==================== clock_setup_ctrl
==> src/rtl/clock_pkg.sv <==
// Shared state codes and counter-width helper for the clock setup sequencer.
package clock_pkg;

   typedef enum logic [1:0] {
      ST_RUN  = 2'd0,
      ST_SEC  = 2'd1,
      ST_MIN  = 2'd2,
      ST_HOUR = 2'd3
   } state_t;

   localparam int TICK_DIV_DEF      = 50_000_000;
   localparam int REPEAT_DLY_DEF    = 25_000_000;
   localparam int REPEAT_RATE_DEF   = 5_000_000;
   localparam int TIMEOUT_TICKS_DEF = 10;

   // Bits needed to hold 0..n-1, never less than one.
   function automatic int cnt_width(input int n);
      return (n > 1) ? $clog2(n) : 1;
   endfunction

   localparam int TICK_W_DEF   = cnt_width(TICK_DIV_DEF);
   localparam int REPEAT_W_DEF = cnt_width(REPEAT_DLY_DEF);

endpackage

==> src/rtl/btn_repeat.sv <==
// Rising-edge detector with hold delay and auto-repeat; emits one-cycle pulses.
module btn_repeat
   import clock_pkg::*;
#(
   parameter int REPEAT_DLY  = REPEAT_DLY_DEF,
   parameter int REPEAT_RATE = REPEAT_RATE_DEF
) (
   input  logic clk,
   input  logic rst,
   input  logic btn,
   input  logic clear,
   output logic pulse
);

   localparam int RW = cnt_width((REPEAT_DLY > REPEAT_RATE) ? REPEAT_DLY : REPEAT_RATE);
   localparam logic [RW-1:0] DLY_LAST  = RW'(REPEAT_DLY - 1);
   localparam logic [RW-1:0] RATE_LAST = RW'(REPEAT_RATE - 1);

   logic          prev_q;
   logic [RW-1:0] cnt_q, cnt_d;
   logic          rep_q, rep_d;
   logic          rise;

   assign rise = btn & ~prev_q;

   always_comb begin
      pulse = 1'b0;
      cnt_d = cnt_q;
      rep_d = rep_q;
      if (clear || !btn) begin
         cnt_d = '0;
         rep_d = 1'b0;
      end else if (rise) begin
         pulse = 1'b1;
         cnt_d = '0;
         rep_d = 1'b0;
      end else if (cnt_q == (rep_q ? RATE_LAST : DLY_LAST)) begin
         // First expiry ends the hold delay; later ones pace the repeat.
         pulse = 1'b1;
         cnt_d = '0;
         rep_d = 1'b1;
      end else begin
         cnt_d = cnt_q + RW'(1);
      end
   end

   always_ff @(posedge clk or posedge rst) begin
      if (rst) begin
         prev_q <= 1'b0;
         cnt_q  <= '0;
         rep_q  <= 1'b0;
      end else begin
         prev_q <= btn;
         cnt_q  <= cnt_d;
         rep_q  <= rep_d;
      end
   end

endmodule

==> src/rtl/clock_setup_ctrl.sv <==
// Run/setup sequencer: 1 Hz run tick, field selection, edit ticks and setup timeout.
module clock_setup_ctrl
   import clock_pkg::*;
#(
   parameter int TICK_DIV      = TICK_DIV_DEF,
   parameter int REPEAT_DLY    = REPEAT_DLY_DEF,
   parameter int REPEAT_RATE   = REPEAT_RATE_DEF,
   parameter int TIMEOUT_TICKS = TIMEOUT_TICKS_DEF
) (
   input  logic       clk,
   input  logic       rst,
   input  logic       btn_mode,
   input  logic       btn_inc,
   input  logic       btn_dec,
   output logic       display,
   output logic       setup_second,
   output logic       setup_minute,
   output logic       setup_hour,
   output logic       inc_dec,
   output logic       tick,
   output logic [1:0] field
);

   localparam int PW = cnt_width(TICK_DIV);
   localparam int TW = cnt_width(TIMEOUT_TICKS);
   localparam logic [PW-1:0] PRE_LAST = PW'(TICK_DIV - 1);
   localparam logic [TW-1:0] TO_LAST  = TW'(TIMEOUT_TICKS - 1);

   state_t        state_q, state_d;
   logic          mode_prev_q;
   logic [PW-1:0] pre_q, pre_d, to_pre_q, to_pre_d;
   logic [TW-1:0] to_cnt_q, to_cnt_d;
   logic          display_q, display_d, sec_n_q, sec_n_d, min_n_q, min_n_d, hour_n_q, hour_n_d;
   logic          inc_dec_q, inc_dec_d, tick_q, tick_d;
   logic [1:0]    field_q, field_d;
   logic          mode_rise, in_setup, activity, timeout, edit_clear;
   logic          inc_pulse, dec_pulse, run_tick, edit_tick;

   assign mode_rise  = btn_mode & ~mode_prev_q;
   assign in_setup   = (state_q != ST_RUN);
   assign activity   = btn_mode | btn_inc | btn_dec;
   assign timeout    = in_setup & ~activity & (to_pre_q == PRE_LAST) & (to_cnt_q == TO_LAST);
   // Pressing both edit buttons, or any state change, freezes both repeaters.
   assign edit_clear = ~in_setup | mode_rise | timeout | (btn_inc & btn_dec);

   btn_repeat #(.REPEAT_DLY(REPEAT_DLY), .REPEAT_RATE(REPEAT_RATE)) u_inc (
      .clk(clk), .rst(rst), .btn(btn_inc), .clear(edit_clear), .pulse(inc_pulse)
   );

   btn_repeat #(.REPEAT_DLY(REPEAT_DLY), .REPEAT_RATE(REPEAT_RATE)) u_dec (
      .clk(clk), .rst(rst), .btn(btn_dec), .clear(edit_clear), .pulse(dec_pulse)
   );

   assign run_tick  = ~in_setup & ~mode_rise & (pre_q == PRE_LAST);
   assign edit_tick = in_setup & (inc_pulse | dec_pulse);

   always_comb begin
      state_d = state_q;
      if (mode_rise) begin
         state_d = state_t'(state_q + 2'd1);
      end else if (timeout) begin
         state_d = ST_RUN;
      end

      pre_d = '0;
      if (!in_setup && state_d == ST_RUN) begin
         pre_d = (pre_q == PRE_LAST) ? '0 : pre_q + PW'(1);
      end

      to_pre_d = '0;
      to_cnt_d = '0;
      if (in_setup && !activity && !timeout) begin
         to_cnt_d = to_cnt_q;
         if (to_pre_q == PRE_LAST) begin
            to_cnt_d = to_cnt_q + TW'(1);
         end else begin
            to_pre_d = to_pre_q + PW'(1);
         end
      end

      // Guard keeps a late button change from producing back-to-back ticks.
      tick_d    = (run_tick | edit_tick) & ~tick_q;
      inc_dec_d = inc_dec_q;
      if (edit_tick && !tick_q) begin
         inc_dec_d = inc_pulse;
      end

      display_d = in_setup;
      sec_n_d   = (state_q != ST_SEC);
      min_n_d   = (state_q != ST_MIN);
      hour_n_d  = (state_q != ST_HOUR);
      field_d   = state_q;
   end

   always_ff @(posedge clk or posedge rst) begin
      if (rst) begin
         state_q     <= ST_RUN;
         mode_prev_q <= 1'b0;
         pre_q       <= '0;
         to_pre_q    <= '0;
         to_cnt_q    <= '0;
         display_q   <= 1'b0;
         sec_n_q     <= 1'b1;
         min_n_q     <= 1'b1;
         hour_n_q    <= 1'b1;
         inc_dec_q   <= 1'b1;
         tick_q      <= 1'b0;
         field_q     <= 2'd0;
      end else begin
         state_q     <= state_d;
         mode_prev_q <= btn_mode;
         pre_q       <= pre_d;
         to_pre_q    <= to_pre_d;
         to_cnt_q    <= to_cnt_d;
         display_q   <= display_d;
         sec_n_q     <= sec_n_d;
         min_n_q     <= min_n_d;
         hour_n_q    <= hour_n_d;
         inc_dec_q   <= inc_dec_d;
         tick_q      <= tick_d;
         field_q     <= field_d;
      end
   end

   assign display      = display_q;
   assign setup_second = sec_n_q;
   assign setup_minute = min_n_q;
   assign setup_hour   = hour_n_q;
   assign inc_dec      = inc_dec_q;
   assign tick         = tick_q;
   assign field        = field_q;

endmodule

==> config.mk <==
export PLATFORM = sky130hd
export DESIGN_NAME = clock_setup_ctrl
export DESIGN_NICKNAME = d
export VERILOG_FILES = /design/src/rtl/clock_pkg.sv /design/src/rtl/btn_repeat.sv /design/src/rtl/clock_setup_ctrl.sv
export SDC_FILE = /design/constraint.sdc
export NUM_CORES = 1
export LEC_CHECK = 0
export ABC_AREA = 1
export CAP_MARGIN = 10
export CORE_MARGIN = 8
export CORE_UTILIZATION = 27
export DETAILED_ROUTE_END_ITERATION = 10
export PLACE_DENSITY = 0.51
export SETUP_SLACK_MARGIN = 0.02
export SYNTH_ARGS = -nofsm -noshare
export SYNTH_HDL_FRONTEND = slang
export SYNTH_SLANG_ARGS = --single-unit
==> constraint.sdc <==
create_clock -name clk -period 9.5 [get_ports clk]
set_input_delay 1.9 -clock clk [delete_from_list [all_inputs] [get_ports clk]]
set_output_delay 1.9 -clock clk [all_outputs]
set_load 0.1 [all_outputs]
**clock_setup_ctrl: met1 routing**

Cells faint in the background.
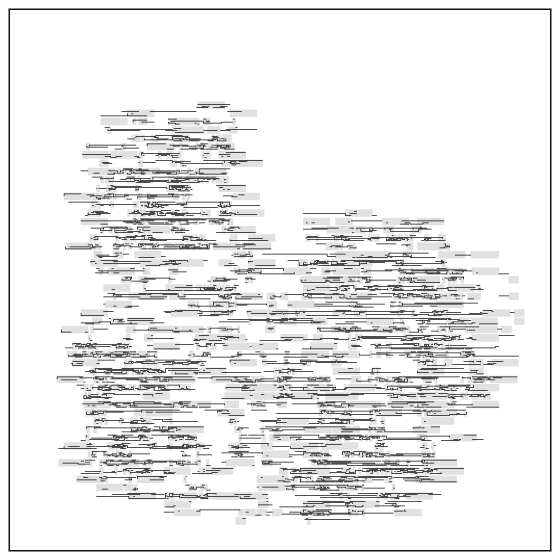
main direction = horizontal
longest straight run = 46.5 µm
share of all routed wire = 51%
met1 Usage GRT: 14.9%
Post-Route WL: 16100 µm
Vias: 5675

**clock_setup_ctrl: metal 2**

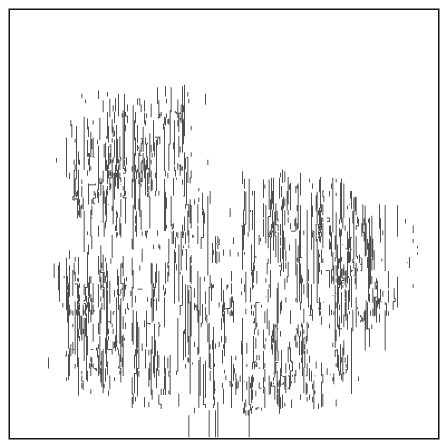
main direction = vertical
longest straight run = 38.1 µm

==> results_dict.tcl <==
# place-and-route summary
set metrics [dict create \
    use_met2_pct 16.5 \
    post-route-util_pct 31.8 \
    fp.dieH_um 177 \
    antenna_found_initial 1 \
    simple_gate_area_share_pct 36.4 \
    clkCellAreaFrac_pct 7.54 \
    setup_ws_ps 5520 \
    top_power_group "the clock network" \
    clk_latency_ps 420 \
    seq_power_share_pct 38.7 \
    cp_cell_sequence "clkdlybuf4s50_1" \
    cts_tree "done" \
    critPathLaunchType "flop" \
    post_cts_resized 0 \
    cp_num_cells 1 \
    cts_setup_buffers 0 \
    tool_warnings 30 \
    top_cell "nand2_1" \
    viasPerCell 4.52 \
    crit_path_start "inc_dec" \
    seqAreaFraction_pct 37.7 \
    first_iter_violations 433 \
    num_rows 58 \
    buf_share_pct 1.77 \
    ios 13 \
    status "finished clean" \
    ir_drop_mv 0.165 \
    p_clk_share_pct 46.8 \
    wl_met1_um 8140 \
    p_per_area_nw_per_um2 177 \
    area_leaders "dfrtp_1 (42%), nand2_1 (9.2%), nor2_1 (7.8%)" \
    sh_comb_area_pct 41.8 \
    ys_warn_count 0 \
]

==================== serial_operand_loader_flat
**serial_operand_loader_flat: congestion heat map**

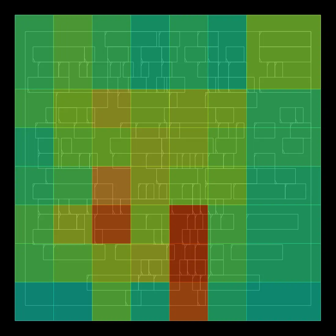
**serial_operand_loader_flat: met1 routing**

Cells faint in the background.
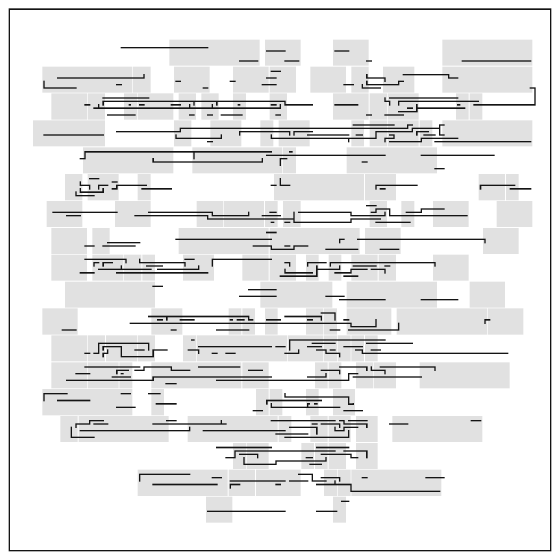
--- src/rtl/serial_pkg.sv ---
// serial_pkg: shared types and sizing helpers for the serial operand loader.
// Optional feature macro: SERIAL_LOADER_SIGN_EXTEND_EN (adds one sign-repeat
// bit to every frame so the serial sum cannot overflow).
package serial_pkg;

    // Loader FSM states.
    typedef enum logic {
        IDLE  = 1'b0,
        SHIFT = 1'b1
    } state_t;

    // Number of serial bits per frame for a given operand width.
    function automatic int frame_len(input int width);
`ifdef SERIAL_LOADER_SIGN_EXTEND_EN
        return width + 1;
`else
        return width;
`endif
    endfunction

    // Bit counter width: wide enough to hold values 0..frame_len.
    function automatic int cnt_width(input int width);
        return $clog2(frame_len(width) + 1);
    endfunction

endpackage

--- src/rtl/serial_operand_loader_if.sv ---
// serial_operand_loader_if: operand handshake plus serial frame outputs.
// Handshake: a pair transfers on a rising edge where in_valid && in_ready;
// in_ready never depends on in_valid, and the producer holds op_a/op_b
// stable while in_valid is high and in_ready is low.
// Optional feature macro: SERIAL_LOADER_SIGN_EXTEND_EN (no effect on ports).
interface serial_operand_loader_if #(
    parameter int WIDTH = 8
);
    logic             in_valid;
    logic             in_ready;
    logic [WIDTH-1:0] op_a;
    logic [WIDTH-1:0] op_b;
    logic             a;
    logic             b;
    logic             first;
    logic             last;
    logic             busy;

    // Producer / observer side.
    modport master (
        output in_valid, op_a, op_b,
        input  in_ready, a, b, first, last, busy
    );

    // Loader side.
    modport slave (
        input  in_valid, op_a, op_b,
        output in_ready, a, b, first, last, busy
    );
endinterface

--- src/rtl/piso_shift_reg.sv ---
// piso_shift_reg: parallel-load, shift-right register with LSB serial output.
// With SIGN_REPEAT set, the MSB is replicated on every shift, so a shift
// beyond WIDTH-1 keeps presenting the operand sign bit.
// Optional feature macro: SERIAL_LOADER_SIGN_EXTEND_EN (selected by the top).
module piso_shift_reg #(
    parameter int WIDTH       = 8,
    parameter bit SIGN_REPEAT = 1'b0
) (
    input  logic             clk,
    input  logic             reset,
    input  logic             load,
    input  logic             shift,
    input  logic             clear,
    input  logic [WIDTH-1:0] din,
    output logic             dout
);
    logic [WIDTH-1:0] data_q;
    logic [WIDTH-1:0] shifted;

    // Next value for a right shift; fill bit is 0 or the current MSB.
    always_comb begin
        shifted = data_q >> 1;
        if (SIGN_REPEAT) begin
            shifted[WIDTH-1] = data_q[WIDTH-1];
        end
    end

    // Load has priority over clear, clear over shift.
    always_ff @(posedge clk or posedge reset) begin
        if (reset) begin
            data_q <= '0;
        end else if (load) begin
            data_q <= din;
        end else if (clear) begin
            data_q <= '0;
        end else if (shift) begin
            data_q <= shifted;
        end
    end

    assign dout = data_q[0];
endmodule

--- src/rtl/serial_operand_loader.sv ---
// serial_operand_loader: accepts an operand pair via valid/ready and shifts
// both operands out LSB-first, one bit per clock, with first/last markers.
// Optional feature macro: SERIAL_LOADER_SIGN_EXTEND_EN (frame = WIDTH+1
// bits, the extra bit repeating each operand MSB).
module serial_operand_loader
    import serial_pkg::*;
#(
    parameter int WIDTH = 8
) (
    input  logic                     clk,
    input  logic                     reset,
    serial_operand_loader_if.slave   bus,
    output state_t                   state_dbg
);
    localparam int L  = frame_len(WIDTH);
    localparam int CW = cnt_width(WIDTH);

`ifdef SERIAL_LOADER_SIGN_EXTEND_EN
    localparam bit SIGN_REPEAT = 1'b1;
`else
    localparam bit SIGN_REPEAT = 1'b0;
`endif

    state_t         state, state_n;
    logic [CW-1:0]  count, count_n;
    logic           is_last;
    logic           ready;
    logic           load;
    logic           shift;
    logic           clear;
    logic           busy_q, first_q, last_q;
    logic           busy_n, first_n, last_n;

    // State and bit counter registers.
    always_ff @(posedge clk or posedge reset) begin
        if (reset) begin
            state <= IDLE;
            count <= '0;
        end else begin
            state <= state_n;
            count <= count_n;
        end
    end

    // Next state: start on transfer, advance per bit, reload or stop at the end.
    always_comb begin
        state_n = state;
        count_n = count;
        unique case (state)
            IDLE: begin
                if (load) begin
                    state_n = SHIFT;
                    count_n = '0;
                end
            end
            SHIFT: begin
                if (is_last) begin
                    count_n = '0;
                    state_n = load ? SHIFT : IDLE;
                end else begin
                    count_n = count + CW'(1);
                end
            end
            default: begin
                state_n = IDLE;
                count_n = '0;
            end
        endcase
    end

    // Handshake, shift-register controls and next values of the marker flops.
    always_comb begin
        is_last = (state == SHIFT) && (count == CW'(L - 1));
        ready   = (state == IDLE) || is_last;
        load    = bus.in_valid && ready;
        shift   = (state == SHIFT) && !is_last;
        clear   = is_last && !load;
        busy_n  = (state_n == SHIFT);
        first_n = (state_n == SHIFT) && (count_n == '0);
        last_n  = (state_n == SHIFT) && (count_n == CW'(L - 1));
    end

    // Registered frame markers so the adder sees them stable all cycle.
    always_ff @(posedge clk or posedge reset) begin
        if (reset) begin
            busy_q  <= 1'b0;
            first_q <= 1'b0;
            last_q  <= 1'b0;
        end else begin
            busy_q  <= busy_n;
            first_q <= first_n;
            last_q  <= last_n;
        end
    end

    piso_shift_reg #(
        .WIDTH       (WIDTH),
        .SIGN_REPEAT (SIGN_REPEAT)
    ) u_shift_a (
        .clk   (clk),
        .reset (reset),
        .load  (load),
        .shift (shift),
        .clear (clear),
        .din   (bus.op_a),
        .dout  (bus.a)
    );

    piso_shift_reg #(
        .WIDTH       (WIDTH),
        .SIGN_REPEAT (SIGN_REPEAT)
    ) u_shift_b (
        .clk   (clk),
        .reset (reset),
        .load  (load),
        .shift (shift),
        .clear (clear),
        .din   (bus.op_b),
        .dout  (bus.b)
    );

    assign bus.in_ready = ready;
    assign bus.busy     = busy_q;
    assign bus.first    = first_q;
    assign bus.last     = last_q;
    assign state_dbg    = state;
endmodule

--- src/flat_wrapper.sv ---
// flat-port wrapper written by rule: the top's interface ports become plain ports
module serial_operand_loader_flat import serial_pkg::*;
#(
    parameter int WIDTH = 8
)
  (clk, reset, state_dbg, bus_in_valid, bus_op_a, bus_op_b, bus_in_ready, bus_a, bus_b, bus_first, bus_last, bus_busy);
  serial_operand_loader_if #(.WIDTH(WIDTH)) bus_i ();
  input  logic clk;
  input  logic reset;
  output state_t state_dbg;
  input wire logic [$bits(bus_i.in_valid)-1:0] bus_in_valid;
  input wire logic [$bits(bus_i.op_a)-1:0] bus_op_a;
  input wire logic [$bits(bus_i.op_b)-1:0] bus_op_b;
  output wire logic [$bits(bus_i.in_ready)-1:0] bus_in_ready;
  output wire logic [$bits(bus_i.a)-1:0] bus_a;
  output wire logic [$bits(bus_i.b)-1:0] bus_b;
  output wire logic [$bits(bus_i.first)-1:0] bus_first;
  output wire logic [$bits(bus_i.last)-1:0] bus_last;
  output wire logic [$bits(bus_i.busy)-1:0] bus_busy;
  assign bus_i.in_valid = bus_in_valid;
  assign bus_i.op_a = bus_op_a;
  assign bus_i.op_b = bus_op_b;
  assign bus_in_ready = bus_i.in_ready;
  assign bus_a = bus_i.a;
  assign bus_b = bus_i.b;
  assign bus_first = bus_i.first;
  assign bus_last = bus_i.last;
  assign bus_busy = bus_i.busy;
  serial_operand_loader #(.WIDTH(WIDTH)) u_core (.clk(clk), .reset(reset), .bus(bus_i), .state_dbg(state_dbg));
endmodule
--- config.mk ---
export PLATFORM = sky130hd
export DESIGN_NAME = serial_operand_loader_flat
export DESIGN_NICKNAME = d
export VERILOG_FILES = /design/src/rtl/serial_pkg.sv /design/src/rtl/serial_operand_loader_if.sv /design/src/rtl/piso_shift_reg.sv /design/src/rtl/serial_operand_loader.sv /design/src/flat_wrapper.sv
export SDC_FILE = /design/constraint.sdc
export NUM_CORES = 1
export LEC_CHECK = 0
export ABC_AREA = 1
export CAP_MARGIN = 30
export CORE_MARGIN = 1.5
export CORE_UTILIZATION = 41
export DETAILED_ROUTE_END_ITERATION = 8
export PLACE_DENSITY_LB_ADDON = 0.12
export SLEW_MARGIN = 5
export SYNTH_ARGS = -nofsm -noshare
export SYNTH_HDL_FRONTEND = slang
export SYNTH_SLANG_ARGS = --single-unit
export TNS_END_PERCENT = 5
--- constraint.sdc ---
create_clock -name clk -period 2 [get_ports clk]
set_input_delay 0.3 -clock clk [delete_from_list [all_inputs] [get_ports clk]]
set_output_delay 0.3 -clock clk [all_outputs]
set_load 0.05 [all_outputs]
==> results_dict.tcl <==
# place-and-route summary
set metrics [dict create \
    switching_share_pct 43.9 \
    ys_area_um2 1090 \
    largest_class "registers" \
    finClkSkew_ps 3.75 \
    nFillCells 240 \
    crit_slowest_cell "dfrtp_1" \
    crit_path_start "u_core.count[0]" \
    relSlewSlack_pct 67.1 \
    drt_pass1_iterations 2 \
    status "finished clean" \
    powerComb_w 0.000905 \
    cts_tree "done" \
    flop_cell "dfrtp_1" \
    num_rows 18 \
    chipArea_um2 2990 \
    rr_worst_depth 6 \
    drt_wl_total_um 2060 \
    regToRegSetupSlack_ps 520 \
    rsz0062_at_grt "no" \
    p_per_area_nw_per_um2 1340 \
    area_growth_pct 26.4 \
    dp.cells 164 \
    sh_comb_area_pct 28.5 \
    synthCells 114 \
    core_area_um2 2500 \
    final_cell_mix "dfrtp_1 (23), clkdlybuf4s50_1 (22), inv_1 (20), nand3_1 (20), nand2_1 (15)" \
    non_clock_inverter_count 21 \
    syn-num-nets 134 \
    cts_buffers 3 \
    critPathCaptureType "primary output" \
    drive_gt1_share_pct 12.3 \
    critPathBufInv 1 \
    hold_path_class "primary input to asynchronous set/reset pin" \
    grt_pass1_vias 802 \
    antenna_found_initial 0 \
    hpwl_um 1460 \
    wl_per_cell_um 12.2 \
    synthMuxAreaShare_pct 0 \
    power_w 0.00185 \
    htree_num_levels 1 \
    cp.required_ps 1700 \
    area_leaders "dfrtp_1 (53%), o221ai_1 (9.6%), nand3_1 (9.2%)" \
    fin_area_um2 1380 \
    place_congestion 0.877 \
    root_buffer "clkbuf_4" \
    finalMaxSlewViolations 0 \
    seq_power_share_pct 39.6 \
    seq_area_um2 576 \
    worstSetupEndpoint "bus_in_ready" \
    tool_warnings 26 \
    tightest_slew_ps 491 \
    logic_area_um2 394 \
    grt_first_pass_wirelength_um 3460 \
]
About 'congestion heat map' of serial_operand_loader_flat:
met3 GRT Util: 3.01%
fin util: 55.3%

About 'met1 routing' of serial_operand_loader_flat:
main direction = horizontal
longest straight run = 23.0 µm
wire length on this layer = 965 µm


==================== sequential_load_packer
**sequential_load_packer: met1 routing**

Cells faint in the background.
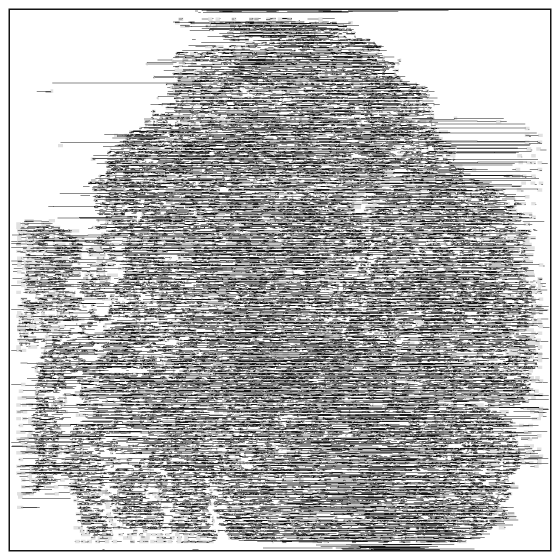
**sequential_load_packer: metal 2**

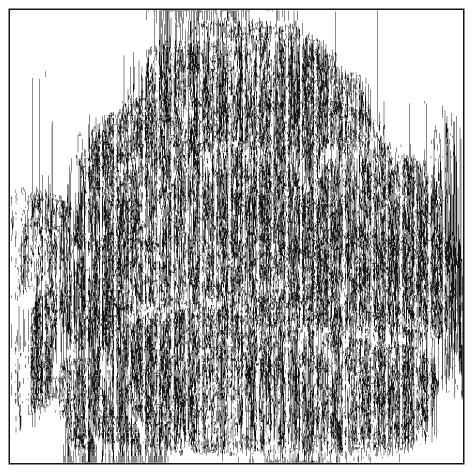
**sequential_load_packer: met4 routing**

Cells faint in the background.
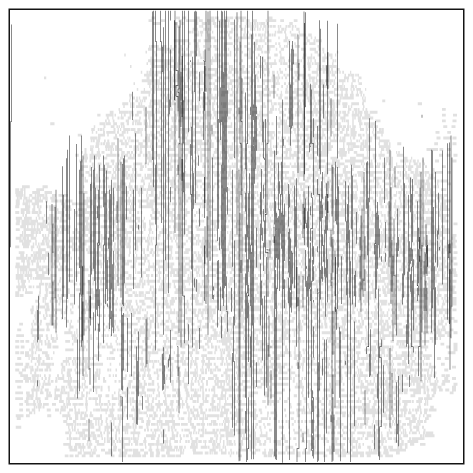
**config.mk**
```make
export PLATFORM = sky130hd
export DESIGN_NAME = sequential_load_packer
export DESIGN_NICKNAME = d
export VERILOG_FILES = /design/src/rtl/vlsu_pkg.sv /design/src/rtl/seq_load_nb_align.sv /design/src/rtl/sequential_load_packer.sv
export SDC_FILE = /design/constraint.sdc
export NUM_CORES = 2
export LEC_CHECK = 0
export ABC_AREA = 1
export CORE_MARGIN = 5
export CORE_UTILIZATION = 36
export CTS_BUF_LIST = sky130_fd_sc_hd__clkbuf_4 sky130_fd_sc_hd__clkbuf_8
export DETAILED_ROUTE_END_ITERATION = 8
export SLEW_MARGIN = 15
export SYNTH_ARGS = -nofsm -noshare
export SYNTH_HDL_FRONTEND = slang
export SYNTH_HIERARCHICAL = 1
export SYNTH_SLANG_ARGS = --single-unit
```
**constraint.sdc**
```tcl
create_clock -name clk_i -period 10.7 [get_ports clk_i]
set_input_delay 2.14 -clock clk_i [delete_from_list [all_inputs] [get_ports clk_i]]
set_output_delay 2.14 -clock clk_i [all_outputs]
set_load 0.01 [all_outputs]
```
**src/rtl/vlsu_pkg.sv**
```systemverilog
// Shared constants and types for the vector load/store unit.
// Default geometry, FSM states and AXI response codes.
package vlsu_pkg;

  localparam int NrLanesDef = 4;
  localparam int DlenDef    = 64;
  localparam int AxiDwDef   = 128;
  localparam int TotNbWDef  = 16;

  localparam int SeqNbs = DlenDef / 4 * NrLanesDef;
  localparam int BusNbs = AxiDwDef / 4;

  typedef enum logic [1:0] {
    IDLE,
    RECV,
    DRAIN
  } state_e;

  localparam logic [1:0] RESP_OKAY   = 2'b00;
  localparam logic [1:0] RESP_EXOKAY = 2'b01;
  localparam logic [1:0] RESP_SLVERR = 2'b10;
  localparam logic [1:0] RESP_DECERR = 2'b11;

  function automatic logic resp_is_err(
    input logic [1:0] resp
  );
    return (resp == RESP_SLVERR) ||
           (resp == RESP_DECERR);
  endfunction

endpackage

```
**src/rtl/seq_load_nb_align.sv**
```systemverilog
// Beat nibble aligner: drops leading nibbles, keeps len,
// and places them at the accumulator insert position.
module seq_load_nb_align #(
  parameter int BusNb    = 32,
  parameter int AccNb    = 96,
  parameter int BusNSize = 5,
  parameter int InNbW    = 6,
  parameter int PosW     = 7
) (
  input  logic [BusNb*4-1:0]    data_i,
  input  logic [BusNSize-1:0]   base_i,
  input  logic [InNbW-1:0]      len_i,
  input  logic [PosW-1:0]       pos_i,
  output logic [AccNb*4-1:0]    data_o
);

  logic [BusNb*4-1:0] shifted;
  logic [BusNb*4-1:0] masked;
  logic [AccNb*4-1:0] wide;

  always_comb begin
    shifted = data_i >> {base_i, 2'b00};
    masked  = '0;
    for (int i = 0; i < BusNb; i++) begin
      if (i < int'(len_i)) begin
        masked[i*4 +: 4] = shifted[i*4 +: 4];
      end
    end
    wide   = (AccNb*4)'(masked);
    data_o = wide << {pos_i, 2'b00};
  end

endmodule

```
**src/rtl/sequential_load_packer.sv**
```systemverilog
// Packs AXI R beats into lane-wide sequence words,
// trimming the start offset and flagging the last word.
module sequential_load_packer
  import vlsu_pkg::*;
#(
  parameter int NrLanes      = NrLanesDef,
  parameter int DLEN         = DlenDef,
  parameter int AxiDataWidth = AxiDwDef,
  parameter int TotNbW       = TotNbWDef,
  localparam int SeqNb    = DLEN / 4 * NrLanes,
  localparam int BusNb    = AxiDataWidth / 4,
  localparam int BusNSize = $clog2(BusNb),
  localparam int OutNbW   = $clog2(SeqNb + 1)
) (
  input  logic                    clk_i,
  input  logic                    rst_ni,
  input  logic                    txn_valid_i,
  output logic                    txn_ready_o,
  input  logic [BusNSize-1:0]     txn_start_nb_i,
  input  logic [TotNbW-1:0]       txn_total_nb_i,
  input  logic                    axi_r_valid_i,
  output logic                    axi_r_ready_o,
  input  logic [AxiDataWidth-1:0] axi_r_data_i,
  input  logic [1:0]              axi_r_resp_i,
  input  logic                    axi_r_last_i,
  output logic                    out_valid_o,
  input  logic                    out_ready_i,
  output logic [SeqNb*4-1:0]      out_data_o,
  output logic [OutNbW-1:0]       out_nbs_o,
  output logic                    out_last_o,
  output logic                    err_o,
  input  logic                    err_clr_i
);

  localparam int AccNb = SeqNb + BusNb;
  localparam int FillW = $clog2(AccNb + 1);
  localparam int InNbW = $clog2(BusNb + 1);

  state_e              state_q, state_d;
  logic [FillW-1:0]    fill_q, fill_d, pos;
  logic [TotNbW-1:0]   rem_q, rem_d, rem_nxt;
  logic                first_q, first_d;
  logic [BusNSize-1:0] off_q, off_d, base;
  logic [AccNb*4-1:0]  acc_q, acc_d, ins;
  logic                err_q, err_d, err_set;
  logic [InNbW-1:0]    avail, in_nb;
  logic [OutNbW-1:0]   out_nb;
  logic                out_hs, r_hs, full;

  always_comb begin
    full   = fill_q >= FillW'(SeqNb);
    out_nb = full ? OutNbW'(SeqNb)
                  : OutNbW'(fill_q);

    out_valid_o = (state_q == RECV && full) ||
                  (state_q == DRAIN && fill_q != '0);
    out_last_o  = (state_q == DRAIN) &&
                  (fill_q <= FillW'(SeqNb));
    out_nbs_o   = out_nb;
    out_data_o  = acc_q[SeqNb*4-1:0];
    out_hs      = out_valid_o && out_ready_i;

    txn_ready_o   = state_q == IDLE;
    // Draining a full word frees space for the next beat
    axi_r_ready_o = (state_q == RECV) &&
                    (!full || out_hs);
    r_hs          = axi_r_ready_o && axi_r_valid_i;

    base  = first_q ? off_q : '0;
    avail = InNbW'(BusNb) - InNbW'(base);
    in_nb = (TotNbW'(avail) <= rem_q) ? avail
                                      : InNbW'(rem_q);
    pos   = out_hs ? fill_q - FillW'(out_nb)
                   : fill_q;
    rem_nxt = rem_q - TotNbW'(in_nb);
  end

  seq_load_nb_align #(
    .BusNb   (BusNb),
    .AccNb   (AccNb),
    .BusNSize(BusNSize),
    .InNbW   (InNbW),
    .PosW    (FillW)
  ) u_align (
    .data_i(axi_r_data_i),
    .base_i(base),
    .len_i (in_nb),
    .pos_i (pos),
    .data_o(ins)
  );

  always_comb begin
    state_d = state_q;
    fill_d  = fill_q;
    rem_d   = rem_q;
    first_d = first_q;
    off_d   = off_q;
    acc_d   = acc_q;
    err_d   = err_q;

    err_set = r_hs &&
              (resp_is_err(axi_r_resp_i) ||
               (axi_r_last_i != (rem_nxt == '0)));

    if (out_hs) begin
      acc_d  = acc_q >> {out_nb, 2'b00};
      fill_d = pos;
    end
    if (r_hs) begin
      acc_d   = acc_d | ins;
      fill_d  = pos + FillW'(in_nb);
      rem_d   = rem_nxt;
      first_d = 1'b0;
    end

    unique case (state_q)
      IDLE: begin
        if (txn_valid_i) begin
          state_d = RECV;
          off_d   = txn_start_nb_i;
          rem_d   = txn_total_nb_i;
          first_d = 1'b1;
        end
      end
      RECV: begin
        if (r_hs && rem_nxt == '0) state_d = DRAIN;
      end
      DRAIN: begin
        if (out_hs && out_last_o) state_d = IDLE;
      end
      default: state_d = IDLE;
    endcase

    if (err_set) err_d = 1'b1;
    else if (err_clr_i) err_d = 1'b0;
  end

  assign err_o = err_q;

  always_ff @(posedge clk_i) begin
    if (!rst_ni) begin
      state_q <= IDLE;
      fill_q  <= '0;
      rem_q   <= '0;
      first_q <= 1'b0;
      off_q   <= '0;
      acc_q   <= '0;
      err_q   <= 1'b0;
    end else begin
      state_q <= state_d;
      fill_q  <= fill_d;
      rem_q   <= rem_d;
      first_q <= first_d;
      off_q   <= off_d;
      acc_q   <= acc_d;
      err_q   <= err_d;
    end
  end

endmodule

```
==> results_dict.tcl <==
# place-and-route summary
set metrics [dict create \
    grt-ovfl-total 0 \
    powerComb_w 0.0152 \
    cts.path.max_buffers 3 \
    grt.busiest_layer "met2" \
    cts_buffers 89 \
    chipArea_um2 185000 \
    max_stage_delay_ps 820 \
    grt_pass1_vias 73700 \
    grt_usage_pct 39.9 \
    status "complete, but fails checks" \
    synthMuxAreaShare_pct 1.12 \
    dieWidth_um 430 \
    post-place-ws_ps 2870 \
    setup_viol 0 \
    syn-num-nets 12300 \
    seq_area_um2 8330 \
    cts_sinks 416 \
    top_cell "nand2_1" \
    fin_area_um2 67600 \
    yosysSeqAreaShare_pct 13.1 \
    internal_power_w 0.00655 \
    nMultiInputCombCells 9658 \
    setup_ws_ps 3280 \
    top_cell_area_share_pct 24.5 \
    sh_comb_area_pct 68.2 \
    synthArstFlopShare_pct 0 \
    worst_hold_path.endpoint "err_o" \
    synth_cell_type_count 70 \
    regMostFlops "acc_q" \
    instances_no_fill 13800 \
    r2r-start "fill_q[6]" \
    cp_num_cells 18 \
    cp.required_ps 11500 \
    cts_tree "done" \
    wl_per_cell_um 28.3 \
    lay_top_count "nand2_1" \
    leakagePower_nw 27.5 \
    layout_min_cycle_time_ps 7420 \
    post-route-util_pct 38.4 \
    p_seq_w 0.00230 \
    area_leaders "nand2_1 (25%), nand3_1 (14%), dfxtp_1 (13%)" \
    core_area_um2 176000 \
    buf_share_pct 7.91 \
    flop-count 416 \
    path_common_cell "nand2_1" \
    grt_max_degree 206 \
    avgSynthCellArea_um2 5.26 \
    violations "DRC" \
    switching_share_pct 66.7 \
    fp.dieH_um 430 \
    antenna_found_initial 17 \
    p_per_area_nw_per_um2 291 \
    place_congestion 1.06 \
    htree_num_levels 3 \
    finClkSkew_ps 83.3 \
    post_cts_resized 0 \
    worstHoldStart "err_o" \
    critPathLaunchType "primary input" \
    flop_cell "dfxtp_1" \
    synthXorXnorAreaFrac_pct 0.148 \
    wl_met1_um 151000 \
    yosys.area_share.adder_pct 0.397 \
    final_cell_mix "nand2_1 (4150), nand3_1 (1761), o21ai_0 (815)" \
    logic_area_um2 46100 \
    cp_cell_sequence "clkdlybuf4s50_1 > nand2_4 > inv_6 > nand2_2 > nand2_1 > inv_4 > inv_4 > buf_4 > nand3_1 > nand3_1 > nand2_1 > nand2_1 > nand2_1 > nor2_2 > nand2_1 > a21oi_1 > a22oi_1 > a21oi_1" \
    rr_worst_depth 20 \
    root_buffer "clkbuf_8" \
    drc 2 \
    fin_setup_tns_ps 0 \
]
Notes on 'met1 routing' of sequential_load_packer above:
share of all routed wire = 39%
longest straight run = 141 µm
main direction = horizontal
nets with wire on the layer = 10953
Vias: 85400
met1 Usage GRT: 51.7%
Post-Route WL: 392000 µm

Notes on 'metal 2' of sequential_load_packer above:
longest straight run = 169 µm
share of all routed wire = 38%
met2 Resource Use GR: 54.0%

Notes on 'met4 routing' of sequential_load_packer above:
share of all routed wire = 9.0%
main direction = vertical
wire length on this layer = 35.3 mm


==================== acq_sequencer
**acq_sequencer: metal 2**

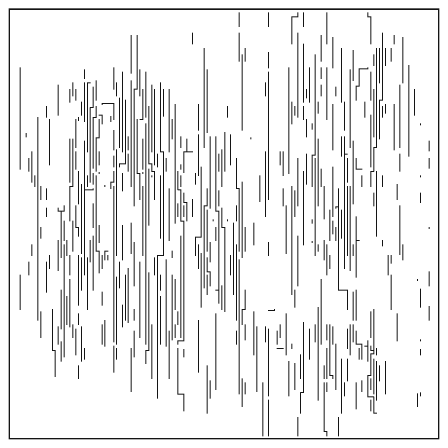
**acq_sequencer: congestion heat map**

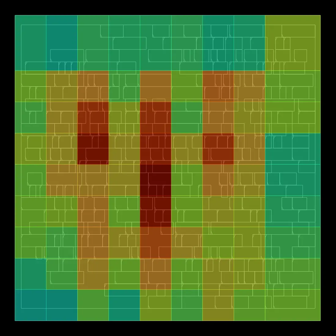
<file path="src/rtl/audio_pkg.sv">
// rtl/audio_pkg.sv - shared audio project types and default constants
package audio_pkg;

  localparam int ACQ_FRAME_LEN   = 1024;
  localparam int ACQ_ADDR_W      = 10;
  localparam int ACQ_FFT_TIMEOUT = 65535;

  typedef enum logic [2:0] {
    ACQ_IDLE      = 3'd0,
    ACQ_CAPTURE   = 3'd1,
    ACQ_FFT_START = 3'd2,
    ACQ_FFT_WAIT  = 3'd3,
    ACQ_DONE      = 3'd4
  } acq_state_e;

endpackage

</file>
<file path="src/rtl/acq_sequencer.sv">
// rtl/acq_sequencer.sv - frame acquisition sequencer: capture samples, kick FFT, signal frame ready
// Flat FSM; every output except we_o comes straight from a register.
module acq_sequencer
  import audio_pkg::*;
#(
  parameter int FRAME_LEN   = ACQ_FRAME_LEN,
  parameter int ADDR_W      = ACQ_ADDR_W,
  parameter int FFT_TIMEOUT = ACQ_FFT_TIMEOUT
) (
  input  logic              clk,
  input  logic              reset,
  input  logic              start_i,
  input  logic              sample_valid_i,
  input  logic              fft_done_i,
  output logic              capture_en_o,
  output logic              we_o,
  output logic [ADDR_W-1:0] waddr_o,
  output logic              fft_start_o,
  output logic              frame_ready_o,
  output logic              busy_o,
  output logic              timeout_o,
  output logic [7:0]        overrun_cnt_o
);

  localparam int TCNT_W = $clog2(FFT_TIMEOUT + 1);
  localparam logic [ADDR_W-1:0] LAST_ADDR = ADDR_W'(FRAME_LEN - 1);
  localparam logic [TCNT_W-1:0] TCNT_LAST = TCNT_W'(FFT_TIMEOUT - 1);

  acq_state_e        state_q, state_d;
  logic [ADDR_W-1:0] waddr_q, waddr_d;
  logic [TCNT_W-1:0] tcnt_q, tcnt_d;
  logic [7:0]        ovr_q, ovr_d;
  logic              timeout_q, timeout_d;
  logic              capture_en_q, fft_start_q, frame_ready_q, busy_q;

  always_comb begin
    state_d   = state_q;
    waddr_d   = waddr_q;
    tcnt_d    = tcnt_q;
    ovr_d     = ovr_q;
    timeout_d = 1'b0;

    if (start_i && (state_q != ACQ_IDLE) && (ovr_q != 8'hFF)) begin
      ovr_d = ovr_q + 8'd1;
    end

    case (state_q)
      ACQ_IDLE: begin
        if (start_i) begin
          state_d = ACQ_CAPTURE;
          waddr_d = '0;
        end
      end
      ACQ_CAPTURE: begin
        if (sample_valid_i) begin
          if (waddr_q == LAST_ADDR) begin
            waddr_d = '0;
            state_d = ACQ_FFT_START;
          end else begin
            waddr_d = waddr_q + 1'b1;
          end
        end
      end
      ACQ_FFT_START: begin
        tcnt_d  = '0;
        state_d = ACQ_FFT_WAIT;
      end
      ACQ_FFT_WAIT: begin
        // A done arriving on the last allowed cycle wins over the timeout.
        if (fft_done_i) begin
          state_d = ACQ_DONE;
        end else if (tcnt_q == TCNT_LAST) begin
          timeout_d = 1'b1;
          state_d   = ACQ_IDLE;
        end else begin
          tcnt_d = tcnt_q + 1'b1;
        end
      end
      ACQ_DONE: begin
        state_d = ACQ_IDLE;
      end
      default: begin
        state_d = ACQ_IDLE;
      end
    endcase
  end

  always_ff @(posedge clk) begin
    if (reset) begin
      state_q       <= ACQ_IDLE;
      waddr_q       <= '0;
      tcnt_q        <= '0;
      ovr_q         <= '0;
      timeout_q     <= 1'b0;
      capture_en_q  <= 1'b0;
      fft_start_q   <= 1'b0;
      frame_ready_q <= 1'b0;
      busy_q        <= 1'b0;
    end else begin
      state_q       <= state_d;
      waddr_q       <= waddr_d;
      tcnt_q        <= tcnt_d;
      ovr_q         <= ovr_d;
      timeout_q     <= timeout_d;
      capture_en_q  <= (state_d == ACQ_CAPTURE);
      fft_start_q   <= (state_d == ACQ_FFT_START);
      frame_ready_q <= (state_d == ACQ_DONE);
      busy_q        <= (state_d != ACQ_IDLE);
    end
  end

  assign capture_en_o  = capture_en_q;
  assign we_o          = capture_en_q & sample_valid_i;
  assign waddr_o       = waddr_q;
  assign fft_start_o   = fft_start_q;
  assign frame_ready_o = frame_ready_q;
  assign busy_o        = busy_q;
  assign timeout_o     = timeout_q;
  assign overrun_cnt_o = ovr_q;

endmodule

</file>
<file path="config.mk">
export PLATFORM = sky130hd
export DESIGN_NAME = acq_sequencer
export DESIGN_NICKNAME = d
export VERILOG_FILES = /design/src/rtl/audio_pkg.sv /design/src/rtl/acq_sequencer.sv
export SDC_FILE = /design/constraint.sdc
export NUM_CORES = 1
export LEC_CHECK = 0
export CAP_MARGIN = 30
export CORE_UTILIZATION = 49
export DETAILED_ROUTE_END_ITERATION = 7
export PLACE_DENSITY = 0.74
export SETUP_SLACK_MARGIN = 0.1
export SYNTH_ARGS = -nofsm -noshare
export SYNTH_HDL_FRONTEND = slang
export SYNTH_SLANG_ARGS = --single-unit
</file>
<file path="constraint.sdc">
create_clock -name clk -period 1.97 [get_ports clk]
set_input_delay 0.394 -clock clk [delete_from_list [all_inputs] [get_ports clk]]
set_output_delay 0.394 -clock clk [all_outputs]
set_load 0.02 [all_outputs]
</file>
==> results_dict.tcl <==
# place-and-route summary
set metrics [dict create \
    regToRegSetupSlack_ps 80 \
    status "finished clean" \
    root_buffer "clkbuf_8" \
    switching_share_pct 24.4 \
    synthMuxAreaShare_pct 1.49 \
    final_hold_viol_count 0 \
    post_cts_resized 4 \
    seqAreaFraction_pct 30.1 \
    ys_seq_elements 42 \
    vias 1886 \
    mappedNetlistArea_um2 2100 \
    grt_pass1_vias 1685 \
    netlist_logic_family_top "simple AND/OR/NAND/NOR gates" \
    period_used_pct 96.1 \
    holdWs_ps 512 \
    non_clock_inverter_count 4 \
    area_growth_pct 33.4 \
    leakagePower_nw 0.973 \
    p_clk_w 0.000524 \
    ys_warn_count 0 \
    nNonClkBuffers 61 \
    clkCellAreaFrac_pct 2.82 \
    grt_usage_pct 22.3 \
    top_cell "dfxtp_1" \
    crit_slowest_cell "or4_4" \
    viasPerCell 5.44 \
    nFillCells 337 \
    clk_latency_ps 290 \
    place_area_um2 2600 \
    instances_no_fill 347 \
    finClkSkew_ps 6.83 \
    cts.clk_slew.worst_paths_ps 80 \
    place_congestion 0.864 \
    max_stage_delay_ps 490 \
    critPathCaptureType "flop" \
    finalMaxSlewViolations 0 \
    drt_wl_total_um 4670 \
    p_clk_share_pct 33.8 \
    min_path_cells 2 \
    taps 50 \
    cts_buffers 5 \
    setup_ws_ps 77.2 \
    drive_gt1_share_pct 21.2 \
    drt_pass1_iterations 4 \
    clock_buffers 5 \
    power_frac_comb_pct 9.9 \
    post-place-ws_ps -37.0 \
    htree_num_levels 2 \
    grt_max_degree 24 \
    yosysSeqAreaShare_pct 40.1 \
    crit_fanout 5 \
    buf_share_pct 19.5 \
    dieWidth_um 67.4 \
    nMultiInputCombCells 183 \
    ant_nets 0 \
    ctsHoldBuffers 0 \
    dr.max_layer_used "met4" \
    internal_power_w 0.00117 \
]
About 'metal 2' of acq_sequencer:
longest straight run = 34.7 µm
share of all routed wire = 48%
main direction = vertical
nets with wire on the layer = 257

About 'congestion heat map' of acq_sequencer:
met3 GRT Util: 5.07%
fin util: 68.9%
busiest grt layer: met2
met1 Usage GRT: 27.6%
met2 Resource Use GR: 36.4%


==================== matrix_feed_ctrl
==> src/rtl/systolic_pkg.sv <==
// systolic_pkg: shared FSM states, default sizes and counter width helper for the systolic feed path
package systolic_pkg;
  typedef enum logic [1:0] {IDLE, FEED, DRAIN, DONE} state_t;
  localparam int DEF_N = 3;
  localparam int DEF_DATA_WIDTH = 8;
  function automatic int cnt_w(input int x);
    return (x <= 1) ? 1 : $clog2(x);
  endfunction
endpackage

==> src/rtl/skew_buffer.sv <==
// skew_buffer: N zero-padded shift lanes, lane i delayed by i+1 cycles with a valid bit per stage
//   clk, reset_n          clock, async active-low reset
//   in_data, in_valid     one N-lane block captured when in_valid, zeros shifted otherwise
//   out_data, out_valid   lane i output of its last stage
module skew_buffer #(
  parameter int N = 3,
  parameter int DATA_WIDTH = 8
) (
  input  logic                    clk,
  input  logic                    reset_n,
  input  logic [N*DATA_WIDTH-1:0] in_data,
  input  logic                    in_valid,
  output logic [N*DATA_WIDTH-1:0] out_data,
  output logic [N-1:0]            out_valid
);
  for (genvar i = 0; i < N; i++) begin : lane
    logic [DATA_WIDTH-1:0] sr [i+1];
    logic                  vr [i+1];
    always_ff @(posedge clk or negedge reset_n) begin
      if (!reset_n) begin
        for (int s = 0; s <= i; s++) begin
          sr[s] <= '0;
          vr[s] <= 1'b0;
        end
      end else begin
        sr[0] <= in_valid ? in_data[i*DATA_WIDTH +: DATA_WIDTH] : '0;
        vr[0] <= in_valid;
        for (int s = 1; s <= i; s++) begin
          sr[s] <= sr[s-1];
          vr[s] <= vr[s-1];
        end
      end
    end
    assign out_data[i*DATA_WIDTH +: DATA_WIDTH] = sr[i];
    assign out_valid[i] = vr[i];
  end
endmodule

==> src/rtl/matrix_feed_ctrl.sv <==
// matrix_feed_ctrl: sequences ROM block reads and skewed, zero-padded edge feeding of an NxN systolic array
//   clk, reset_n            clock, async active-low reset
//   start                   launch request, honoured only in IDLE
//   busy, done, pe_clear    run status, completion pulse, accumulator clear pulse
//   rom_rd_en, rom_addr     shared ROM read enable and block address
//   rom_a_data, rom_b_data  combinational ROM blocks (column k of A, row k of B)
//   a_feed, b_feed          west / north array edge inputs
//   feed_valid              {B lane valids, A lane valids}
module matrix_feed_ctrl
  import systolic_pkg::*;
#(
  parameter int DATA_WIDTH = DEF_DATA_WIDTH,
  parameter int N = DEF_N,
  localparam int ADDR_W = cnt_w(N*N)
) (
  input  logic                    clk,
  input  logic                    reset_n,
  input  logic                    start,
  output logic                    busy,
  output logic                    done,
  output logic                    pe_clear,
  output logic                    rom_rd_en,
  output logic [ADDR_W-1:0]       rom_addr,
  input  logic [N*DATA_WIDTH-1:0] rom_a_data,
  input  logic [N*DATA_WIDTH-1:0] rom_b_data,
  output logic [N*DATA_WIDTH-1:0] a_feed,
  output logic [N*DATA_WIDTH-1:0] b_feed,
  output logic [2*N-1:0]          feed_valid
);
  localparam int K_W = cnt_w(N);
  localparam int D_W = cnt_w(2*N-1);
  state_t         state;
  logic [K_W-1:0] k;
  logic [D_W-1:0] d;
  logic [N-1:0]   a_v, b_v;
  always_ff @(posedge clk or negedge reset_n) begin
    if (!reset_n) begin
      state     <= IDLE;
      k         <= '0;
      d         <= '0;
      busy      <= 1'b0;
      done      <= 1'b0;
      pe_clear  <= 1'b0;
      rom_rd_en <= 1'b0;
      rom_addr  <= '0;
    end else begin
      done     <= 1'b0;
      pe_clear <= 1'b0;
      case (state)
        IDLE: if (start) begin
          state     <= FEED;
          k         <= '0;
          busy      <= 1'b1;
          pe_clear  <= 1'b1;
          rom_rd_en <= 1'b1;
          rom_addr  <= '0;
        end
        FEED: if (k == K_W'(N-1)) begin
          state     <= DRAIN;
          d         <= '0;
          rom_rd_en <= 1'b0;
          rom_addr  <= '0;
        end else begin
          k        <= k + K_W'(1);
          rom_addr <= rom_addr + ADDR_W'(N);
        end
        DRAIN: if (d == D_W'(2*N-2)) begin
          state <= DONE;
          done  <= 1'b1;
        end else begin
          d <= d + D_W'(1);
        end
        default: begin
          state <= IDLE;
          busy  <= 1'b0;
        end
      endcase
    end
  end
  // rom_rd_en is high exactly in FEED, so it doubles as the capture strobe for both skew lanes
  skew_buffer #(.N(N), .DATA_WIDTH(DATA_WIDTH)) u_skew_a (
    .clk(clk), .reset_n(reset_n), .in_data(rom_a_data), .in_valid(rom_rd_en),
    .out_data(a_feed), .out_valid(a_v)
  );
  skew_buffer #(.N(N), .DATA_WIDTH(DATA_WIDTH)) u_skew_b (
    .clk(clk), .reset_n(reset_n), .in_data(rom_b_data), .in_valid(rom_rd_en),
    .out_data(b_feed), .out_valid(b_v)
  );
  assign feed_valid = {b_v, a_v};
endmodule

==> config.mk <==
export PLATFORM = sky130hd
export DESIGN_NAME = matrix_feed_ctrl
export DESIGN_NICKNAME = d
export VERILOG_FILES = /design/src/rtl/systolic_pkg.sv /design/src/rtl/skew_buffer.sv /design/src/rtl/matrix_feed_ctrl.sv
export SDC_FILE = /design/constraint.sdc
export NUM_CORES = 1
export LEC_CHECK = 0
export CORE_ASPECT_RATIO = 1.75
export CORE_UTILIZATION = 49
export CTS_BUF_LIST = sky130_fd_sc_hd__clkbuf_8
export DETAILED_ROUTE_END_ITERATION = 8
export GPL_TIMING_DRIVEN = 0
export PLACE_DENSITY = 0.82
export SLEW_MARGIN = 20
export SYNTH_ARGS = -nofsm -noshare
export SYNTH_HDL_FRONTEND = slang
export SYNTH_SLANG_ARGS = --single-unit
==> constraint.sdc <==
create_clock -name clk -period 2.16 [get_ports clk]
set_input_delay 0.324 -clock clk [delete_from_list [all_inputs] [get_ports clk]]
set_output_delay 0.324 -clock clk [all_outputs]
set_load 0.005 [all_outputs]
==> results_dict.tcl <==
# place-and-route summary
set metrics [dict create \
    status "finished clean" \
    avgSynthCellArea_um2 14.1 \
    met3WireLength_um 531 \
    dr.max_layer_used "met4" \
    drc 0 \
    grt_pass1_vias 2517 \
    cts_sinks 114 \
    groute.layer.met3.usage_pct 7.89 \
    cts_tree "done" \
    regToRegSetupSlack_ps 400 \
    logic_area_um2 756 \
    critPathBufInv 1 \
    cp.required_ps 1840 \
    nFillCells 525 \
    hpwl_um 4830 \
    aoi_share_pct 3.82 \
    finalMaxSlewViolations 0 \
    met1_usage_pct 19.4 \
    top_cell_area_share_pct 72.1 \
    flop-count 114 \
    nNonClkBuffers 158 \
    buf_share_pct 26.0 \
    cp_num_cells 1 \
    critPathCaptureType "primary output" \
    first_iter_violations 116 \
    syn-num-nets 339 \
    seq_power_share_pct 42.5 \
    cts.clk_slew.worst_paths_ps 70 \
    power_w 0.00606 \
    synthCells 280 \
    holdWs_ps 346 \
    grt_usage_pct 18.1 \
    fin_nets 472 \
    cp_cell_sequence "clkdlybuf4s50_1" \
    post-route-util_pct 72.3 \
    synthXorXnorAreaFrac_pct 0 \
    period_used_pct 83.2 \
    crit_path_start "rom_rd_en" \
    worstSetupEndpoint "rom_rd_en" \
    top_cell "dfrtp_1" \
    p_clk_w 0.00218 \
    layout_min_cycle_time_ps 1800 \
    grt-ovfl-total 0 \
    antenna_cells 0 \
    yosys-top-cells-count "dfrtp_1 (114), and2_1 (50), buf_4 (36), inv_1 (9), nand2_1 (9)" \
    switchingPower_w 0.00154 \
    hold_path_class "primary input to asynchronous set/reset pin" \
    root_buffer "clkbuf_8" \
    crit_type "flop to primary output" \
    leakagePower_nw 2.52 \
    rr_endpoint "state[1]" \
    ys_warn_count 0 \
]
**matrix_feed_ctrl: met1 routing**

Cells faint in the background.
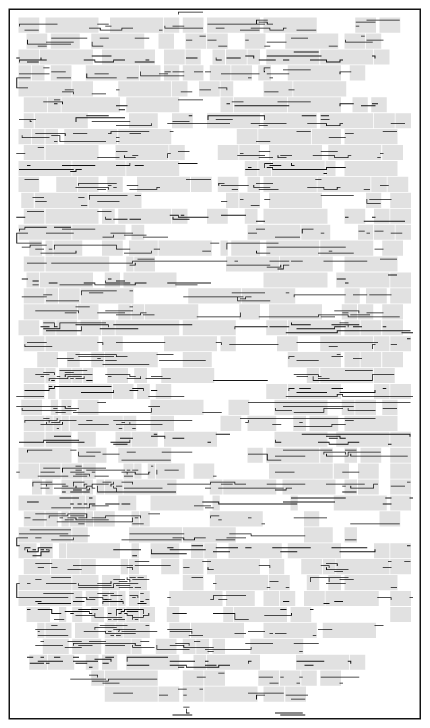
share of all routed wire = 37%
longest straight run = 27.6 µm
wire length on this layer = 2590 µm
Vias: 2372
Post-Route WL: 6960 µm

**matrix_feed_ctrl: cells by drive strength**

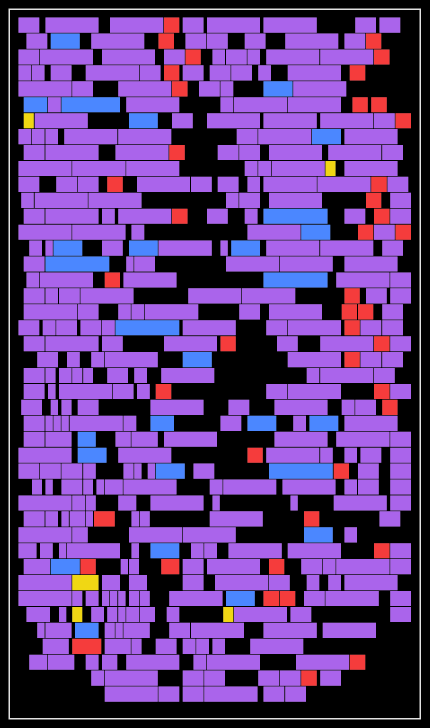
red -> drive 3 to 4  # cells 43
purple -> drive 1 or less  # cells 350
blue -> drive 6 and up  # cells 27
yellow -> drive 2  # cells 5
Post-Layout Inst Area: 5680 µm²
P&R area growth vs syn: 43.4%
final worst setup slack: 363 ps


==================== grid_gen_sequencer
**grid_gen_sequencer: metal 2**

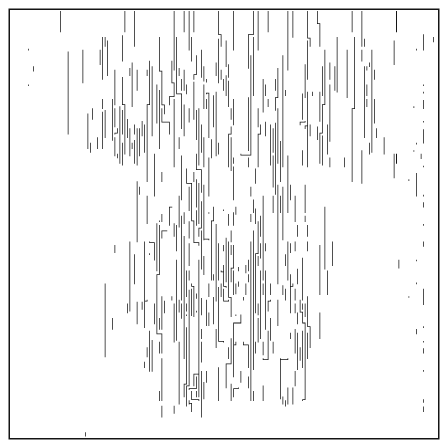
**grid_gen_sequencer: cells by drive strength**

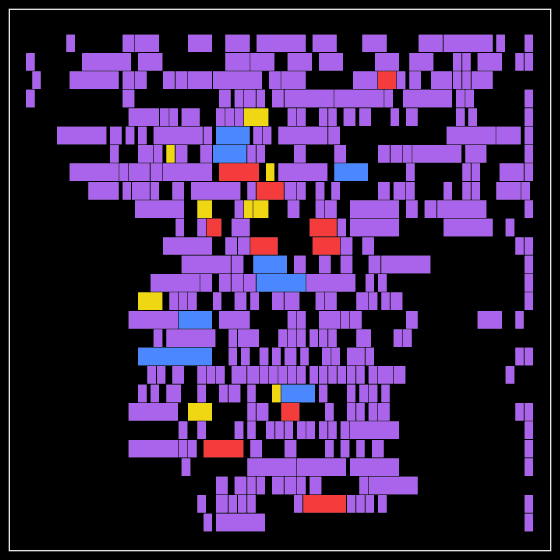
===== config.mk =====
export PLATFORM = sky130hd
export DESIGN_NAME = grid_gen_sequencer
export DESIGN_NICKNAME = d
export VERILOG_FILES = /design/src/rtl/grid_gen_sequencer.sv
export SDC_FILE = /design/constraint.sdc
export NUM_CORES = 1
export LEC_CHECK = 0
export ABC_AREA = 1
export ABC_CLOCK_PERIOD_IN_PS = 2600
export CAP_MARGIN = 40
export CORE_MARGIN = 2
export CORE_UTILIZATION = 40
export DETAILED_ROUTE_END_ITERATION = 8
export PLACE_DENSITY = 0.67
export REMOVE_ABC_BUFFERS = 1
export SLEW_MARGIN = 5
export SYNTH_ARGS = -nofsm -noshare
export SYNTH_HDL_FRONTEND = slang
export SYNTH_SLANG_ARGS = --single-unit
export TNS_END_PERCENT = 30

===== constraint.sdc =====
create_clock -name clock -period 2.6 [get_ports clock]
set_input_delay 0.78 -clock clock [delete_from_list [all_inputs] [get_ports clock]]
set_output_delay 0.78 -clock clock [all_outputs]
set_load 0.005 [all_outputs]

===== src/rtl/grid_gen_sequencer.sv =====
// Sequences one grid generator per request: seeds it, starts it, waits for done, retries with LFSR seeds.
// Optional lifetime statistics counters are enabled with `define GRID_SEQ_STATS_EN.
module grid_gen_sequencer #(
  parameter int         MAX_ATTEMPTS   = 8,
  parameter int         TIMEOUT_CYCLES = 22500,
  parameter int         START_PULSE    = 4,
  parameter logic [7:0] SEED_INIT      = 8'h01
) (
  input  logic        clock,
  input  logic        reset,
  input  logic        req,
  output logic        busy,
  output logic        result_valid,
  output logic        result_ok,
  output logic [3:0]  attempts,
  output logic [7:0]  seed,
  output logic        gen_reset,
  output logic        gen_rq_start,
  input  logic        gen_done,
  input  logic        gen_success,
  output logic [15:0] total_attempts,
  output logic [15:0] total_timeouts
);

  typedef enum logic [2:0] {IDLE, RESET_GEN, START, WAIT, CHECK, REPORT} state_t;

  localparam int CNT_MAX = (TIMEOUT_CYCLES > START_PULSE) ? TIMEOUT_CYCLES : START_PULSE;
  localparam int CW      = $clog2(CNT_MAX + 1);

  state_t        state, state_n;
  logic [CW-1:0] cnt;
  logic [3:0]    att_cnt;
  logic          done_prev;
  logic          succ;
  logic          adv_lfsr;
  logic          done_edge;
  logic          wait_timeout;
  logic          start_last;
  logic [7:0]    lfsr_next;

  assign lfsr_next  = {1'b0, seed[7:1]} ^ (seed[0] ? 8'hB8 : 8'h00);
  assign start_last = (cnt == CW'(START_PULSE - 1));

  always_comb begin
    state_n      = state;
    adv_lfsr     = 1'b0;
    done_edge    = 1'b0;
    wait_timeout = 1'b0;
    busy         = (state != IDLE);
    result_valid = (state == REPORT);
    gen_reset    = (state == RESET_GEN);
    gen_rq_start = (state == START);
    case (state)
      IDLE:      if (req) state_n = RESET_GEN;
      RESET_GEN: state_n = START;
      START:     if (start_last) state_n = WAIT;
      WAIT: begin
        if (gen_done && !done_prev) begin
          done_edge = 1'b1;
          state_n   = CHECK;
        end else if (cnt == CW'(TIMEOUT_CYCLES - 1)) begin
          wait_timeout = 1'b1;
          state_n      = CHECK;
        end
      end
      CHECK: begin
        if (succ || att_cnt == 4'(MAX_ATTEMPTS)) state_n = REPORT;
        else begin
          adv_lfsr = 1'b1;
          state_n  = RESET_GEN;
        end
      end
      REPORT: begin
        adv_lfsr = 1'b1;
        state_n  = IDLE;
      end
      default: state_n = IDLE;
    endcase
  end

  always_ff @(posedge clock) begin
    if (reset) begin
      state     <= IDLE;
      cnt       <= '0;
      att_cnt   <= '0;
      done_prev <= 1'b0;
      succ      <= 1'b0;
      seed      <= SEED_INIT;
      result_ok <= 1'b0;
      attempts  <= '0;
    end else begin
      state <= state_n;
      if (adv_lfsr) seed <= lfsr_next;
      case (state)
        IDLE: if (req) att_cnt <= '0;
        RESET_GEN: begin
          done_prev <= 1'b0;
          att_cnt   <= att_cnt + 4'd1;
          cnt       <= '0;
        end
        // done_prev follows gen_done through START too, so a level left high
        // from before this attempt is not taken as a fresh edge on WAIT entry.
        START: begin
          done_prev <= gen_done;
          cnt       <= start_last ? '0 : cnt + 1'b1;
        end
        WAIT: begin
          done_prev <= gen_done;
          if (done_edge)         succ <= gen_success;
          else if (wait_timeout) succ <= 1'b0;
          else                   cnt  <= cnt + 1'b1;
        end
        // Result registers load on the way into REPORT so they are valid with the pulse.
        CHECK: begin
          if (state_n == REPORT) begin
            result_ok <= succ;
            attempts  <= att_cnt;
          end
        end
        default: ;
      endcase
    end
  end

`ifdef GRID_SEQ_STATS_EN
  always_ff @(posedge clock) begin
    if (reset) begin
      total_attempts <= '0;
      total_timeouts <= '0;
    end else begin
      if (state == RESET_GEN && total_attempts != 16'hFFFF)
        total_attempts <= total_attempts + 16'd1;
      if (wait_timeout && total_timeouts != 16'hFFFF)
        total_timeouts <= total_timeouts + 16'd1;
    end
  end
`else
  assign total_attempts = 16'h0;
  assign total_timeouts = 16'h0;
`endif

endmodule


==> results_dict.tcl <==
# place-and-route summary
set metrics [dict create \
    drive_gt1_share_pct 7.74 \
    max_stage_delay_ps 510 \
    synthArstFlopShare_pct 0 \
    met1_usage_pct 17.3 \
    status "finished clean" \
    crit_arrival_ps 1690 \
    largest_area_cell "dfxtp_1" \
    p_clk_w 0.000523 \
    worstHoldStart "succ" \
    antenna_cells 0 \
    final_hold_viol_count 0 \
    chipArea_um2 6360 \
    ios 54 \
    powerComb_w 0.000157 \
    min_path_cells 2 \
    post-place-ws_ps 204 \
    htree_num_levels 2 \
    viasPerCell 4.64 \
    fin_nets 356 \
    buf_share_pct 8.68 \
    reg_top3 "cnt x15, seed x8" \
    holdWs_ps 474 \
    top_cell "nand2_1" \
    dr.max_layer_used "met4" \
    tightest_slew_ps 608 \
    grt.busiest_layer "met2" \
    drc 0 \
    power_w 0.00127 \
    antenna_found_initial 0 \
    seq_area_um2 741 \
    setup_ws_ps 130 \
    synthCells 333 \
]
About 'metal 2' of grid_gen_sequencer:
share of all routed wire = 47%
main direction = vertical
wire length on this layer = 2030 µm
nets with wire on the layer = 273
longest straight run = 29.6 µm

About 'cells by drive strength' of grid_gen_sequencer:
blue -> drive 6 and up  # cells 8
purple -> drive 1 or less  # cells 322
red -> drive 3 to 4  # cells 10
yellow -> drive 2  # cells 9
Post-Layout Inst Area: 2510 µm²
bufs w/o clock: 22
P&R area growth vs syn: 9.38%


==================== if_stage_flat
## src/rtl/if_stage_pkg.sv

```systemverilog
// Shared constants and state encoding for the instruction-fetch stage.
// Decode and the hazard unit import the same package so that the bubble
// instruction, reset PC and PC width stay consistent across the pipeline.
package if_stage_pkg;

   // Word-PC width; the PC wraps modulo 2**PC_W.
   localparam int PC_W   = 9;
   // Instruction width.
   localparam int INST_W = 32;

   // First fetch address after reset.
   localparam logic [PC_W-1:0]   RESET_PC = 9'd0;
   // Instruction shown to decode whenever the slot is a bubble (addi x0,x0,0).
   localparam logic [INST_W-1:0] NOP_INST = 32'h0000_0013;

   // Fetch-stage state.
   //   BOOT   : first cycle after reset, nothing valid has returned yet
   //   RUN    : the returning word belongs to the correct path
   //   BUBBLE : the returning word was fetched before a redirect and is killed
   typedef enum logic [1:0] {
      ST_BOOT   = 2'd0,
      ST_RUN    = 2'd1,
      ST_BUBBLE = 2'd2
   } if_state_e;

   // Sequential next word address; wraps from the top word back to zero.
   function automatic logic [PC_W-1:0] pc_inc(input logic [PC_W-1:0] pc);
      return pc + 9'd1;
   endfunction

   // A slot is only a real instruction while the stage is in RUN.
   function automatic logic state_is_bubble(input if_state_e st);
      return (st != ST_RUN);
   endfunction

endpackage : if_stage_pkg

```

## src/rtl/if_stage_if.sv

```systemverilog
// Bundle of the fetch stage's bus signals: the instruction-memory port,
// the redirect/stall inputs from decode and the hazard unit, and the
// decode slot presented to decode.
interface if_stage_if;
   import if_stage_pkg::*;

   // Instruction memory port (synchronous read, 1-cycle latency).
   logic [PC_W-1:0]   imem_addr;
   logic [INST_W-1:0] imem_data;

   // Control from decode / hazard unit.
   logic              stall;
   logic              jump_valid;
   logic [PC_W-1:0]   jump_addr;

   // Decode slot.
   logic [PC_W-1:0]   pc_out;
   logic [INST_W-1:0] inst_out;
   logic              wist;

   // View of the fetch stage itself.
   modport master (
      input  stall,
      input  jump_valid,
      input  jump_addr,
      input  imem_data,
      output imem_addr,
      output pc_out,
      output inst_out,
      output wist
   );

   // View of the surrounding pipeline / memory.
   modport slave (
      output stall,
      output jump_valid,
      output jump_addr,
      output imem_data,
      input  imem_addr,
      input  pc_out,
      input  inst_out,
      input  wist
   );

endinterface : if_stage_if

```

## src/rtl/if_hold_buf.sv

```systemverilog
// Stall capture buffer and decode-slot instruction mux.
// On the first stalled edge the word currently returning from memory is
// latched so the decode slot stays stable however long the stall lasts;
// memory keeps being addressed at the held fetch PC, so once the stall
// drops the live memory data is correct again and the buffer is released.
module if_hold_buf
   import if_stage_pkg::*;
(
   input  logic              i_clk,
   input  logic              i_rst,
   input  logic              i_stall,
   input  logic              i_wist,
   input  logic [INST_W-1:0] i_imem_data,
   output logic [INST_W-1:0] o_inst
);

   logic [INST_W-1:0] r_hold_inst;
   logic              r_hold_vld;
   logic [INST_W-1:0] w_inst;

   // Capture the returning word on the first stalled edge; release on the first unstalled edge.
   always_ff @(posedge i_clk) begin
      if (i_rst) begin
         r_hold_inst <= NOP_INST;
         r_hold_vld  <= 1'b0;
      end else if (i_stall) begin
         if (!r_hold_vld) begin
            r_hold_inst <= i_imem_data;
            r_hold_vld  <= 1'b1;
         end else begin
            r_hold_inst <= r_hold_inst;
            r_hold_vld  <= 1'b1;
         end
      end else begin
         r_hold_inst <= r_hold_inst;
         r_hold_vld  <= 1'b0;
      end
   end

   // Select what decode sees: bubble NOP, captured word, or live memory data.
   always_comb begin
      w_inst = NOP_INST;
      if (i_wist) begin
         w_inst = NOP_INST;
      end else if (r_hold_vld) begin
         w_inst = r_hold_inst;
      end else begin
         w_inst = i_imem_data;
      end
   end

   assign o_inst = w_inst;

endmodule : if_hold_buf

```

## src/rtl/if_stage.sv

```systemverilog
// Instruction-fetch stage.
// Owns the fetch PC (pc_f, drives memory) and the PC of the word returning
// this cycle (pc_d). A taken redirect kills the one word already in flight,
// so every redirect costs exactly one bubble. A stall freezes the PCs, the
// state and (through if_hold_buf) the decode slot; a stall also overrides a
// concurrent redirect, which decode re-issues once the stall drops.
module if_stage
   import if_stage_pkg::*;
(
   input  logic        i_clk,
   input  logic        i_rst,
   if_stage_if.master  if_bus
);

   logic [PC_W-1:0]   r_pc_f;
   logic [PC_W-1:0]   r_pc_d;
   if_state_e         r_state;

   logic [PC_W-1:0]   w_pc_f_nxt;
   logic [PC_W-1:0]   w_pc_d_nxt;
   if_state_e         w_state_nxt;
   logic              w_wist;
   logic [INST_W-1:0] w_inst;

   // Next PC / next state: stall holds everything, otherwise redirect or sequential fetch.
   always_comb begin
      w_pc_f_nxt  = r_pc_f;
      w_pc_d_nxt  = r_pc_d;
      w_state_nxt = r_state;
      if (if_bus.stall) begin
         w_pc_f_nxt = r_pc_f;
         w_pc_d_nxt = r_pc_d;
         case (r_state)
            ST_BOOT:   w_state_nxt = ST_BOOT;
            ST_RUN:    w_state_nxt = ST_RUN;
            ST_BUBBLE: w_state_nxt = ST_BUBBLE;
            default:   w_state_nxt = ST_BOOT;
         endcase
      end else if (if_bus.jump_valid) begin
         // The word for the old pc_f is already in flight; mark it killed.
         w_pc_f_nxt  = if_bus.jump_addr;
         w_pc_d_nxt  = r_pc_f;
         w_state_nxt = ST_BUBBLE;
      end else begin
         w_pc_f_nxt  = pc_inc(r_pc_f);
         w_pc_d_nxt  = r_pc_f;
         w_state_nxt = ST_RUN;
      end
   end

   // PC and state registers; reset discards every in-flight fetch.
   always_ff @(posedge i_clk) begin
      if (i_rst) begin
         r_pc_f  <= RESET_PC;
         r_pc_d  <= RESET_PC;
         r_state <= ST_BOOT;
      end else begin
         r_pc_f  <= w_pc_f_nxt;
         r_pc_d  <= w_pc_d_nxt;
         r_state <= w_state_nxt;
      end
   end

   assign w_wist = state_is_bubble(r_state);

   if_hold_buf u_hold_buf (
      .i_clk       (i_clk),
      .i_rst       (i_rst),
      .i_stall     (if_bus.stall),
      .i_wist      (w_wist),
      .i_imem_data (if_bus.imem_data),
      .o_inst      (w_inst)
   );

   assign if_bus.imem_addr = r_pc_f;
   assign if_bus.pc_out    = r_pc_d;
   assign if_bus.wist      = w_wist;
   assign if_bus.inst_out  = w_inst;

endmodule : if_stage

```

## src/flat_wrapper.sv

```systemverilog
// flat-port wrapper written by rule: the top's interface ports become plain ports
module if_stage_flat import if_stage_pkg::*;
  (i_clk, i_rst, if_bus_stall, if_bus_jump_valid, if_bus_jump_addr, if_bus_imem_data, if_bus_imem_addr, if_bus_pc_out, if_bus_inst_out, if_bus_wist);
  if_stage_if if_bus_i ();
  input  logic i_clk;
  input  logic i_rst;
  input wire logic [$bits(if_bus_i.stall)-1:0] if_bus_stall;
  input wire logic [$bits(if_bus_i.jump_valid)-1:0] if_bus_jump_valid;
  input wire logic [$bits(if_bus_i.jump_addr)-1:0] if_bus_jump_addr;
  input wire logic [$bits(if_bus_i.imem_data)-1:0] if_bus_imem_data;
  output wire logic [$bits(if_bus_i.imem_addr)-1:0] if_bus_imem_addr;
  output wire logic [$bits(if_bus_i.pc_out)-1:0] if_bus_pc_out;
  output wire logic [$bits(if_bus_i.inst_out)-1:0] if_bus_inst_out;
  output wire logic [$bits(if_bus_i.wist)-1:0] if_bus_wist;
  assign if_bus_i.stall = if_bus_stall;
  assign if_bus_i.jump_valid = if_bus_jump_valid;
  assign if_bus_i.jump_addr = if_bus_jump_addr;
  assign if_bus_i.imem_data = if_bus_imem_data;
  assign if_bus_imem_addr = if_bus_i.imem_addr;
  assign if_bus_pc_out = if_bus_i.pc_out;
  assign if_bus_inst_out = if_bus_i.inst_out;
  assign if_bus_wist = if_bus_i.wist;
  if_stage u_core (.i_clk(i_clk), .i_rst(i_rst), .if_bus(if_bus_i));
endmodule
```

## config.mk

```make
export PLATFORM = sky130hd
export DESIGN_NAME = if_stage_flat
export DESIGN_NICKNAME = d
export VERILOG_FILES = /design/src/rtl/if_stage_pkg.sv /design/src/rtl/if_stage_if.sv /design/src/rtl/if_hold_buf.sv /design/src/rtl/if_stage.sv /design/src/flat_wrapper.sv
export SDC_FILE = /design/constraint.sdc
export NUM_CORES = 1
export LEC_CHECK = 0
export ABC_AREA = 1
export ABC_CLOCK_PERIOD_IN_PS = 2200
export CAP_MARGIN = 10
export CORE_MARGIN = 2
export CORE_UTILIZATION = 49
export CTS_BUF_LIST = sky130_fd_sc_hd__clkbuf_4 sky130_fd_sc_hd__clkbuf_8 sky130_fd_sc_hd__clkbuf_16
export DETAILED_ROUTE_END_ITERATION = 16
export PLACE_DENSITY = 0.85
export SLEW_MARGIN = 20
export SYNTH_ARGS = -nofsm -noshare
export SYNTH_HDL_FRONTEND = slang
export SYNTH_SLANG_ARGS = --single-unit
```

## constraint.sdc

```tcl
create_clock -name i_clk -period 2.2 [get_ports i_clk]
set_clock_uncertainty 0.2 [all_clocks]
set_input_delay 0.55 -clock i_clk [delete_from_list [all_inputs] [get_ports i_clk]]
set_output_delay 0.55 -clock i_clk [all_outputs]
set_load 0.01 [all_outputs]
```

==> results_dict.tcl <==
# place-and-route summary
set metrics [dict create \
    synthXorXnorAreaFrac_pct 0 \
    top_power_group "registers" \
    cts_tree "done" \
    syn-num-nets 481 \
    powerComb_w 0.000582 \
    yosys.area_share.adder_pct 0.438 \
    sh_comb_area_pct 31.2 \
    worstHoldStart "u_core.if_bus.pc_out[0]" \
    p_clk_share_pct 26.4 \
    clkCellAreaFrac_pct 2.46 \
    cts.path.max_buffers 2 \
    instances_no_fill 620 \
    p_per_area_nw_per_um2 543 \
    grt_max_degree 50 \
    core_area_um2 5570 \
    status "finished clean" \
    cts.clk_slew.worst_paths_ps 100 \
    cp_top_family "flip-flops" \
    switching_share_pct 27.8 \
    regMostFlops "u_core.u_hold_buf.r_hold_inst" \
    largest_class "combinational gates" \
    ys_warn_count 0 \
    seq_area_um2 1060 \
]
**if_stage_flat: congestion heat map**

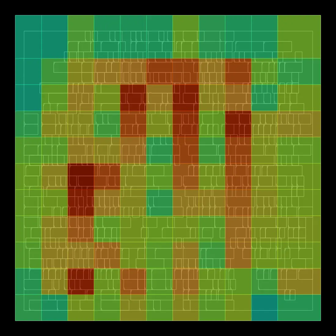
met1 Usage GRT: 28.4%
fin util: 73.8%
met3 GRT Util: 3.37%
Avg WL per Cell: 12.3 µm
Total Routing Usage GR: 23.4%

**if_stage_flat: met1 routing**

Cells faint in the background.
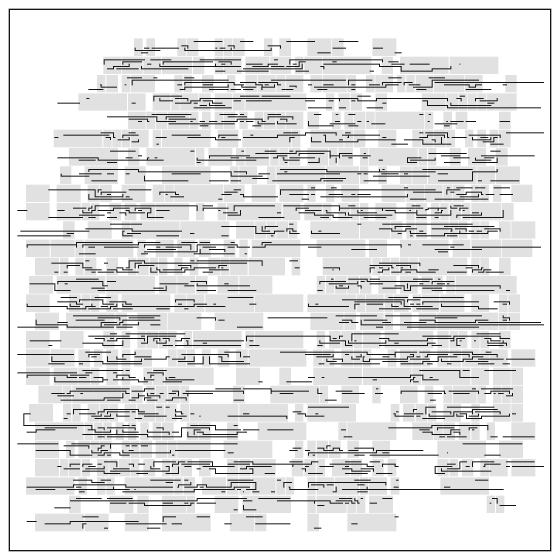
nets with wire on the layer = 531
longest straight run = 27.1 µm
share of all routed wire = 45%
main direction = horizontal
wire length on this layer = 3450 µm


==================== ps2_key_event
### config.mk
export PLATFORM = sky130hd
export DESIGN_NAME = ps2_key_event
export DESIGN_NICKNAME = d
export VERILOG_FILES = /design/src/rtl/kbd_pkg.sv /design/src/rtl/keycode_to_ascii.sv /design/src/rtl/ps2_key_event.sv
export SDC_FILE = /design/constraint.sdc
export NUM_CORES = 1
export LEC_CHECK = 0
export ABC_AREA = 1
export CAP_MARGIN = 20
export CORE_MARGIN = 4
export CORE_UTILIZATION = 40
export CTS_CLUSTER_SIZE = 20
export DETAILED_ROUTE_END_ITERATION = 10
export GPL_ROUTABILITY_DRIVEN = 0
export GPL_TIMING_DRIVEN = 1
export PLACE_DENSITY = 0.66
export SLEW_MARGIN = 10
export SYNTH_ARGS = -nofsm -noshare
export SYNTH_HDL_FRONTEND = slang
export SYNTH_SLANG_ARGS = --single-unit
### constraint.sdc
create_clock -name clk -period 2 [get_ports clk]
set_input_delay 0.4 -clock clk [delete_from_list [all_inputs] [get_ports clk]]
set_output_delay 0.4 -clock clk [all_outputs]
set_load 0.02 [all_outputs]
### src/rtl/kbd_pkg.sv
// Shared types and scan-code constants for the PS/2 key event decoder.
package kbd_pkg;

    typedef enum logic [1:0] {
        S_IDLE,
        S_POP,
        S_WAIT,
        S_DECODE
    } state_t;

    localparam logic [7:0] KC_EXT    = 8'hE0;
    localparam logic [7:0] KC_BRK    = 8'hF0;
    localparam logic [7:0] KC_LSHIFT = 8'h12;
    localparam logic [7:0] KC_RSHIFT = 8'h59;
    localparam logic [7:0] KC_CAPS   = 8'h58;

    function automatic logic is_lower_letter(input logic [7:0] a);
        return (a >= 8'h61) && (a <= 8'h7A);
    endfunction

endpackage

### src/rtl/keycode_to_ascii.sv
// Scan-code set 2 to ASCII lookup: lowercase letters, digits, space and enter; 0 otherwise.
module keycode_to_ascii (
    input  logic [7:0] code,
    output logic [7:0] ascii
);

    always_comb begin
        ascii = 8'h00;
        case (code)
            8'h1C: ascii = 8'h61;
            8'h32: ascii = 8'h62;
            8'h21: ascii = 8'h63;
            8'h23: ascii = 8'h64;
            8'h24: ascii = 8'h65;
            8'h2B: ascii = 8'h66;
            8'h34: ascii = 8'h67;
            8'h33: ascii = 8'h68;
            8'h43: ascii = 8'h69;
            8'h3B: ascii = 8'h6A;
            8'h42: ascii = 8'h6B;
            8'h4B: ascii = 8'h6C;
            8'h3A: ascii = 8'h6D;
            8'h31: ascii = 8'h6E;
            8'h44: ascii = 8'h6F;
            8'h4D: ascii = 8'h70;
            8'h15: ascii = 8'h71;
            8'h2D: ascii = 8'h72;
            8'h1B: ascii = 8'h73;
            8'h2C: ascii = 8'h74;
            8'h3C: ascii = 8'h75;
            8'h2A: ascii = 8'h76;
            8'h1D: ascii = 8'h77;
            8'h22: ascii = 8'h78;
            8'h35: ascii = 8'h79;
            8'h1A: ascii = 8'h7A;
            8'h45: ascii = 8'h30;
            8'h16: ascii = 8'h31;
            8'h1E: ascii = 8'h32;
            8'h26: ascii = 8'h33;
            8'h25: ascii = 8'h34;
            8'h2E: ascii = 8'h35;
            8'h36: ascii = 8'h36;
            8'h3D: ascii = 8'h37;
            8'h3E: ascii = 8'h38;
            8'h46: ascii = 8'h39;
            8'h29: ascii = 8'h20;
            8'h5A: ascii = 8'h0D;
            default: ascii = 8'h00;
        endcase
    end

endmodule

### src/rtl/ps2_key_event.sv
// PS/2 scan-code event decoder: pops FIFO bytes, resolves E0/F0 prefixes, emits press/release events.
// Optional feature: define KBD_SHIFT_EN for shift/caps-lock aware ASCII.
module ps2_key_event
    import kbd_pkg::*;
#(
    parameter int HIST_DEPTH = 3,
    parameter int CNT_W      = 8
) (
    input  logic                    clk,
    input  logic                    rst,
    input  logic                    ready,
    input  logic [7:0]              data,
    input  logic                    overflow,
    output logic                    nextdata_n,
    output logic                    ev_valid,
    output logic                    ev_break,
    output logic                    ev_ext,
    output logic [7:0]              ev_code,
    output logic [7:0]              ev_ascii,
    output logic                    key_held,
    output logic [CNT_W-1:0]        press_cnt,
    output logic [8*HIST_DEPTH-1:0] hist,
    output logic                    err
);

    state_t                  state_q, state_d;
    logic [7:0]              byte_q, byte_d;
    logic                    ext_q, ext_d, brk_q, brk_d;
    logic                    held_q, held_d, held_ext_q, held_ext_d;
    logic [7:0]              held_code_q, held_code_d;
    logic                    ev_valid_q, ev_valid_d, ev_break_q, ev_break_d, ev_ext_q, ev_ext_d;
    logic [7:0]              ev_code_q, ev_code_d, ev_ascii_q, ev_ascii_d;
    logic [CNT_W-1:0]        cnt_q, cnt_d;
    logic [8*HIST_DEPTH-1:0] hist_q, hist_d, hist_shift;
    logic                    err_q, err_d;
    logic [7:0]              lut_ascii, press_ascii;
    logic                    is_repeat, is_shift;
`ifdef KBD_SHIFT_EN
    logic                    shift_q, shift_d, caps_q, caps_d;
`endif

    keycode_to_ascii u_lut (
        .code  (byte_q),
        .ascii (lut_ascii)
    );

    if (HIST_DEPTH > 1) begin : g_hist_multi
        assign hist_shift = {hist_q[8*HIST_DEPTH-9:0], byte_q};
    end else begin : g_hist_single
        assign hist_shift = byte_q;
    end

    assign is_repeat = held_q && (held_code_q == byte_q) && (held_ext_q == ext_q);

`ifdef KBD_SHIFT_EN
    assign is_shift = !ext_q && ((byte_q == KC_LSHIFT) || (byte_q == KC_RSHIFT));
    always_comb begin
        press_ascii = lut_ascii;
        if (is_lower_letter(lut_ascii) && (shift_q ^ caps_q))
            press_ascii = lut_ascii - 8'h20;
    end
`else
    assign is_shift    = 1'b0;
    assign press_ascii = lut_ascii;
`endif

    // Decode runs on the S_WAIT -> S_DECODE edge so ev_valid is high during S_DECODE.
    always_comb begin
        state_d     = state_q;
        byte_d      = byte_q;
        ext_d       = ext_q;
        brk_d       = brk_q;
        held_d      = held_q;
        held_code_d = held_code_q;
        held_ext_d  = held_ext_q;
        ev_valid_d  = 1'b0;
        ev_break_d  = ev_break_q;
        ev_ext_d    = ev_ext_q;
        ev_code_d   = ev_code_q;
        ev_ascii_d  = ev_ascii_q;
        cnt_d       = cnt_q;
        hist_d      = hist_q;
        err_d       = err_q | overflow;
`ifdef KBD_SHIFT_EN
        shift_d     = shift_q;
        caps_d      = caps_q;
`endif
        case (state_q)
            S_IDLE: begin
                if (ready) begin
                    byte_d  = data;
                    state_d = S_POP;
                end
            end
            S_POP: state_d = S_WAIT;
            S_WAIT: begin
                state_d = S_DECODE;
                if (byte_q == KC_EXT) begin
                    if (ext_q) err_d = 1'b1;
                    ext_d = 1'b1;
                end else if (byte_q == KC_BRK) begin
                    if (brk_q) err_d = 1'b1;
                    brk_d = 1'b1;
                end else if (brk_q) begin
                    ev_valid_d = 1'b1;
                    ev_break_d = 1'b1;
                    ev_code_d  = byte_q;
                    ev_ext_d   = ext_q;
                    if (is_repeat) held_d = 1'b0;
`ifdef KBD_SHIFT_EN
                    if (is_shift) shift_d = 1'b0;
`endif
                    ext_d = 1'b0;
                    brk_d = 1'b0;
                end else if (is_repeat) begin
                    ext_d = 1'b0;
                end else begin
                    ev_valid_d = 1'b1;
                    ev_break_d = 1'b0;
                    ev_code_d  = byte_q;
                    ev_ext_d   = ext_q;
                    ext_d      = 1'b0;
                    if (is_shift) begin
`ifdef KBD_SHIFT_EN
                        shift_d = 1'b1;
`endif
                    end else begin
`ifdef KBD_SHIFT_EN
                        if (!ext_q && (byte_q == KC_CAPS)) caps_d = ~caps_q;
`endif
                        held_d      = 1'b1;
                        held_code_d = byte_q;
                        held_ext_d  = ext_q;
                        cnt_d       = cnt_q + CNT_W'(1);
                        hist_d      = hist_shift;
                        ev_ascii_d  = ext_q ? 8'h00 : press_ascii;
                    end
                end
            end
            S_DECODE: state_d = S_IDLE;
            default:  state_d = S_IDLE;
        endcase
    end

    always_ff @(posedge clk) begin
        if (rst) begin
            state_q     <= S_IDLE;
            byte_q      <= 8'h00;
            ext_q       <= 1'b0;
            brk_q       <= 1'b0;
            held_q      <= 1'b0;
            held_code_q <= 8'h00;
            held_ext_q  <= 1'b0;
            ev_valid_q  <= 1'b0;
            ev_break_q  <= 1'b0;
            ev_ext_q    <= 1'b0;
            ev_code_q   <= 8'h00;
            ev_ascii_q  <= 8'h00;
            cnt_q       <= '0;
            hist_q      <= '0;
            err_q       <= 1'b0;
`ifdef KBD_SHIFT_EN
            shift_q     <= 1'b0;
            caps_q      <= 1'b0;
`endif
        end else begin
            state_q     <= state_d;
            byte_q      <= byte_d;
            ext_q       <= ext_d;
            brk_q       <= brk_d;
            held_q      <= held_d;
            held_code_q <= held_code_d;
            held_ext_q  <= held_ext_d;
            ev_valid_q  <= ev_valid_d;
            ev_break_q  <= ev_break_d;
            ev_ext_q    <= ev_ext_d;
            ev_code_q   <= ev_code_d;
            ev_ascii_q  <= ev_ascii_d;
            cnt_q       <= cnt_d;
            hist_q      <= hist_d;
            err_q       <= err_d;
`ifdef KBD_SHIFT_EN
            shift_q     <= shift_d;
            caps_q      <= caps_d;
`endif
        end
    end

    assign nextdata_n = (state_q != S_POP);
    assign ev_valid   = ev_valid_q;
    assign ev_break   = ev_break_q;
    assign ev_ext     = ev_ext_q;
    assign ev_code    = ev_code_q;
    assign ev_ascii   = ev_ascii_q;
    assign key_held   = held_q;
    assign press_cnt  = cnt_q;
    assign hist       = hist_q;
    assign err        = err_q;

endmodule
**ps2_key_event: met1 routing**

Cells faint in the background.
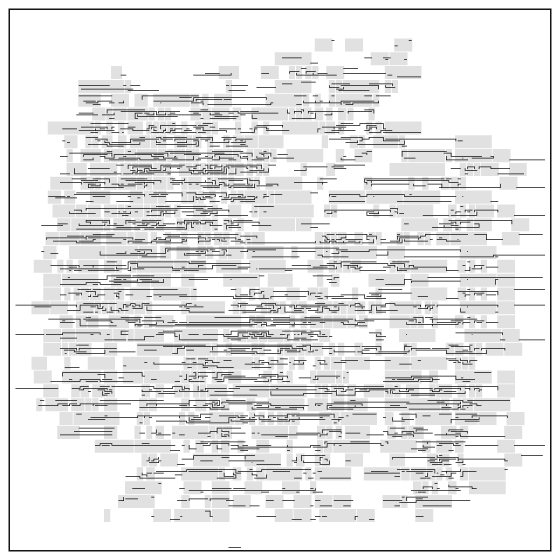
main direction = horizontal
share of all routed wire = 45%
nets with wire on the layer = 642
Vias: 4029
Post-Route WL: 10600 µm
met1 Usage GRT: 23.8%

==> results_dict.tcl <==
# place-and-route summary
set metrics [dict create \
    antenna_cells 0 \
    seq_power_share_pct 28.1 \
    final_hold_viol_count 0 \
    grt_max_degree 36 \
    critPathCaptureType "flop" \
    status "finished clean" \
    grt_first_pass_wirelength_um 16800 \
    logic_area_um2 2340 \
    min_path_cells 2 \
    path_common_cell "nand2_1" \
    largest_area_cell "dfxtp_1" \
    buf_share_pct 19.1 \
    avgSynthCellArea_um2 6.63 \
    period_used_pct 96.7 \
    max_stage_delay_ps 340 \
    groute.layer.met3.usage_pct 3.40 \
    post-place-ws_ps -423 \
    switchingPower_w 0.00325 \
    critPathBufInv 2 \
    p_per_area_nw_per_um2 1450 \
    antenna_found_initial 0 \
    synthMuxAreaShare_pct 0 \
    rr_worst_depth 16 \
    ys_area_um2 3850 \
    seq_area_um2 1440 \
    largest_class "combinational gates" \
    area_leaders "dfxtp_1 (37%), nand2_1 (15%), nor2_1 (11%)" \
    root_buffer "clkbuf_8" \
]

==================== usb_desc_streamer
**usb_desc_streamer: cells by drive strength**

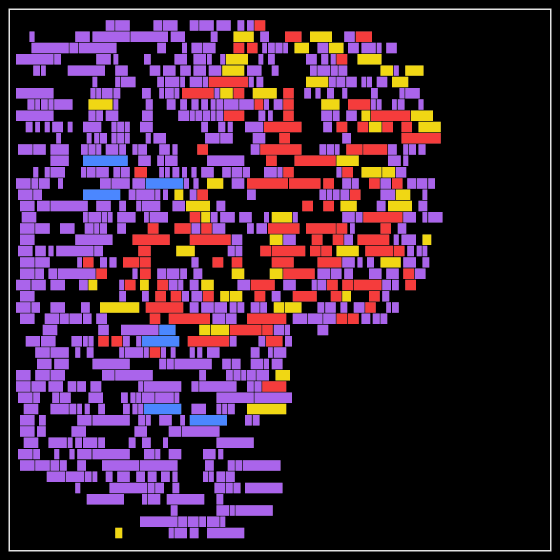
**usb_desc_streamer: placement density heat map**

Bar = 50 µm. The die is cut into 13 by 13 equal tiles; dark blue is low, red is high, 0 to 100% covered.
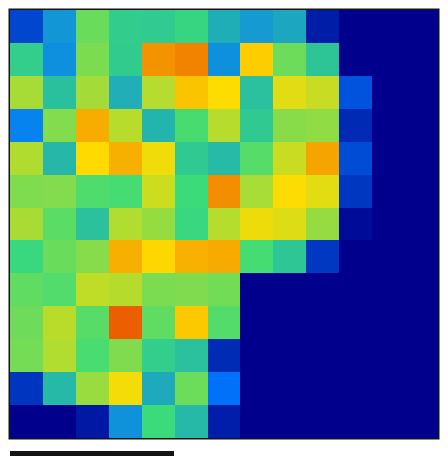
[src/rtl/usb_desc_streamer.sv]
// usb_desc_streamer: builds USB device/qualifier/configuration descriptors on the fly and streams them over valid/ready.
// Optional string descriptors (LANGID + product "FPGA USB") are enabled by defining USB_DESC_STRINGS_EN.
module usb_desc_streamer #(
  parameter logic [15:0] VENDORID   = 16'h33AA,
  parameter logic [15:0] PRODUCTID  = 16'h0120,
  parameter logic [15:0] VERSIONBCD = 16'h0100,
  parameter bit          HSSUPPORT  = 1'b1,
  parameter bit          SELFPOWERED = 1'b0,
  parameter logic [7:0]  MAXPOWER   = 8'hFA,
  parameter int          N_IF       = 2,
  parameter logic [95:0] IF_CLASS   = 96'hFF0000_FF0000_0A0000_FF4201
) (
  input  logic        CLK,
  input  logic        RESET_N,
  input  logic        i_req_valid,
  output logic        o_req_ready,
  input  logic [7:0]  i_req_type,
  input  logic [7:0]  i_req_index,
  input  logic [15:0] i_req_len,
  input  logic        i_hs,
  input  logic        i_abort,
  output logic        o_tx_valid,
  output logic [7:0]  o_tx_data,
  output logic        o_tx_last,
  input  logic        i_tx_ready,
  output logic        o_done,
  output logic        o_stall
);
  typedef enum logic [1:0] {IDLE, SEND, STALL, DONE} state_t;
  typedef enum logic [2:0] {K_DEV, K_CFG, K_OTH, K_QUAL, K_STR0, K_STR1} kind_t;

  localparam logic [15:0] CFG_LEN = 16'(9 + 23 * N_IF);
  localparam logic [63:0] PROD_STR = "FPGA USB";
`ifdef USB_DESC_STRINGS_EN
  localparam logic [7:0] IPROD = 8'h01;
`else
  localparam logic [7:0] IPROD = 8'h00;
`endif

  state_t      r_state, w_next;
  kind_t       r_kind, w_kind, w_sel_kind;
  logic        r_spd, w_spd_in, w_sel_spd, w_ok, w_acc, w_hs;
  logic [7:0]  r_off, r_data, w_sel_off, w_byte;
  logic [15:0] r_rem, w_len, w_rlen;

  // Every descriptor byte is a pure function of what is being sent, where, and at which speed.
  function automatic logic [7:0] desc_byte(input kind_t k, input logic [7:0] off, input logic spd);
    logic [7:0] rel, n, r, mlo, mhi, b;
    logic [95:0] sh;
    logic [63:0] ps;
    rel = off - 8'd9;
    n = rel / 8'd23;
    r = rel % 8'd23;
    sh = IF_CLASS >> (24 * n);
    ps = PROD_STR << (8 * (off[7:1] - 7'd1));
    mlo = spd ? 8'h00 : 8'h40;
    mhi = spd ? 8'h02 : 8'h00;
    b = 8'h00;
    case (k)
      K_DEV:
        case (off)
          8'd0: b = 8'h12;
          8'd1: b = 8'h01;
          8'd2: b = HSSUPPORT ? 8'h00 : 8'h10;
          8'd3: b = HSSUPPORT ? 8'h02 : 8'h01;
          8'd7: b = 8'h40;
          8'd8: b = VENDORID[7:0];
          8'd9: b = VENDORID[15:8];
          8'd10: b = PRODUCTID[7:0];
          8'd11: b = PRODUCTID[15:8];
          8'd12: b = VERSIONBCD[7:0];
          8'd13: b = VERSIONBCD[15:8];
          8'd15: b = IPROD;
          8'd17: b = 8'h01;
          default: b = 8'h00;
        endcase
      K_QUAL:
        case (off)
          8'd0: b = 8'h0A;
          8'd1: b = 8'h06;
          8'd3: b = 8'h02;
          8'd7: b = 8'h40;
          8'd8: b = 8'h01;
          default: b = 8'h00;
        endcase
      K_CFG, K_OTH:
        if (off < 8'd9)
          case (off)
            8'd0: b = 8'h09;
            8'd1: b = (k == K_OTH) ? 8'h07 : 8'h02;
            8'd2: b = CFG_LEN[7:0];
            8'd3: b = CFG_LEN[15:8];
            8'd4: b = 8'(N_IF);
            8'd5: b = 8'h01;
            8'd7: b = SELFPOWERED ? 8'hC0 : 8'h80;
            8'd8: b = MAXPOWER;
            default: b = 8'h00;
          endcase
        else
          case (r)
            8'd0: b = 8'h09;
            8'd1: b = 8'h04;
            8'd2: b = n;
            8'd4: b = 8'h02;
            8'd5: b = sh[23:16];
            8'd6: b = sh[15:8];
            8'd7: b = sh[7:0];
            8'd9, 8'd16: b = 8'h07;
            8'd10, 8'd17: b = 8'h05;
            8'd11: b = 8'h81 + n;
            8'd18: b = 8'h01 + n;
            8'd12, 8'd19: b = 8'h02;
            8'd13, 8'd20: b = mlo;
            8'd14, 8'd21: b = mhi;
            default: b = 8'h00;
          endcase
      K_STR0: b = (off == 8'd0 || off == 8'd3) ? 8'h04 : (off == 8'd1) ? 8'h03 : (off == 8'd2) ? 8'h09 : 8'h00;
      K_STR1: b = (off == 8'd0) ? 8'h12 : (off == 8'd1) ? 8'h03 : off[0] ? 8'h00 : ps[63:56];
      default: b = 8'h00;
    endcase
    return b;
  endfunction

  always_comb begin
    w_kind = K_DEV;
    w_ok = 1'b0;
    case (i_req_type)
      8'd1: begin w_kind = K_DEV; w_ok = (i_req_index == 8'd0); end
      8'd2: begin w_kind = K_CFG; w_ok = (i_req_index == 8'd0); end
      8'd6: begin w_kind = K_QUAL; w_ok = (i_req_index == 8'd0) && HSSUPPORT; end
      8'd7: begin w_kind = K_OTH; w_ok = (i_req_index == 8'd0) && HSSUPPORT; end
`ifdef USB_DESC_STRINGS_EN
      8'd3: begin w_kind = (i_req_index == 8'd0) ? K_STR0 : K_STR1; w_ok = (i_req_index <= 8'd1); end
`endif
      default: ;
    endcase
  end

  assign w_len = (w_kind == K_DEV || w_kind == K_STR1) ? 16'd18 :
                 (w_kind == K_QUAL) ? 16'd10 :
                 (w_kind == K_STR0) ? 16'd4 : CFG_LEN;
  assign w_rlen = (w_len < i_req_len) ? w_len : i_req_len;
  assign w_spd_in = (i_req_type == 8'd7) ? ~i_hs : i_hs;
  assign w_acc = (r_state == IDLE) && i_req_valid && !i_abort;
  assign w_hs = (r_state == SEND) && i_tx_ready;
  // On accept the first byte is prefetched so data is valid the very next cycle.
  assign w_sel_kind = (r_state == IDLE) ? w_kind : r_kind;
  assign w_sel_off = (r_state == IDLE) ? 8'd0 : r_off + 8'd1;
  assign w_sel_spd = (r_state == IDLE) ? w_spd_in : r_spd;
  assign w_byte = desc_byte(w_sel_kind, w_sel_off, w_sel_spd);

  always_comb begin
    w_next = r_state;
    if (i_abort)
      w_next = IDLE;
    else
      case (r_state)
        IDLE: if (w_acc) w_next = !w_ok ? STALL : (w_rlen == 16'd0) ? DONE : SEND;
        SEND: if (w_hs && r_rem == 16'd1) w_next = DONE;
        default: w_next = IDLE;
      endcase
  end

  always_ff @(posedge CLK or negedge RESET_N)
    if (!RESET_N) r_state <= IDLE;
    else r_state <= w_next;

  always_ff @(posedge CLK or negedge RESET_N)
    if (!RESET_N) begin
      r_kind <= K_DEV;
      r_spd <= 1'b0;
      r_off <= 8'd0;
      r_rem <= 16'd0;
      r_data <= 8'd0;
    end else if (w_acc) begin
      r_kind <= w_kind;
      r_spd <= w_spd_in;
      r_off <= 8'd0;
      r_rem <= w_rlen;
      r_data <= w_byte;
    end else if (w_hs && !i_abort) begin
      r_off <= r_off + 8'd1;
      r_rem <= r_rem - 16'd1;
      r_data <= w_byte;
    end

  assign o_req_ready = (r_state == IDLE);
  assign o_tx_valid = (r_state == SEND);
  assign o_tx_data = o_tx_valid ? r_data : 8'd0;
  assign o_tx_last = o_tx_valid && (r_rem == 16'd1);
  assign o_done = (r_state == DONE);
  assign o_stall = (r_state == STALL);
endmodule
[config.mk]
export PLATFORM = sky130hd
export DESIGN_NAME = usb_desc_streamer
export DESIGN_NICKNAME = d
export VERILOG_FILES = /design/src/rtl/usb_desc_streamer.sv
export SDC_FILE = /design/constraint.sdc
export NUM_CORES = 1
export LEC_CHECK = 0
export CAP_MARGIN = 10
export CORE_UTILIZATION = 30
export DETAILED_ROUTE_END_ITERATION = 10
export SYNTH_ARGS = -nofsm -noshare
export SYNTH_HDL_FRONTEND = slang
export SYNTH_SLANG_ARGS = --single-unit
[constraint.sdc]
create_clock -name CLK -period 5.8 [get_ports CLK]
set_input_delay 1.74 -clock CLK [delete_from_list [all_inputs] [get_ports CLK]]
set_output_delay 1.74 -clock CLK [all_outputs]
set_load 0.005 [all_outputs]
==> results_dict.tcl <==
# place-and-route summary
set metrics [dict create \
    relSlewSlack_pct 42.3 \
    crit_path_start "r_off[0]" \
    avgSynthCellArea_um2 7.96 \
    port_buffers 50 \
    cts_setup_buffers 0 \
    min_path_cells 2 \
    p_clk_share_pct 28.2 \
    nFillCells 1596 \
    cp_cell_sequence "ha_4 > buf_4 > nand4_2 > or3_4 > and2_2 > o21ba_4 > a21oi_4 > xnor2_4 > o21ai_0 > a31oi_1 > ha_2 > o21ai_2 > nor3_4 > a21oi_2 > nand2_2 > xor2_4 > ha_4 > nand3_1 > a311o_1 > or3_4 > nand2_4 > and3b_1 > a211o_1 > a32o_1" \
    p_seq_w 0.000276 \
    simple_gate_area_share_pct 29.6 \
    largest_area_cell "dfrtp_1" \
    ys_warn_count 0 \
    power_frac_comb_pct 47.5 \
    timing.fmax_mhz 179 \
    grt_usage_pct 17.5 \
    area_leaders "dfrtp_1 (19%), ha_1 (5.3%), nand2_1 (4.8%)" \
    layout_min_cycle_time_ps 5580 \
    status "finished clean" \
    fin_setup_tns_ps 0 \
    num_rows 46 \
    fp.dieH_um 130 \
    cp_top_family "simple AND/OR/NAND/NOR gates" \
    antenna_cells 0 \
    period_used_pct 96.2 \
    met1_usage_pct 24.2 \
    cts_tree "done" \
    post-place-ws_ps -179 \
    regMostFlops "r_rem" \
    powerComb_w 0.000538 \
    grt_pass1_vias 4831 \
    grt-ovfl-total 0 \
    switchingPower_w 0.000423 \
    non_clock_inverter_count 24 \
    instances_no_fill 934 \
    cts.clk_slew.worst_paths_ps 60 \
    use_met2_pct 29.6 \
    synthCells 620 \
    ir_drop_mv 0.158 \
    seq_power_share_pct 24.4 \
    synthXorXnorAreaFrac_pct 5.43 \
    crit_slowest_cell "or3_4" \
    largest_class "combinational gates" \
    holdWs_ps 481 \
    hpwl_um 11400 \
    wl_met2_um 7190 \
    final_hold_viol_count 0 \
    taps 216 \
    area_growth_pct 32.0 \
    mappedNetlistArea_um2 4930 \
    first_iter_violations 414 \
    largest_reg_flops 16 \
    worstSetupEndpoint "r_data[6]" \
    netlist_logic_family_top "AND-OR/OR-AND gates" \
    worstHoldStart "r_spd" \
    edf_count 0 \
]
About 'cells by drive strength' of usb_desc_streamer:
yellow -> drive 2  # cells 51
red -> drive 3 to 4  # cells 102
purple -> drive 1 or less  # cells 558
blue -> drive 6 and up  # cells 7

About 'placement density heat map' of usb_desc_streamer:
tiles over 75% full = 8.9%
fullest tile = 89%
mean over tiles = 37%
nearly empty tiles = 30%
fin util: 40.8%
core area: 15900 µm²


==================== sw_cmd_sched
--- config.mk ---
export PLATFORM = sky130hd
export DESIGN_NAME = sw_cmd_sched
export DESIGN_NICKNAME = d
export VERILOG_FILES = /design/src/rtl/sw_cmd_sched.sv
export SDC_FILE = /design/constraint.sdc
export NUM_CORES = 1
export LEC_CHECK = 0
export CAP_MARGIN = 5
export CORE_MARGIN = 4
export CORE_UTILIZATION = 61
export CTS_CLUSTER_DIAMETER = 50
export DETAILED_ROUTE_END_ITERATION = 8
export PLACE_DENSITY = 0.8
export SLEW_MARGIN = 10
export SYNTH_ARGS = -nofsm -noshare
export SYNTH_HDL_FRONTEND = slang
export SYNTH_SLANG_ARGS = --single-unit
--- constraint.sdc ---
create_clock -name FPGA_CLK_I -period 2.69 [get_ports FPGA_CLK_I]
set_clock_uncertainty 0.2 [all_clocks]
set_input_delay 0.538 -clock FPGA_CLK_I [delete_from_list [all_inputs] [get_ports FPGA_CLK_I]]
set_output_delay 0.538 -clock FPGA_CLK_I [all_outputs]
set_load 0.02 [all_outputs]
--- src/rtl/sw_cmd_sched.sv ---
// Crosspoint switch command scheduler: buffers host commands, dispatches them
// one at a time to the switch driver, and keeps a 16x8 shadow of switch states.
module sw_cmd_sched #(
  parameter int FIFO_DEPTH   = 4,
  parameter int BUSY_TIMEOUT = 8
) (
  input  logic       FPGA_CLK_I,
  input  logic       RESET_N_I,
  input  logic       CMD_VALID_I,
  output logic       CMD_READY_O,
  input  logic       CMD_CLR_I,
  input  logic [3:0] CMD_AX_I,
  input  logic [2:0] CMD_AY_I,
  input  logic       CMD_DATA_I,
  output logic       SW_EN_O,
  output logic       SW_CLR_O,
  output logic [3:0] SW_AX_O,
  output logic [2:0] SW_AY_O,
  output logic       SW_DATA_O,
  input  logic       SW_IDLE_I,
  input  logic [3:0] RD_AX_I,
  output logic [7:0] RD_ROW_O,
  output logic       BUSY_O,
  output logic       DONE_O,
  output logic       ERR_O
);

  localparam int AW   = $clog2(FIFO_DEPTH);
  localparam int TO_W = $clog2(BUSY_TIMEOUT + 1);

  typedef struct packed {
    logic       clr;
    logic [3:0] ax;
    logic [2:0] ay;
    logic       data;
  } cmd_t;

  typedef enum logic [3:0] {
    S_IDLE      = 4'b0001,
    S_ISSUE     = 4'b0010,
    S_WAIT_BUSY = 4'b0100,
    S_WAIT_DONE = 4'b1000
  } state_t;

  function automatic logic [7:0] row_write(input logic [7:0] row,
                                           input logic [2:0] ay,
                                           input logic       d);
    logic [7:0] r;
    r     = row;
    r[ay] = d;
    return r;
  endfunction

  cmd_t            fifo_mem [FIFO_DEPTH];
  logic [AW:0]     wr_ptr_q;
  logic [AW:0]     rd_ptr_q;
  logic            rdy_en_q;
  logic            fifo_full;
  logic            fifo_empty;
  logic            push;
  logic            pop;
  cmd_t            cmd_in;
  cmd_t            head;

  state_t          state_q;
  logic [TO_W-1:0] to_cnt_q;
  logic            shadow_upd;
  logic [7:0]      shadow [16];
  logic [7:0]      rd_row_p1;

  assign fifo_empty  = (wr_ptr_q == rd_ptr_q);
  assign fifo_full   = (wr_ptr_q[AW] != rd_ptr_q[AW]) &&
                       (wr_ptr_q[AW-1:0] == rd_ptr_q[AW-1:0]);
  // Ready stays low through reset and rises on the first edge after release.
  assign CMD_READY_O = rdy_en_q & ~fifo_full;
  assign push        = CMD_VALID_I & CMD_READY_O;
  assign pop         = (state_q == S_IDLE) & ~fifo_empty & SW_IDLE_I;
  assign cmd_in      = '{clr: CMD_CLR_I, ax: CMD_AX_I, ay: CMD_AY_I, data: CMD_DATA_I};
  assign head        = fifo_mem[rd_ptr_q[AW-1:0]];
  assign BUSY_O      = ~fifo_empty | (state_q != S_IDLE);
  assign shadow_upd  = (state_q == S_WAIT_DONE) & SW_IDLE_I;
  assign RD_ROW_O    = rd_row_p1;

  always_ff @(posedge FPGA_CLK_I) begin
    if (push) fifo_mem[wr_ptr_q[AW-1:0]] <= cmd_in;
  end

  always_ff @(posedge FPGA_CLK_I or negedge RESET_N_I) begin
    if (!RESET_N_I) begin
      wr_ptr_q <= '0;
      rd_ptr_q <= '0;
      rdy_en_q <= 1'b0;
    end else begin
      rdy_en_q <= 1'b1;
      if (push) wr_ptr_q <= wr_ptr_q + 1'b1;
      if (pop)  rd_ptr_q <= rd_ptr_q + 1'b1;
    end
  end

  always_ff @(posedge FPGA_CLK_I or negedge RESET_N_I) begin
    if (!RESET_N_I) begin
      state_q   <= S_IDLE;
      to_cnt_q  <= '0;
      SW_EN_O   <= 1'b0;
      SW_CLR_O  <= 1'b0;
      SW_AX_O   <= '0;
      SW_AY_O   <= '0;
      SW_DATA_O <= 1'b0;
      DONE_O    <= 1'b0;
      ERR_O     <= 1'b0;
    end else begin
      DONE_O <= 1'b0;
      case (state_q)
        S_IDLE: begin
          if (pop) begin
            SW_CLR_O  <= head.clr;
            SW_AX_O   <= head.ax;
            SW_AY_O   <= head.ay;
            SW_DATA_O <= head.data;
            SW_EN_O   <= 1'b1;
            state_q   <= S_ISSUE;
          end
        end
        S_ISSUE: begin
          SW_EN_O  <= 1'b0;
          to_cnt_q <= '0;
          state_q  <= S_WAIT_BUSY;
        end
        S_WAIT_BUSY: begin
          // A driver that never leaves idle loses the command and flags an error.
          if (!SW_IDLE_I) begin
            state_q <= S_WAIT_DONE;
          end else if (to_cnt_q == TO_W'(BUSY_TIMEOUT - 1)) begin
            ERR_O   <= 1'b1;
            state_q <= S_IDLE;
          end else begin
            to_cnt_q <= to_cnt_q + TO_W'(1);
          end
        end
        S_WAIT_DONE: begin
          if (SW_IDLE_I) begin
            DONE_O  <= 1'b1;
            state_q <= S_IDLE;
          end
        end
        default: begin
          SW_EN_O <= 1'b0;
          state_q <= S_IDLE;
        end
      endcase
    end
  end

  always_ff @(posedge FPGA_CLK_I or negedge RESET_N_I) begin
    if (!RESET_N_I) begin
      for (int i = 0; i < 16; i++) shadow[i] <= '0;
      rd_row_p1 <= '0;
    end else begin
      if (shadow_upd) begin
        if (SW_CLR_O) begin
          for (int i = 0; i < 16; i++) shadow[i] <= '0;
        end else begin
          shadow[SW_AX_O] <= row_write(shadow[SW_AX_O], SW_AY_O, SW_DATA_O);
        end
      end
      rd_row_p1 <= shadow[RD_AX_I];
    end
  end

endmodule
**sw_cmd_sched: met1 routing**

Cells faint in the background.
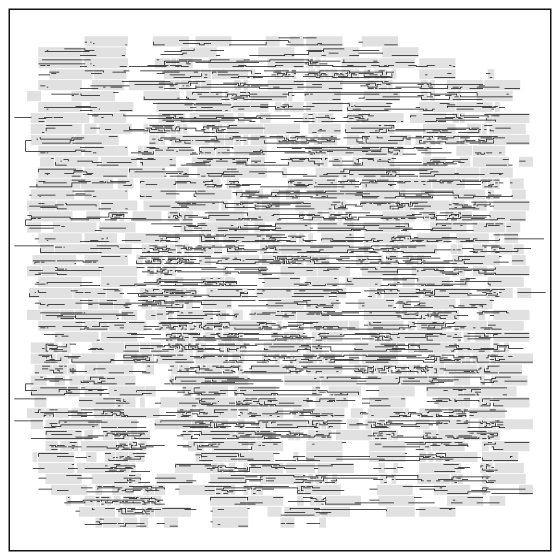
longest straight run = 35.4 µm
main direction = horizontal
wire length on this layer = 9710 µm
nets with wire on the layer = 829
share of all routed wire = 36%

==> results_dict.tcl <==
# place-and-route summary
set metrics [dict create \
    top_cell_area_share_pct 41.7 \
    worstSetupEndpoint "BUSY_O" \
    floorplan.core_util_pct 63.1 \
    avgSynthCellArea_um2 12.0 \
    viasPerCell 6.82 \
    lay_top_count "dfrtp_1" \
    p_seq_w 0.00360 \
    root_buffer "clkbuf_16" \
    synthCells 811 \
    rr_endpoint "shadow[22]" \
    rsz0062_at_grt "no" \
    cts_tree "done" \
    instances_no_fill 1087 \
    grt_first_pass_wirelength_um 42700 \
    regMostFlops "shadow" \
    cts_sinks 199 \
    fin_setup_tns_ps 0 \
    dr.max_layer_used "met4" \
    largest_reg_flops 128 \
    synthMuxAreaShare_pct 19.8 \
    clock_buffers 17 \
    met1_usage_pct 39.2 \
    num_rows 45 \
    post-route-util_pct 72.1 \
    ys_warn_count 0 \
    port_buffers 38 \
    edf_count 36 \
    rr_worst_depth 8 \
    fin_area_um2 11100 \
    status "finished clean" \
    worstHoldStart "ERR_O" \
    finalMaxSlewViolations 0 \
    p_per_area_nw_per_um2 836 \
    yosysSeqAreaShare_pct 53.1 \
    cp_cell_sequence "xnor2_2 > nand3b_1 > nand2b_1 > dlygate4sd2_1" \
    use_met2_pct 50.5 \
    top_power_group "registers" \
]

==================== sync_fifo_ext
**sync_fifo_ext: met1 routing**

Cells faint in the background.
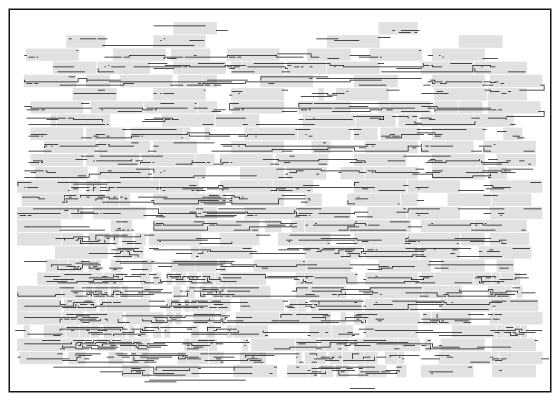
**sync_fifo_ext: metal 2**

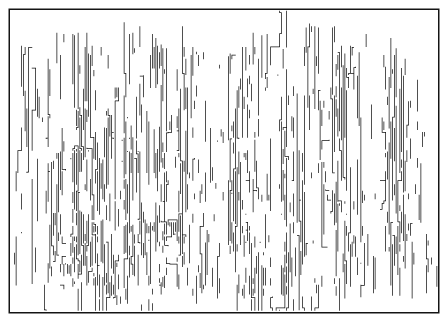
**sync_fifo_ext: met4 routing**

Cells faint in the background.
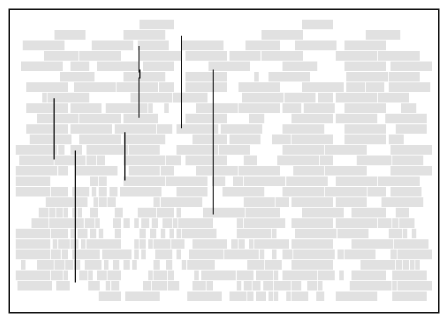
<file path="src/rtl/sync_fifo_pkg.sv">
// Shared types and helpers for the sync_fifo_ext block: read-mode enum,
// count-width and pointer-wrap functions.
package sync_fifo_pkg;

    typedef enum logic {
        SYNC_READ = 1'b0,
        FWFT_READ = 1'b1
    } read_mode_e;

    // Bits needed to hold an occupancy value in the range 0..depth.
    function automatic int cnt_width(input int depth);
        return $clog2(depth + 1);
    endfunction

    // Advance a storage index by one, wrapping from depth-1 back to 0.
    function automatic int unsigned ptr_inc(input int unsigned ptr, input int unsigned depth);
        return (ptr == depth - 1) ? 0 : ptr + 1;
    endfunction

endpackage

</file>
<file path="src/rtl/sync_fifo_mem.sv">
// FIFO storage: one synchronous write port, one asynchronous read port.
// Contents are never reset.
module sync_fifo_mem #(
    parameter int WIDTH = 8,
    parameter int DEPTH = 12,
    localparam int AW = (DEPTH > 1) ? $clog2(DEPTH) : 1
) (
    input  logic             clk,
    input  logic             we,
    input  logic [AW-1:0]    waddr,
    input  logic [WIDTH-1:0] wdata,
    input  logic [AW-1:0]    raddr,
    output logic [WIDTH-1:0] rdata
);

    logic [WIDTH-1:0] mem [DEPTH];

    always_ff @(posedge clk) begin
        if (we) begin
            mem[waddr] <= wdata;
        end
    end

    assign rdata = mem[raddr];

endmodule

</file>
<file path="src/rtl/sync_fifo_ext.sv">
// Synchronous FIFO with arbitrary depth, registered or FWFT read, thresholds
// and sticky error flags. Define SYNC_FIFO_STATS_EN to add the peak_count output.
module sync_fifo_ext
    import sync_fifo_pkg::*;
#(
    parameter int WIDTH     = 8,
    parameter int DEPTH     = 12,
    parameter int FWFT_MODE = 0,
    parameter int CW        = cnt_width(DEPTH)
) (
    input  logic             clk,
    input  logic             rst_n,
    input  logic             flush,
    input  logic             wr_en,
    input  logic [WIDTH-1:0] wr_data,
    output logic             full,
    output logic             almost_full,
    output logic             overflow,
    input  logic             rd_en,
    output logic [WIDTH-1:0] rd_data,
    output logic             rd_valid,
    output logic             empty,
    output logic             almost_empty,
    output logic             underflow,
    input  logic             err_clr,
    input  logic [CW-1:0]    af_thresh,
    input  logic [CW-1:0]    ae_thresh,
    output logic [CW-1:0]    count
`ifdef SYNC_FIFO_STATS_EN
    ,
    output logic [CW-1:0]    peak_count
`endif
);

    localparam int            PW      = (DEPTH > 1) ? $clog2(DEPTH) : 1;
    localparam read_mode_e    MODE    = (FWFT_MODE != 0) ? FWFT_READ : SYNC_READ;
    localparam logic [CW-1:0] DEPTH_C = CW'(DEPTH);

    logic [PW-1:0]    wr_ptr;
    logic [PW-1:0]    rd_ptr;
    logic [CW-1:0]    count_q;
    logic [CW-1:0]    count_nxt;
    logic             rd_acc;
    logic             wr_acc;
    logic             ovf_evt;
    logic             unf_evt;
    logic             overflow_q;
    logic             underflow_q;
    logic [WIDTH-1:0] mem_rdata;

    function automatic logic [PW-1:0] next_ptr(input logic [PW-1:0] p);
        return PW'(ptr_inc(32'(p), DEPTH));
    endfunction

    // Handshake: a write transfers on an edge where wr_en is high and wr_acc
    // holds (not full, or full with a same-cycle accepted read); a read is
    // accepted when rd_en is high, the FIFO is not empty and flush is low.
    // FWFT: rd_valid/rd_data present the head word and rd_en consumes it.
    // Registered: an accepted read returns its word with a one-cycle rd_valid
    // pulse on the following cycle. flush overrides both requests.
    assign empty        = (count_q == '0);
    assign full         = (count_q == DEPTH_C);
    assign almost_full  = (count_q >= af_thresh);
    assign almost_empty = (count_q <= ae_thresh);
    assign count        = count_q;
    assign overflow     = overflow_q;
    assign underflow    = underflow_q;

    assign rd_acc  = rd_en & ~empty & ~flush;
    assign wr_acc  = wr_en & ~flush & (~full | rd_acc);
    assign ovf_evt = wr_en & ~wr_acc & ~flush;
    assign unf_evt = rd_en & empty & ~flush;

    always_comb begin
        count_nxt = count_q;
        if (flush) begin
            count_nxt = '0;
        end else if (wr_acc && !rd_acc) begin
            count_nxt = count_q + CW'(1);
        end else if (rd_acc && !wr_acc) begin
            count_nxt = count_q - CW'(1);
        end
    end

    always_ff @(posedge clk or negedge rst_n) begin
        if (!rst_n) begin
            wr_ptr  <= '0;
            rd_ptr  <= '0;
            count_q <= '0;
        end else if (flush) begin
            wr_ptr  <= '0;
            rd_ptr  <= '0;
            count_q <= '0;
        end else begin
            if (wr_acc) begin
                wr_ptr <= next_ptr(wr_ptr);
            end
            if (rd_acc) begin
                rd_ptr <= next_ptr(rd_ptr);
            end
            count_q <= count_nxt;
        end
    end

    // A set event on the same edge takes priority over err_clr.
    always_ff @(posedge clk or negedge rst_n) begin
        if (!rst_n) begin
            overflow_q  <= 1'b0;
            underflow_q <= 1'b0;
        end else begin
            if (ovf_evt) begin
                overflow_q <= 1'b1;
            end else if (err_clr) begin
                overflow_q <= 1'b0;
            end
            if (unf_evt) begin
                underflow_q <= 1'b1;
            end else if (err_clr) begin
                underflow_q <= 1'b0;
            end
        end
    end

    sync_fifo_mem #(
        .WIDTH (WIDTH),
        .DEPTH (DEPTH)
    ) u_mem (
        .clk   (clk),
        .we    (wr_acc),
        .waddr (wr_ptr),
        .wdata (wr_data),
        .raddr (rd_ptr),
        .rdata (mem_rdata)
    );

    generate
        if (MODE == FWFT_READ) begin : g_fwft
            assign rd_data  = mem_rdata;
            assign rd_valid = ~empty;
        end else begin : g_sync
            logic [WIDTH-1:0] rd_data_q;
            logic             rd_valid_q;

            // rd_data holds its last value between reads and across flush.
            always_ff @(posedge clk or negedge rst_n) begin
                if (!rst_n) begin
                    rd_data_q  <= '0;
                    rd_valid_q <= 1'b0;
                end else begin
                    rd_valid_q <= rd_acc;
                    if (rd_acc) begin
                        rd_data_q <= mem_rdata;
                    end
                end
            end

            assign rd_data  = rd_data_q;
            assign rd_valid = rd_valid_q;
        end
    endgenerate

`ifdef SYNC_FIFO_STATS_EN
    logic [CW-1:0] peak_q;

    // Tracks the occupancy being loaded this edge so peak never trails count.
    always_ff @(posedge clk or negedge rst_n) begin
        if (!rst_n) begin
            peak_q <= '0;
        end else if (flush || err_clr) begin
            peak_q <= '0;
        end else if (count_nxt > peak_q) begin
            peak_q <= count_nxt;
        end
    end

    assign peak_count = peak_q;
`endif

endmodule

</file>
<file path="config.mk">
export PLATFORM = sky130hd
export DESIGN_NAME = sync_fifo_ext
export DESIGN_NICKNAME = d
export VERILOG_FILES = /design/src/rtl/sync_fifo_pkg.sv /design/src/rtl/sync_fifo_mem.sv /design/src/rtl/sync_fifo_ext.sv
export SDC_FILE = /design/constraint.sdc
export NUM_CORES = 1
export LEC_CHECK = 0
export ABC_CLOCK_PERIOD_IN_PS = 4200
export CAP_MARGIN = 0
export CORE_ASPECT_RATIO = 0.7
export CORE_MARGIN = 1
export CORE_UTILIZATION = 61
export DETAILED_ROUTE_END_ITERATION = 10
export DONT_BUFFER_PORTS = 1
export PLACE_DENSITY = 0.79
export SYNTH_ARGS = -nofsm -noshare
export SYNTH_HDL_FRONTEND = slang
export SYNTH_SLANG_ARGS = --single-unit
</file>
<file path="constraint.sdc">
create_clock -name clk -period 4.2 [get_ports clk]
set_input_delay 0.84 -clock clk [delete_from_list [all_inputs] [get_ports clk]]
set_output_delay 0.84 -clock clk [all_outputs]
set_load 0.01 [all_outputs]
</file>
==> results_dict.tcl <==
# place-and-route summary
set metrics [dict create \
    holdWs_ps 128 \
    cts_setup_buffers 0 \
    grt_max_degree 28 \
    drc 4 \
    largest_class "registers" \
    top_cell_area_share_pct 56.4 \
    clock_buffers 29 \
    grt_usage_pct 24.6 \
    ctsHoldBuffers 0 \
    simple_gate_area_share_pct 5.31 \
    critPathCaptureType "flop" \
    viasPerCell 6.28 \
    synthCells 302 \
    crit_fanout 10 \
    synthMuxAreaShare_pct 14.5 \
    violations "DRC" \
    num_rows 27 \
    power_frac_comb_pct 18.5 \
    internal_power_w 0.00261 \
    rsz0062_at_grt "no" \
    dr.max_layer_used "met4" \
    cts_sinks 119 \
    layout_min_cycle_time_ps 3040 \
    p_seq_w 0.00149 \
    status "complete, but fails checks" \
    critPathLaunchType "flop" \
]
About 'met1 routing' of sync_fifo_ext:
longest straight run = 31.3 µm
nets with wire on the layer = 339
met1 Usage GRT: 33.1%
Post-Route WL: 9490 µm

About 'metal 2' of sync_fifo_ext:
share of all routed wire = 48%
longest straight run = 33.5 µm
met2 Resource Use GR: 37.4%
Vias: 2692

About 'met4 routing' of sync_fifo_ext:
share of all routed wire = 1.5%
wire length on this layer = 142 µm
longest straight run = 37.4 µm


==================== noc_local_port_fifo
**noc_local_port_fifo: congestion heat map**

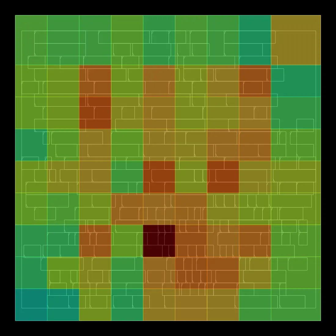
[src/rtl/noc_local_port_fifo.sv]
// Local injection port: FWFT flit FIFO with XY route decode held per packet.
// Route is taken from the header flit and reused for body/tail flits.
module noc_local_port_fifo #(
    parameter int DATA_WIDTH = 8,
    parameter int N_ADD      = 2,
    parameter int DEPTH      = 4,
    parameter int PKT_LEN    = 3
) (
    input  logic                     clk,
    input  logic                     rst,
    input  logic [N_ADD-1:0]         X_cur,
    input  logic [N_ADD-1:0]         Y_cur,
    input  logic [DATA_WIDTH-1:0]    in_data,
    input  logic                     in_val,
    output logic                     in_ret,
    output logic [DATA_WIDTH-1:0]    out_data,
    output logic                     out_val,
    output logic [4:0]               out_req,
    input  logic                     grant,
    output logic                     full,
    output logic                     empty,
    output logic [$clog2(DEPTH):0]   count,
    output logic                     pkt_done
);

    localparam int AW = $clog2(DEPTH);
    localparam int CW = (PKT_LEN > 1) ? $clog2(PKT_LEN) : 1;

    typedef enum logic {IDLE, BODY} state_t;

    logic [DATA_WIDTH-1:0] mem_q [DEPTH];
    logic [AW-1:0]         wr_ptr_q, wr_ptr_d;
    logic [AW-1:0]         rd_ptr_q, rd_ptr_d;
    logic [AW:0]           count_q, count_d;
    state_t                state_q, state_d;
    logic [4:0]            route_q, route_d;
    logic [4:0]            route_c;
    logic [CW-1:0]         flit_q, flit_d;
    logic                  pkt_done_q, pkt_done_d;
    logic                  push, pop;
    logic [N_ADD-1:0]      x_dst, y_dst;

    assign full     = (count_q == (AW+1)'(DEPTH));
    assign empty    = (count_q == '0);
    assign in_ret   = rst & ~full;
    assign push     = in_val & in_ret;
    assign out_val  = ~empty;
    assign pop      = grant & out_val;
    assign out_data = mem_q[rd_ptr_q];
    assign count    = count_q;
    assign pkt_done = pkt_done_q;

    assign x_dst = out_data[2*N_ADD-1:N_ADD];
    assign y_dst = out_data[N_ADD-1:0];

    // Bit order: [0]=Local [1]=East [2]=West [3]=North [4]=South
    always_comb begin
        route_c = 5'b00001;
        if (x_dst > X_cur)      route_c = 5'b00010;
        else if (x_dst < X_cur) route_c = 5'b00100;
        else if (y_dst > Y_cur) route_c = 5'b01000;
        else if (y_dst < Y_cur) route_c = 5'b10000;
    end

    always_comb begin
        wr_ptr_d = wr_ptr_q + AW'(push);
        rd_ptr_d = rd_ptr_q + AW'(pop);
        count_d  = count_q + (AW+1)'(push) - (AW+1)'(pop);
    end

    always_comb begin
        state_d    = state_q;
        route_d    = route_q;
        flit_d     = flit_q;
        pkt_done_d = 1'b0;
        out_req    = 5'b00000;
        case (state_q)
            IDLE: begin
                if (out_val) out_req = route_c;
                if (pop) begin
                    route_d = route_c;
                    flit_d  = CW'(PKT_LEN-1);
                    if (PKT_LEN == 1) pkt_done_d = 1'b1;
                    else              state_d    = BODY;
                end
            end
            BODY: begin
                if (out_val) out_req = route_q;
                if (pop) begin
                    flit_d = flit_q - CW'(1);
                    if (flit_q == CW'(1)) begin
                        pkt_done_d = 1'b1;
                        state_d    = IDLE;
                    end
                end
            end
            default: state_d = IDLE;
        endcase
    end

    always_ff @(posedge clk or negedge rst) begin
        if (!rst) begin
            wr_ptr_q   <= '0;
            rd_ptr_q   <= '0;
            count_q    <= '0;
            state_q    <= IDLE;
            route_q    <= '0;
            flit_q     <= '0;
            pkt_done_q <= 1'b0;
        end else begin
            wr_ptr_q   <= wr_ptr_d;
            rd_ptr_q   <= rd_ptr_d;
            count_q    <= count_d;
            state_q    <= state_d;
            route_q    <= route_d;
            flit_q     <= flit_d;
            pkt_done_q <= pkt_done_d;
        end
    end

    // Storage needs no reset: occupancy alone decides what is visible.
    always_ff @(posedge clk) begin
        if (push) mem_q[wr_ptr_q] <= in_data;
    end

endmodule

[config.mk]
export PLATFORM = sky130hd
export DESIGN_NAME = noc_local_port_fifo
export DESIGN_NICKNAME = d
export VERILOG_FILES = /design/src/rtl/noc_local_port_fifo.sv
export SDC_FILE = /design/constraint.sdc
export NUM_CORES = 1
export LEC_CHECK = 0
export ABC_AREA = 0
export CORE_UTILIZATION = 52
export DETAILED_ROUTE_END_ITERATION = 12
export GPL_ROUTABILITY_DRIVEN = 0
export GPL_TIMING_DRIVEN = 0
export PLACE_DENSITY = 0.79
export SYNTH_ARGS = -nofsm -noshare
export SYNTH_HDL_FRONTEND = slang
export SYNTH_SLANG_ARGS = --single-unit
[constraint.sdc]
create_clock -name clk -period 2.67 [get_ports clk]
set_input_delay 0.267 -clock clk [delete_from_list [all_inputs] [get_ports clk]]
set_output_delay 0.267 -clock clk [all_outputs]
set_load 0.01 [all_outputs]
==> results_dict.tcl <==
# place-and-route summary
set metrics [dict create \
    status "complete, but fails checks" \
    violations "setup timing" \
    drt_pass1_iterations 5 \
    internal_power_w 0.00196 \
    regMostFlops "mem_q" \
    mappedNetlistArea_um2 2120 \
    buf_share_pct 15.1 \
    period_used_pct 102 \
    rr_endpoint "count[2]" \
    hold_path_class "primary input to asynchronous set/reset pin" \
    relSlewSlack_pct 46.8 \
    top_cell "edfxtp_1" \
    netlist_logic_family_top "simple AND/OR/NAND/NOR gates" \
    setup_viol 3 \
    largest_area_cell "edfxtp_1" \
    setup_ws_ps -47.2 \
    switching_share_pct 35.5 \
    flop-count 48 \
    cp_num_cells 8 \
    taps 48 \
    cts_tree "done" \
    floorplan.core_util_pct 55.9 \
    grt_max_degree 19 \
    seq_area_um2 1360 \
    tool_warnings 28 \
    aoi_share_pct 6.77 \
    fin_area_um2 2810 \
    cts.path.max_buffers 2 \
    ant_nets 0 \
    fp.dieH_um 65.9 \
    crit_fanout 4 \
    top_cell_area_share_pct 45.2 \
    met3WireLength_um 196 \
    r2r-start "count[1]" \
    logic_area_um2 828 \
    ys_warn_count 0 \
    power_frac_comb_pct 49.8 \
    seqAreaFraction_pct 48.5 \
    synthCells 141 \
    max_stage_delay_ps 550 \
    yosysSeqAreaShare_pct 64.1 \
    fin_setup_tns_ps -102 \
    tightest_slew_ps 797 \
    largest_class "registers" \
    num_rows 22 \
    critPathLaunchType "flop" \
    cp.required_ps 2400 \
    cp_cell_sequence "buf_6 > buf_6 > mux4_2 > ha_4 > nor2b_4 > or3_1 > a21oi_1 > buf_2" \
    antenna_found_initial 0 \
]
Notes on 'congestion heat map' of noc_local_port_fifo above:
Avg WL per Cell: 17.8 µm
met2 Resource Use GR: 38.8%
met3 GRT Util: 5.52%
met1 Usage GRT: 26.5%
fin util: 74.0%



==> layout pictures side by side <==
Metal 2.
(a)
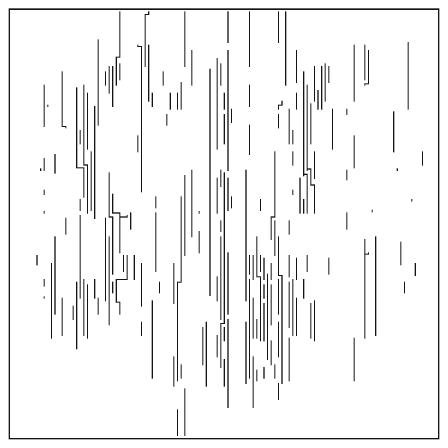
(b)
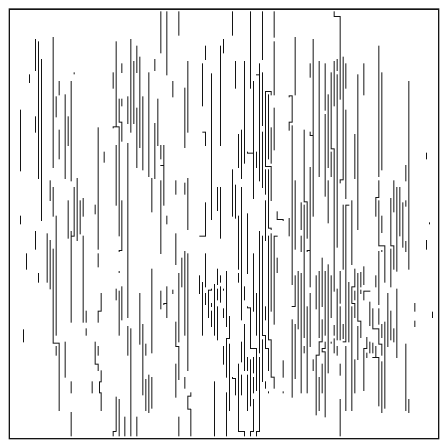
(c)
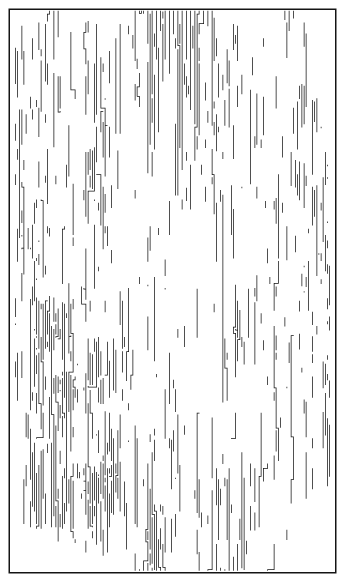
(d)
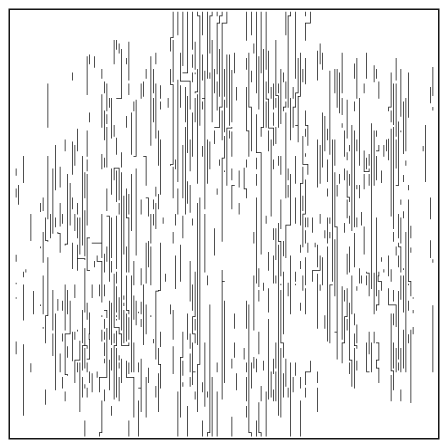
(e)
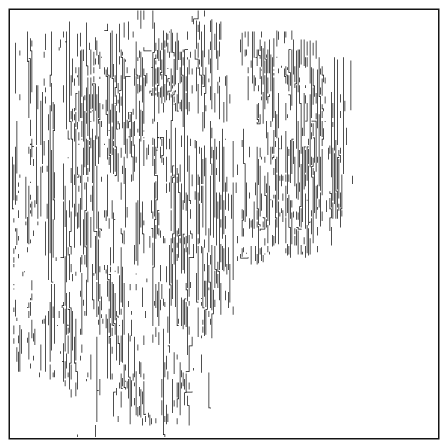
(f)
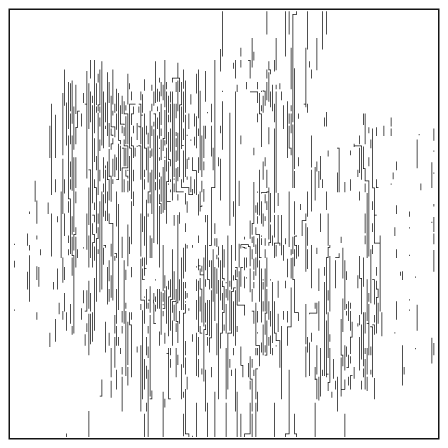
| picture | from |
|---|---|
| (c) | matrix_feed_ctrl |
| (a) | serial_operand_loader_flat |
| (f) | ps2_key_event |
| (b) | noc_local_port_fifo |
| (e) | usb_desc_streamer |
| (d) | if_stage_flat |


==> layout pictures side by side <==
Met1 routing.
Cells faint in the background.
Plate I
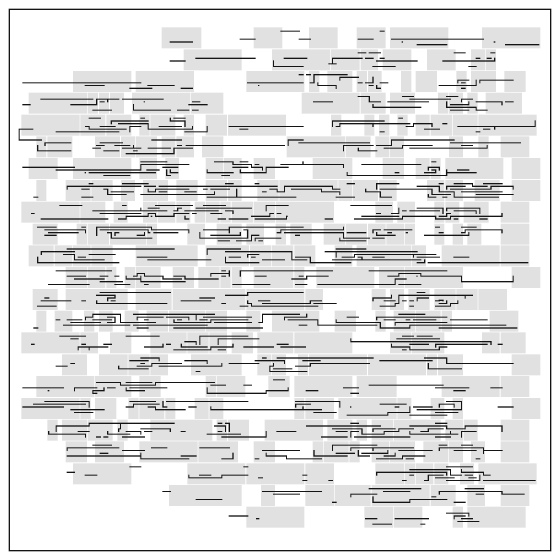
Plate II
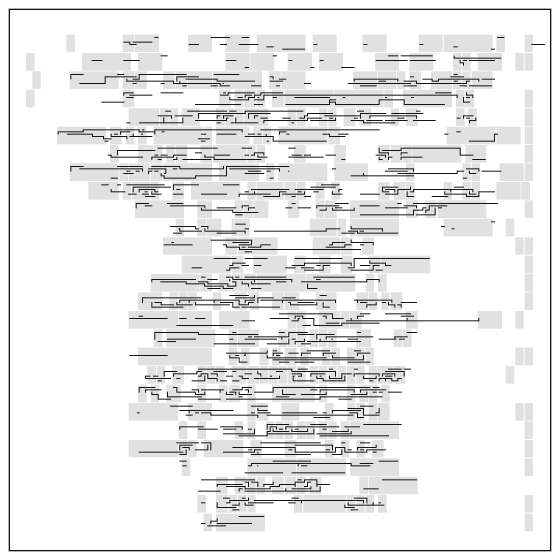
Plate III
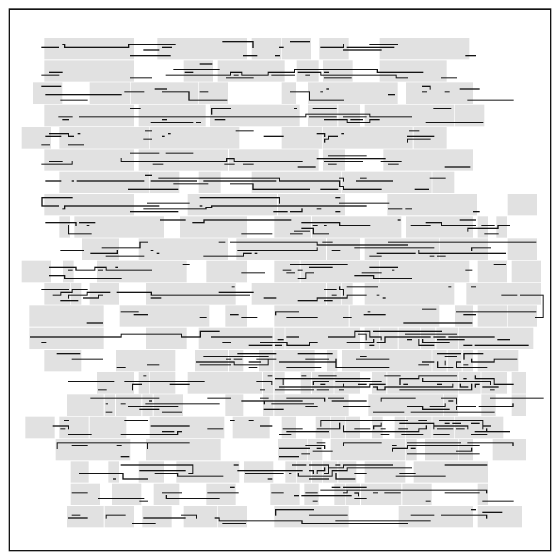
Plate IV
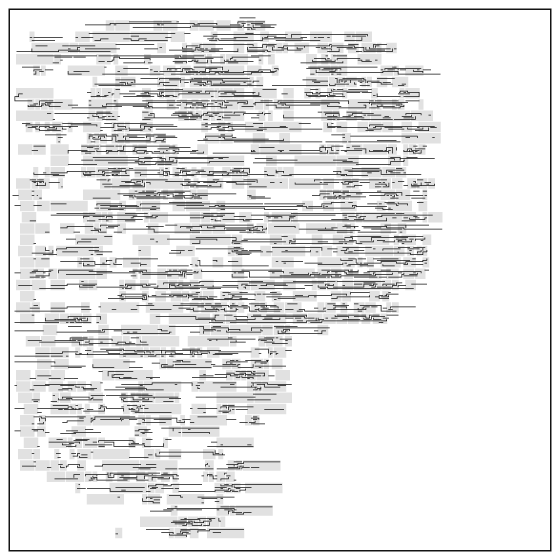
Plate III is noc_local_port_fifo.
Plate II is grid_gen_sequencer.
Plate I is acq_sequencer.
Plate IV is usb_desc_streamer.

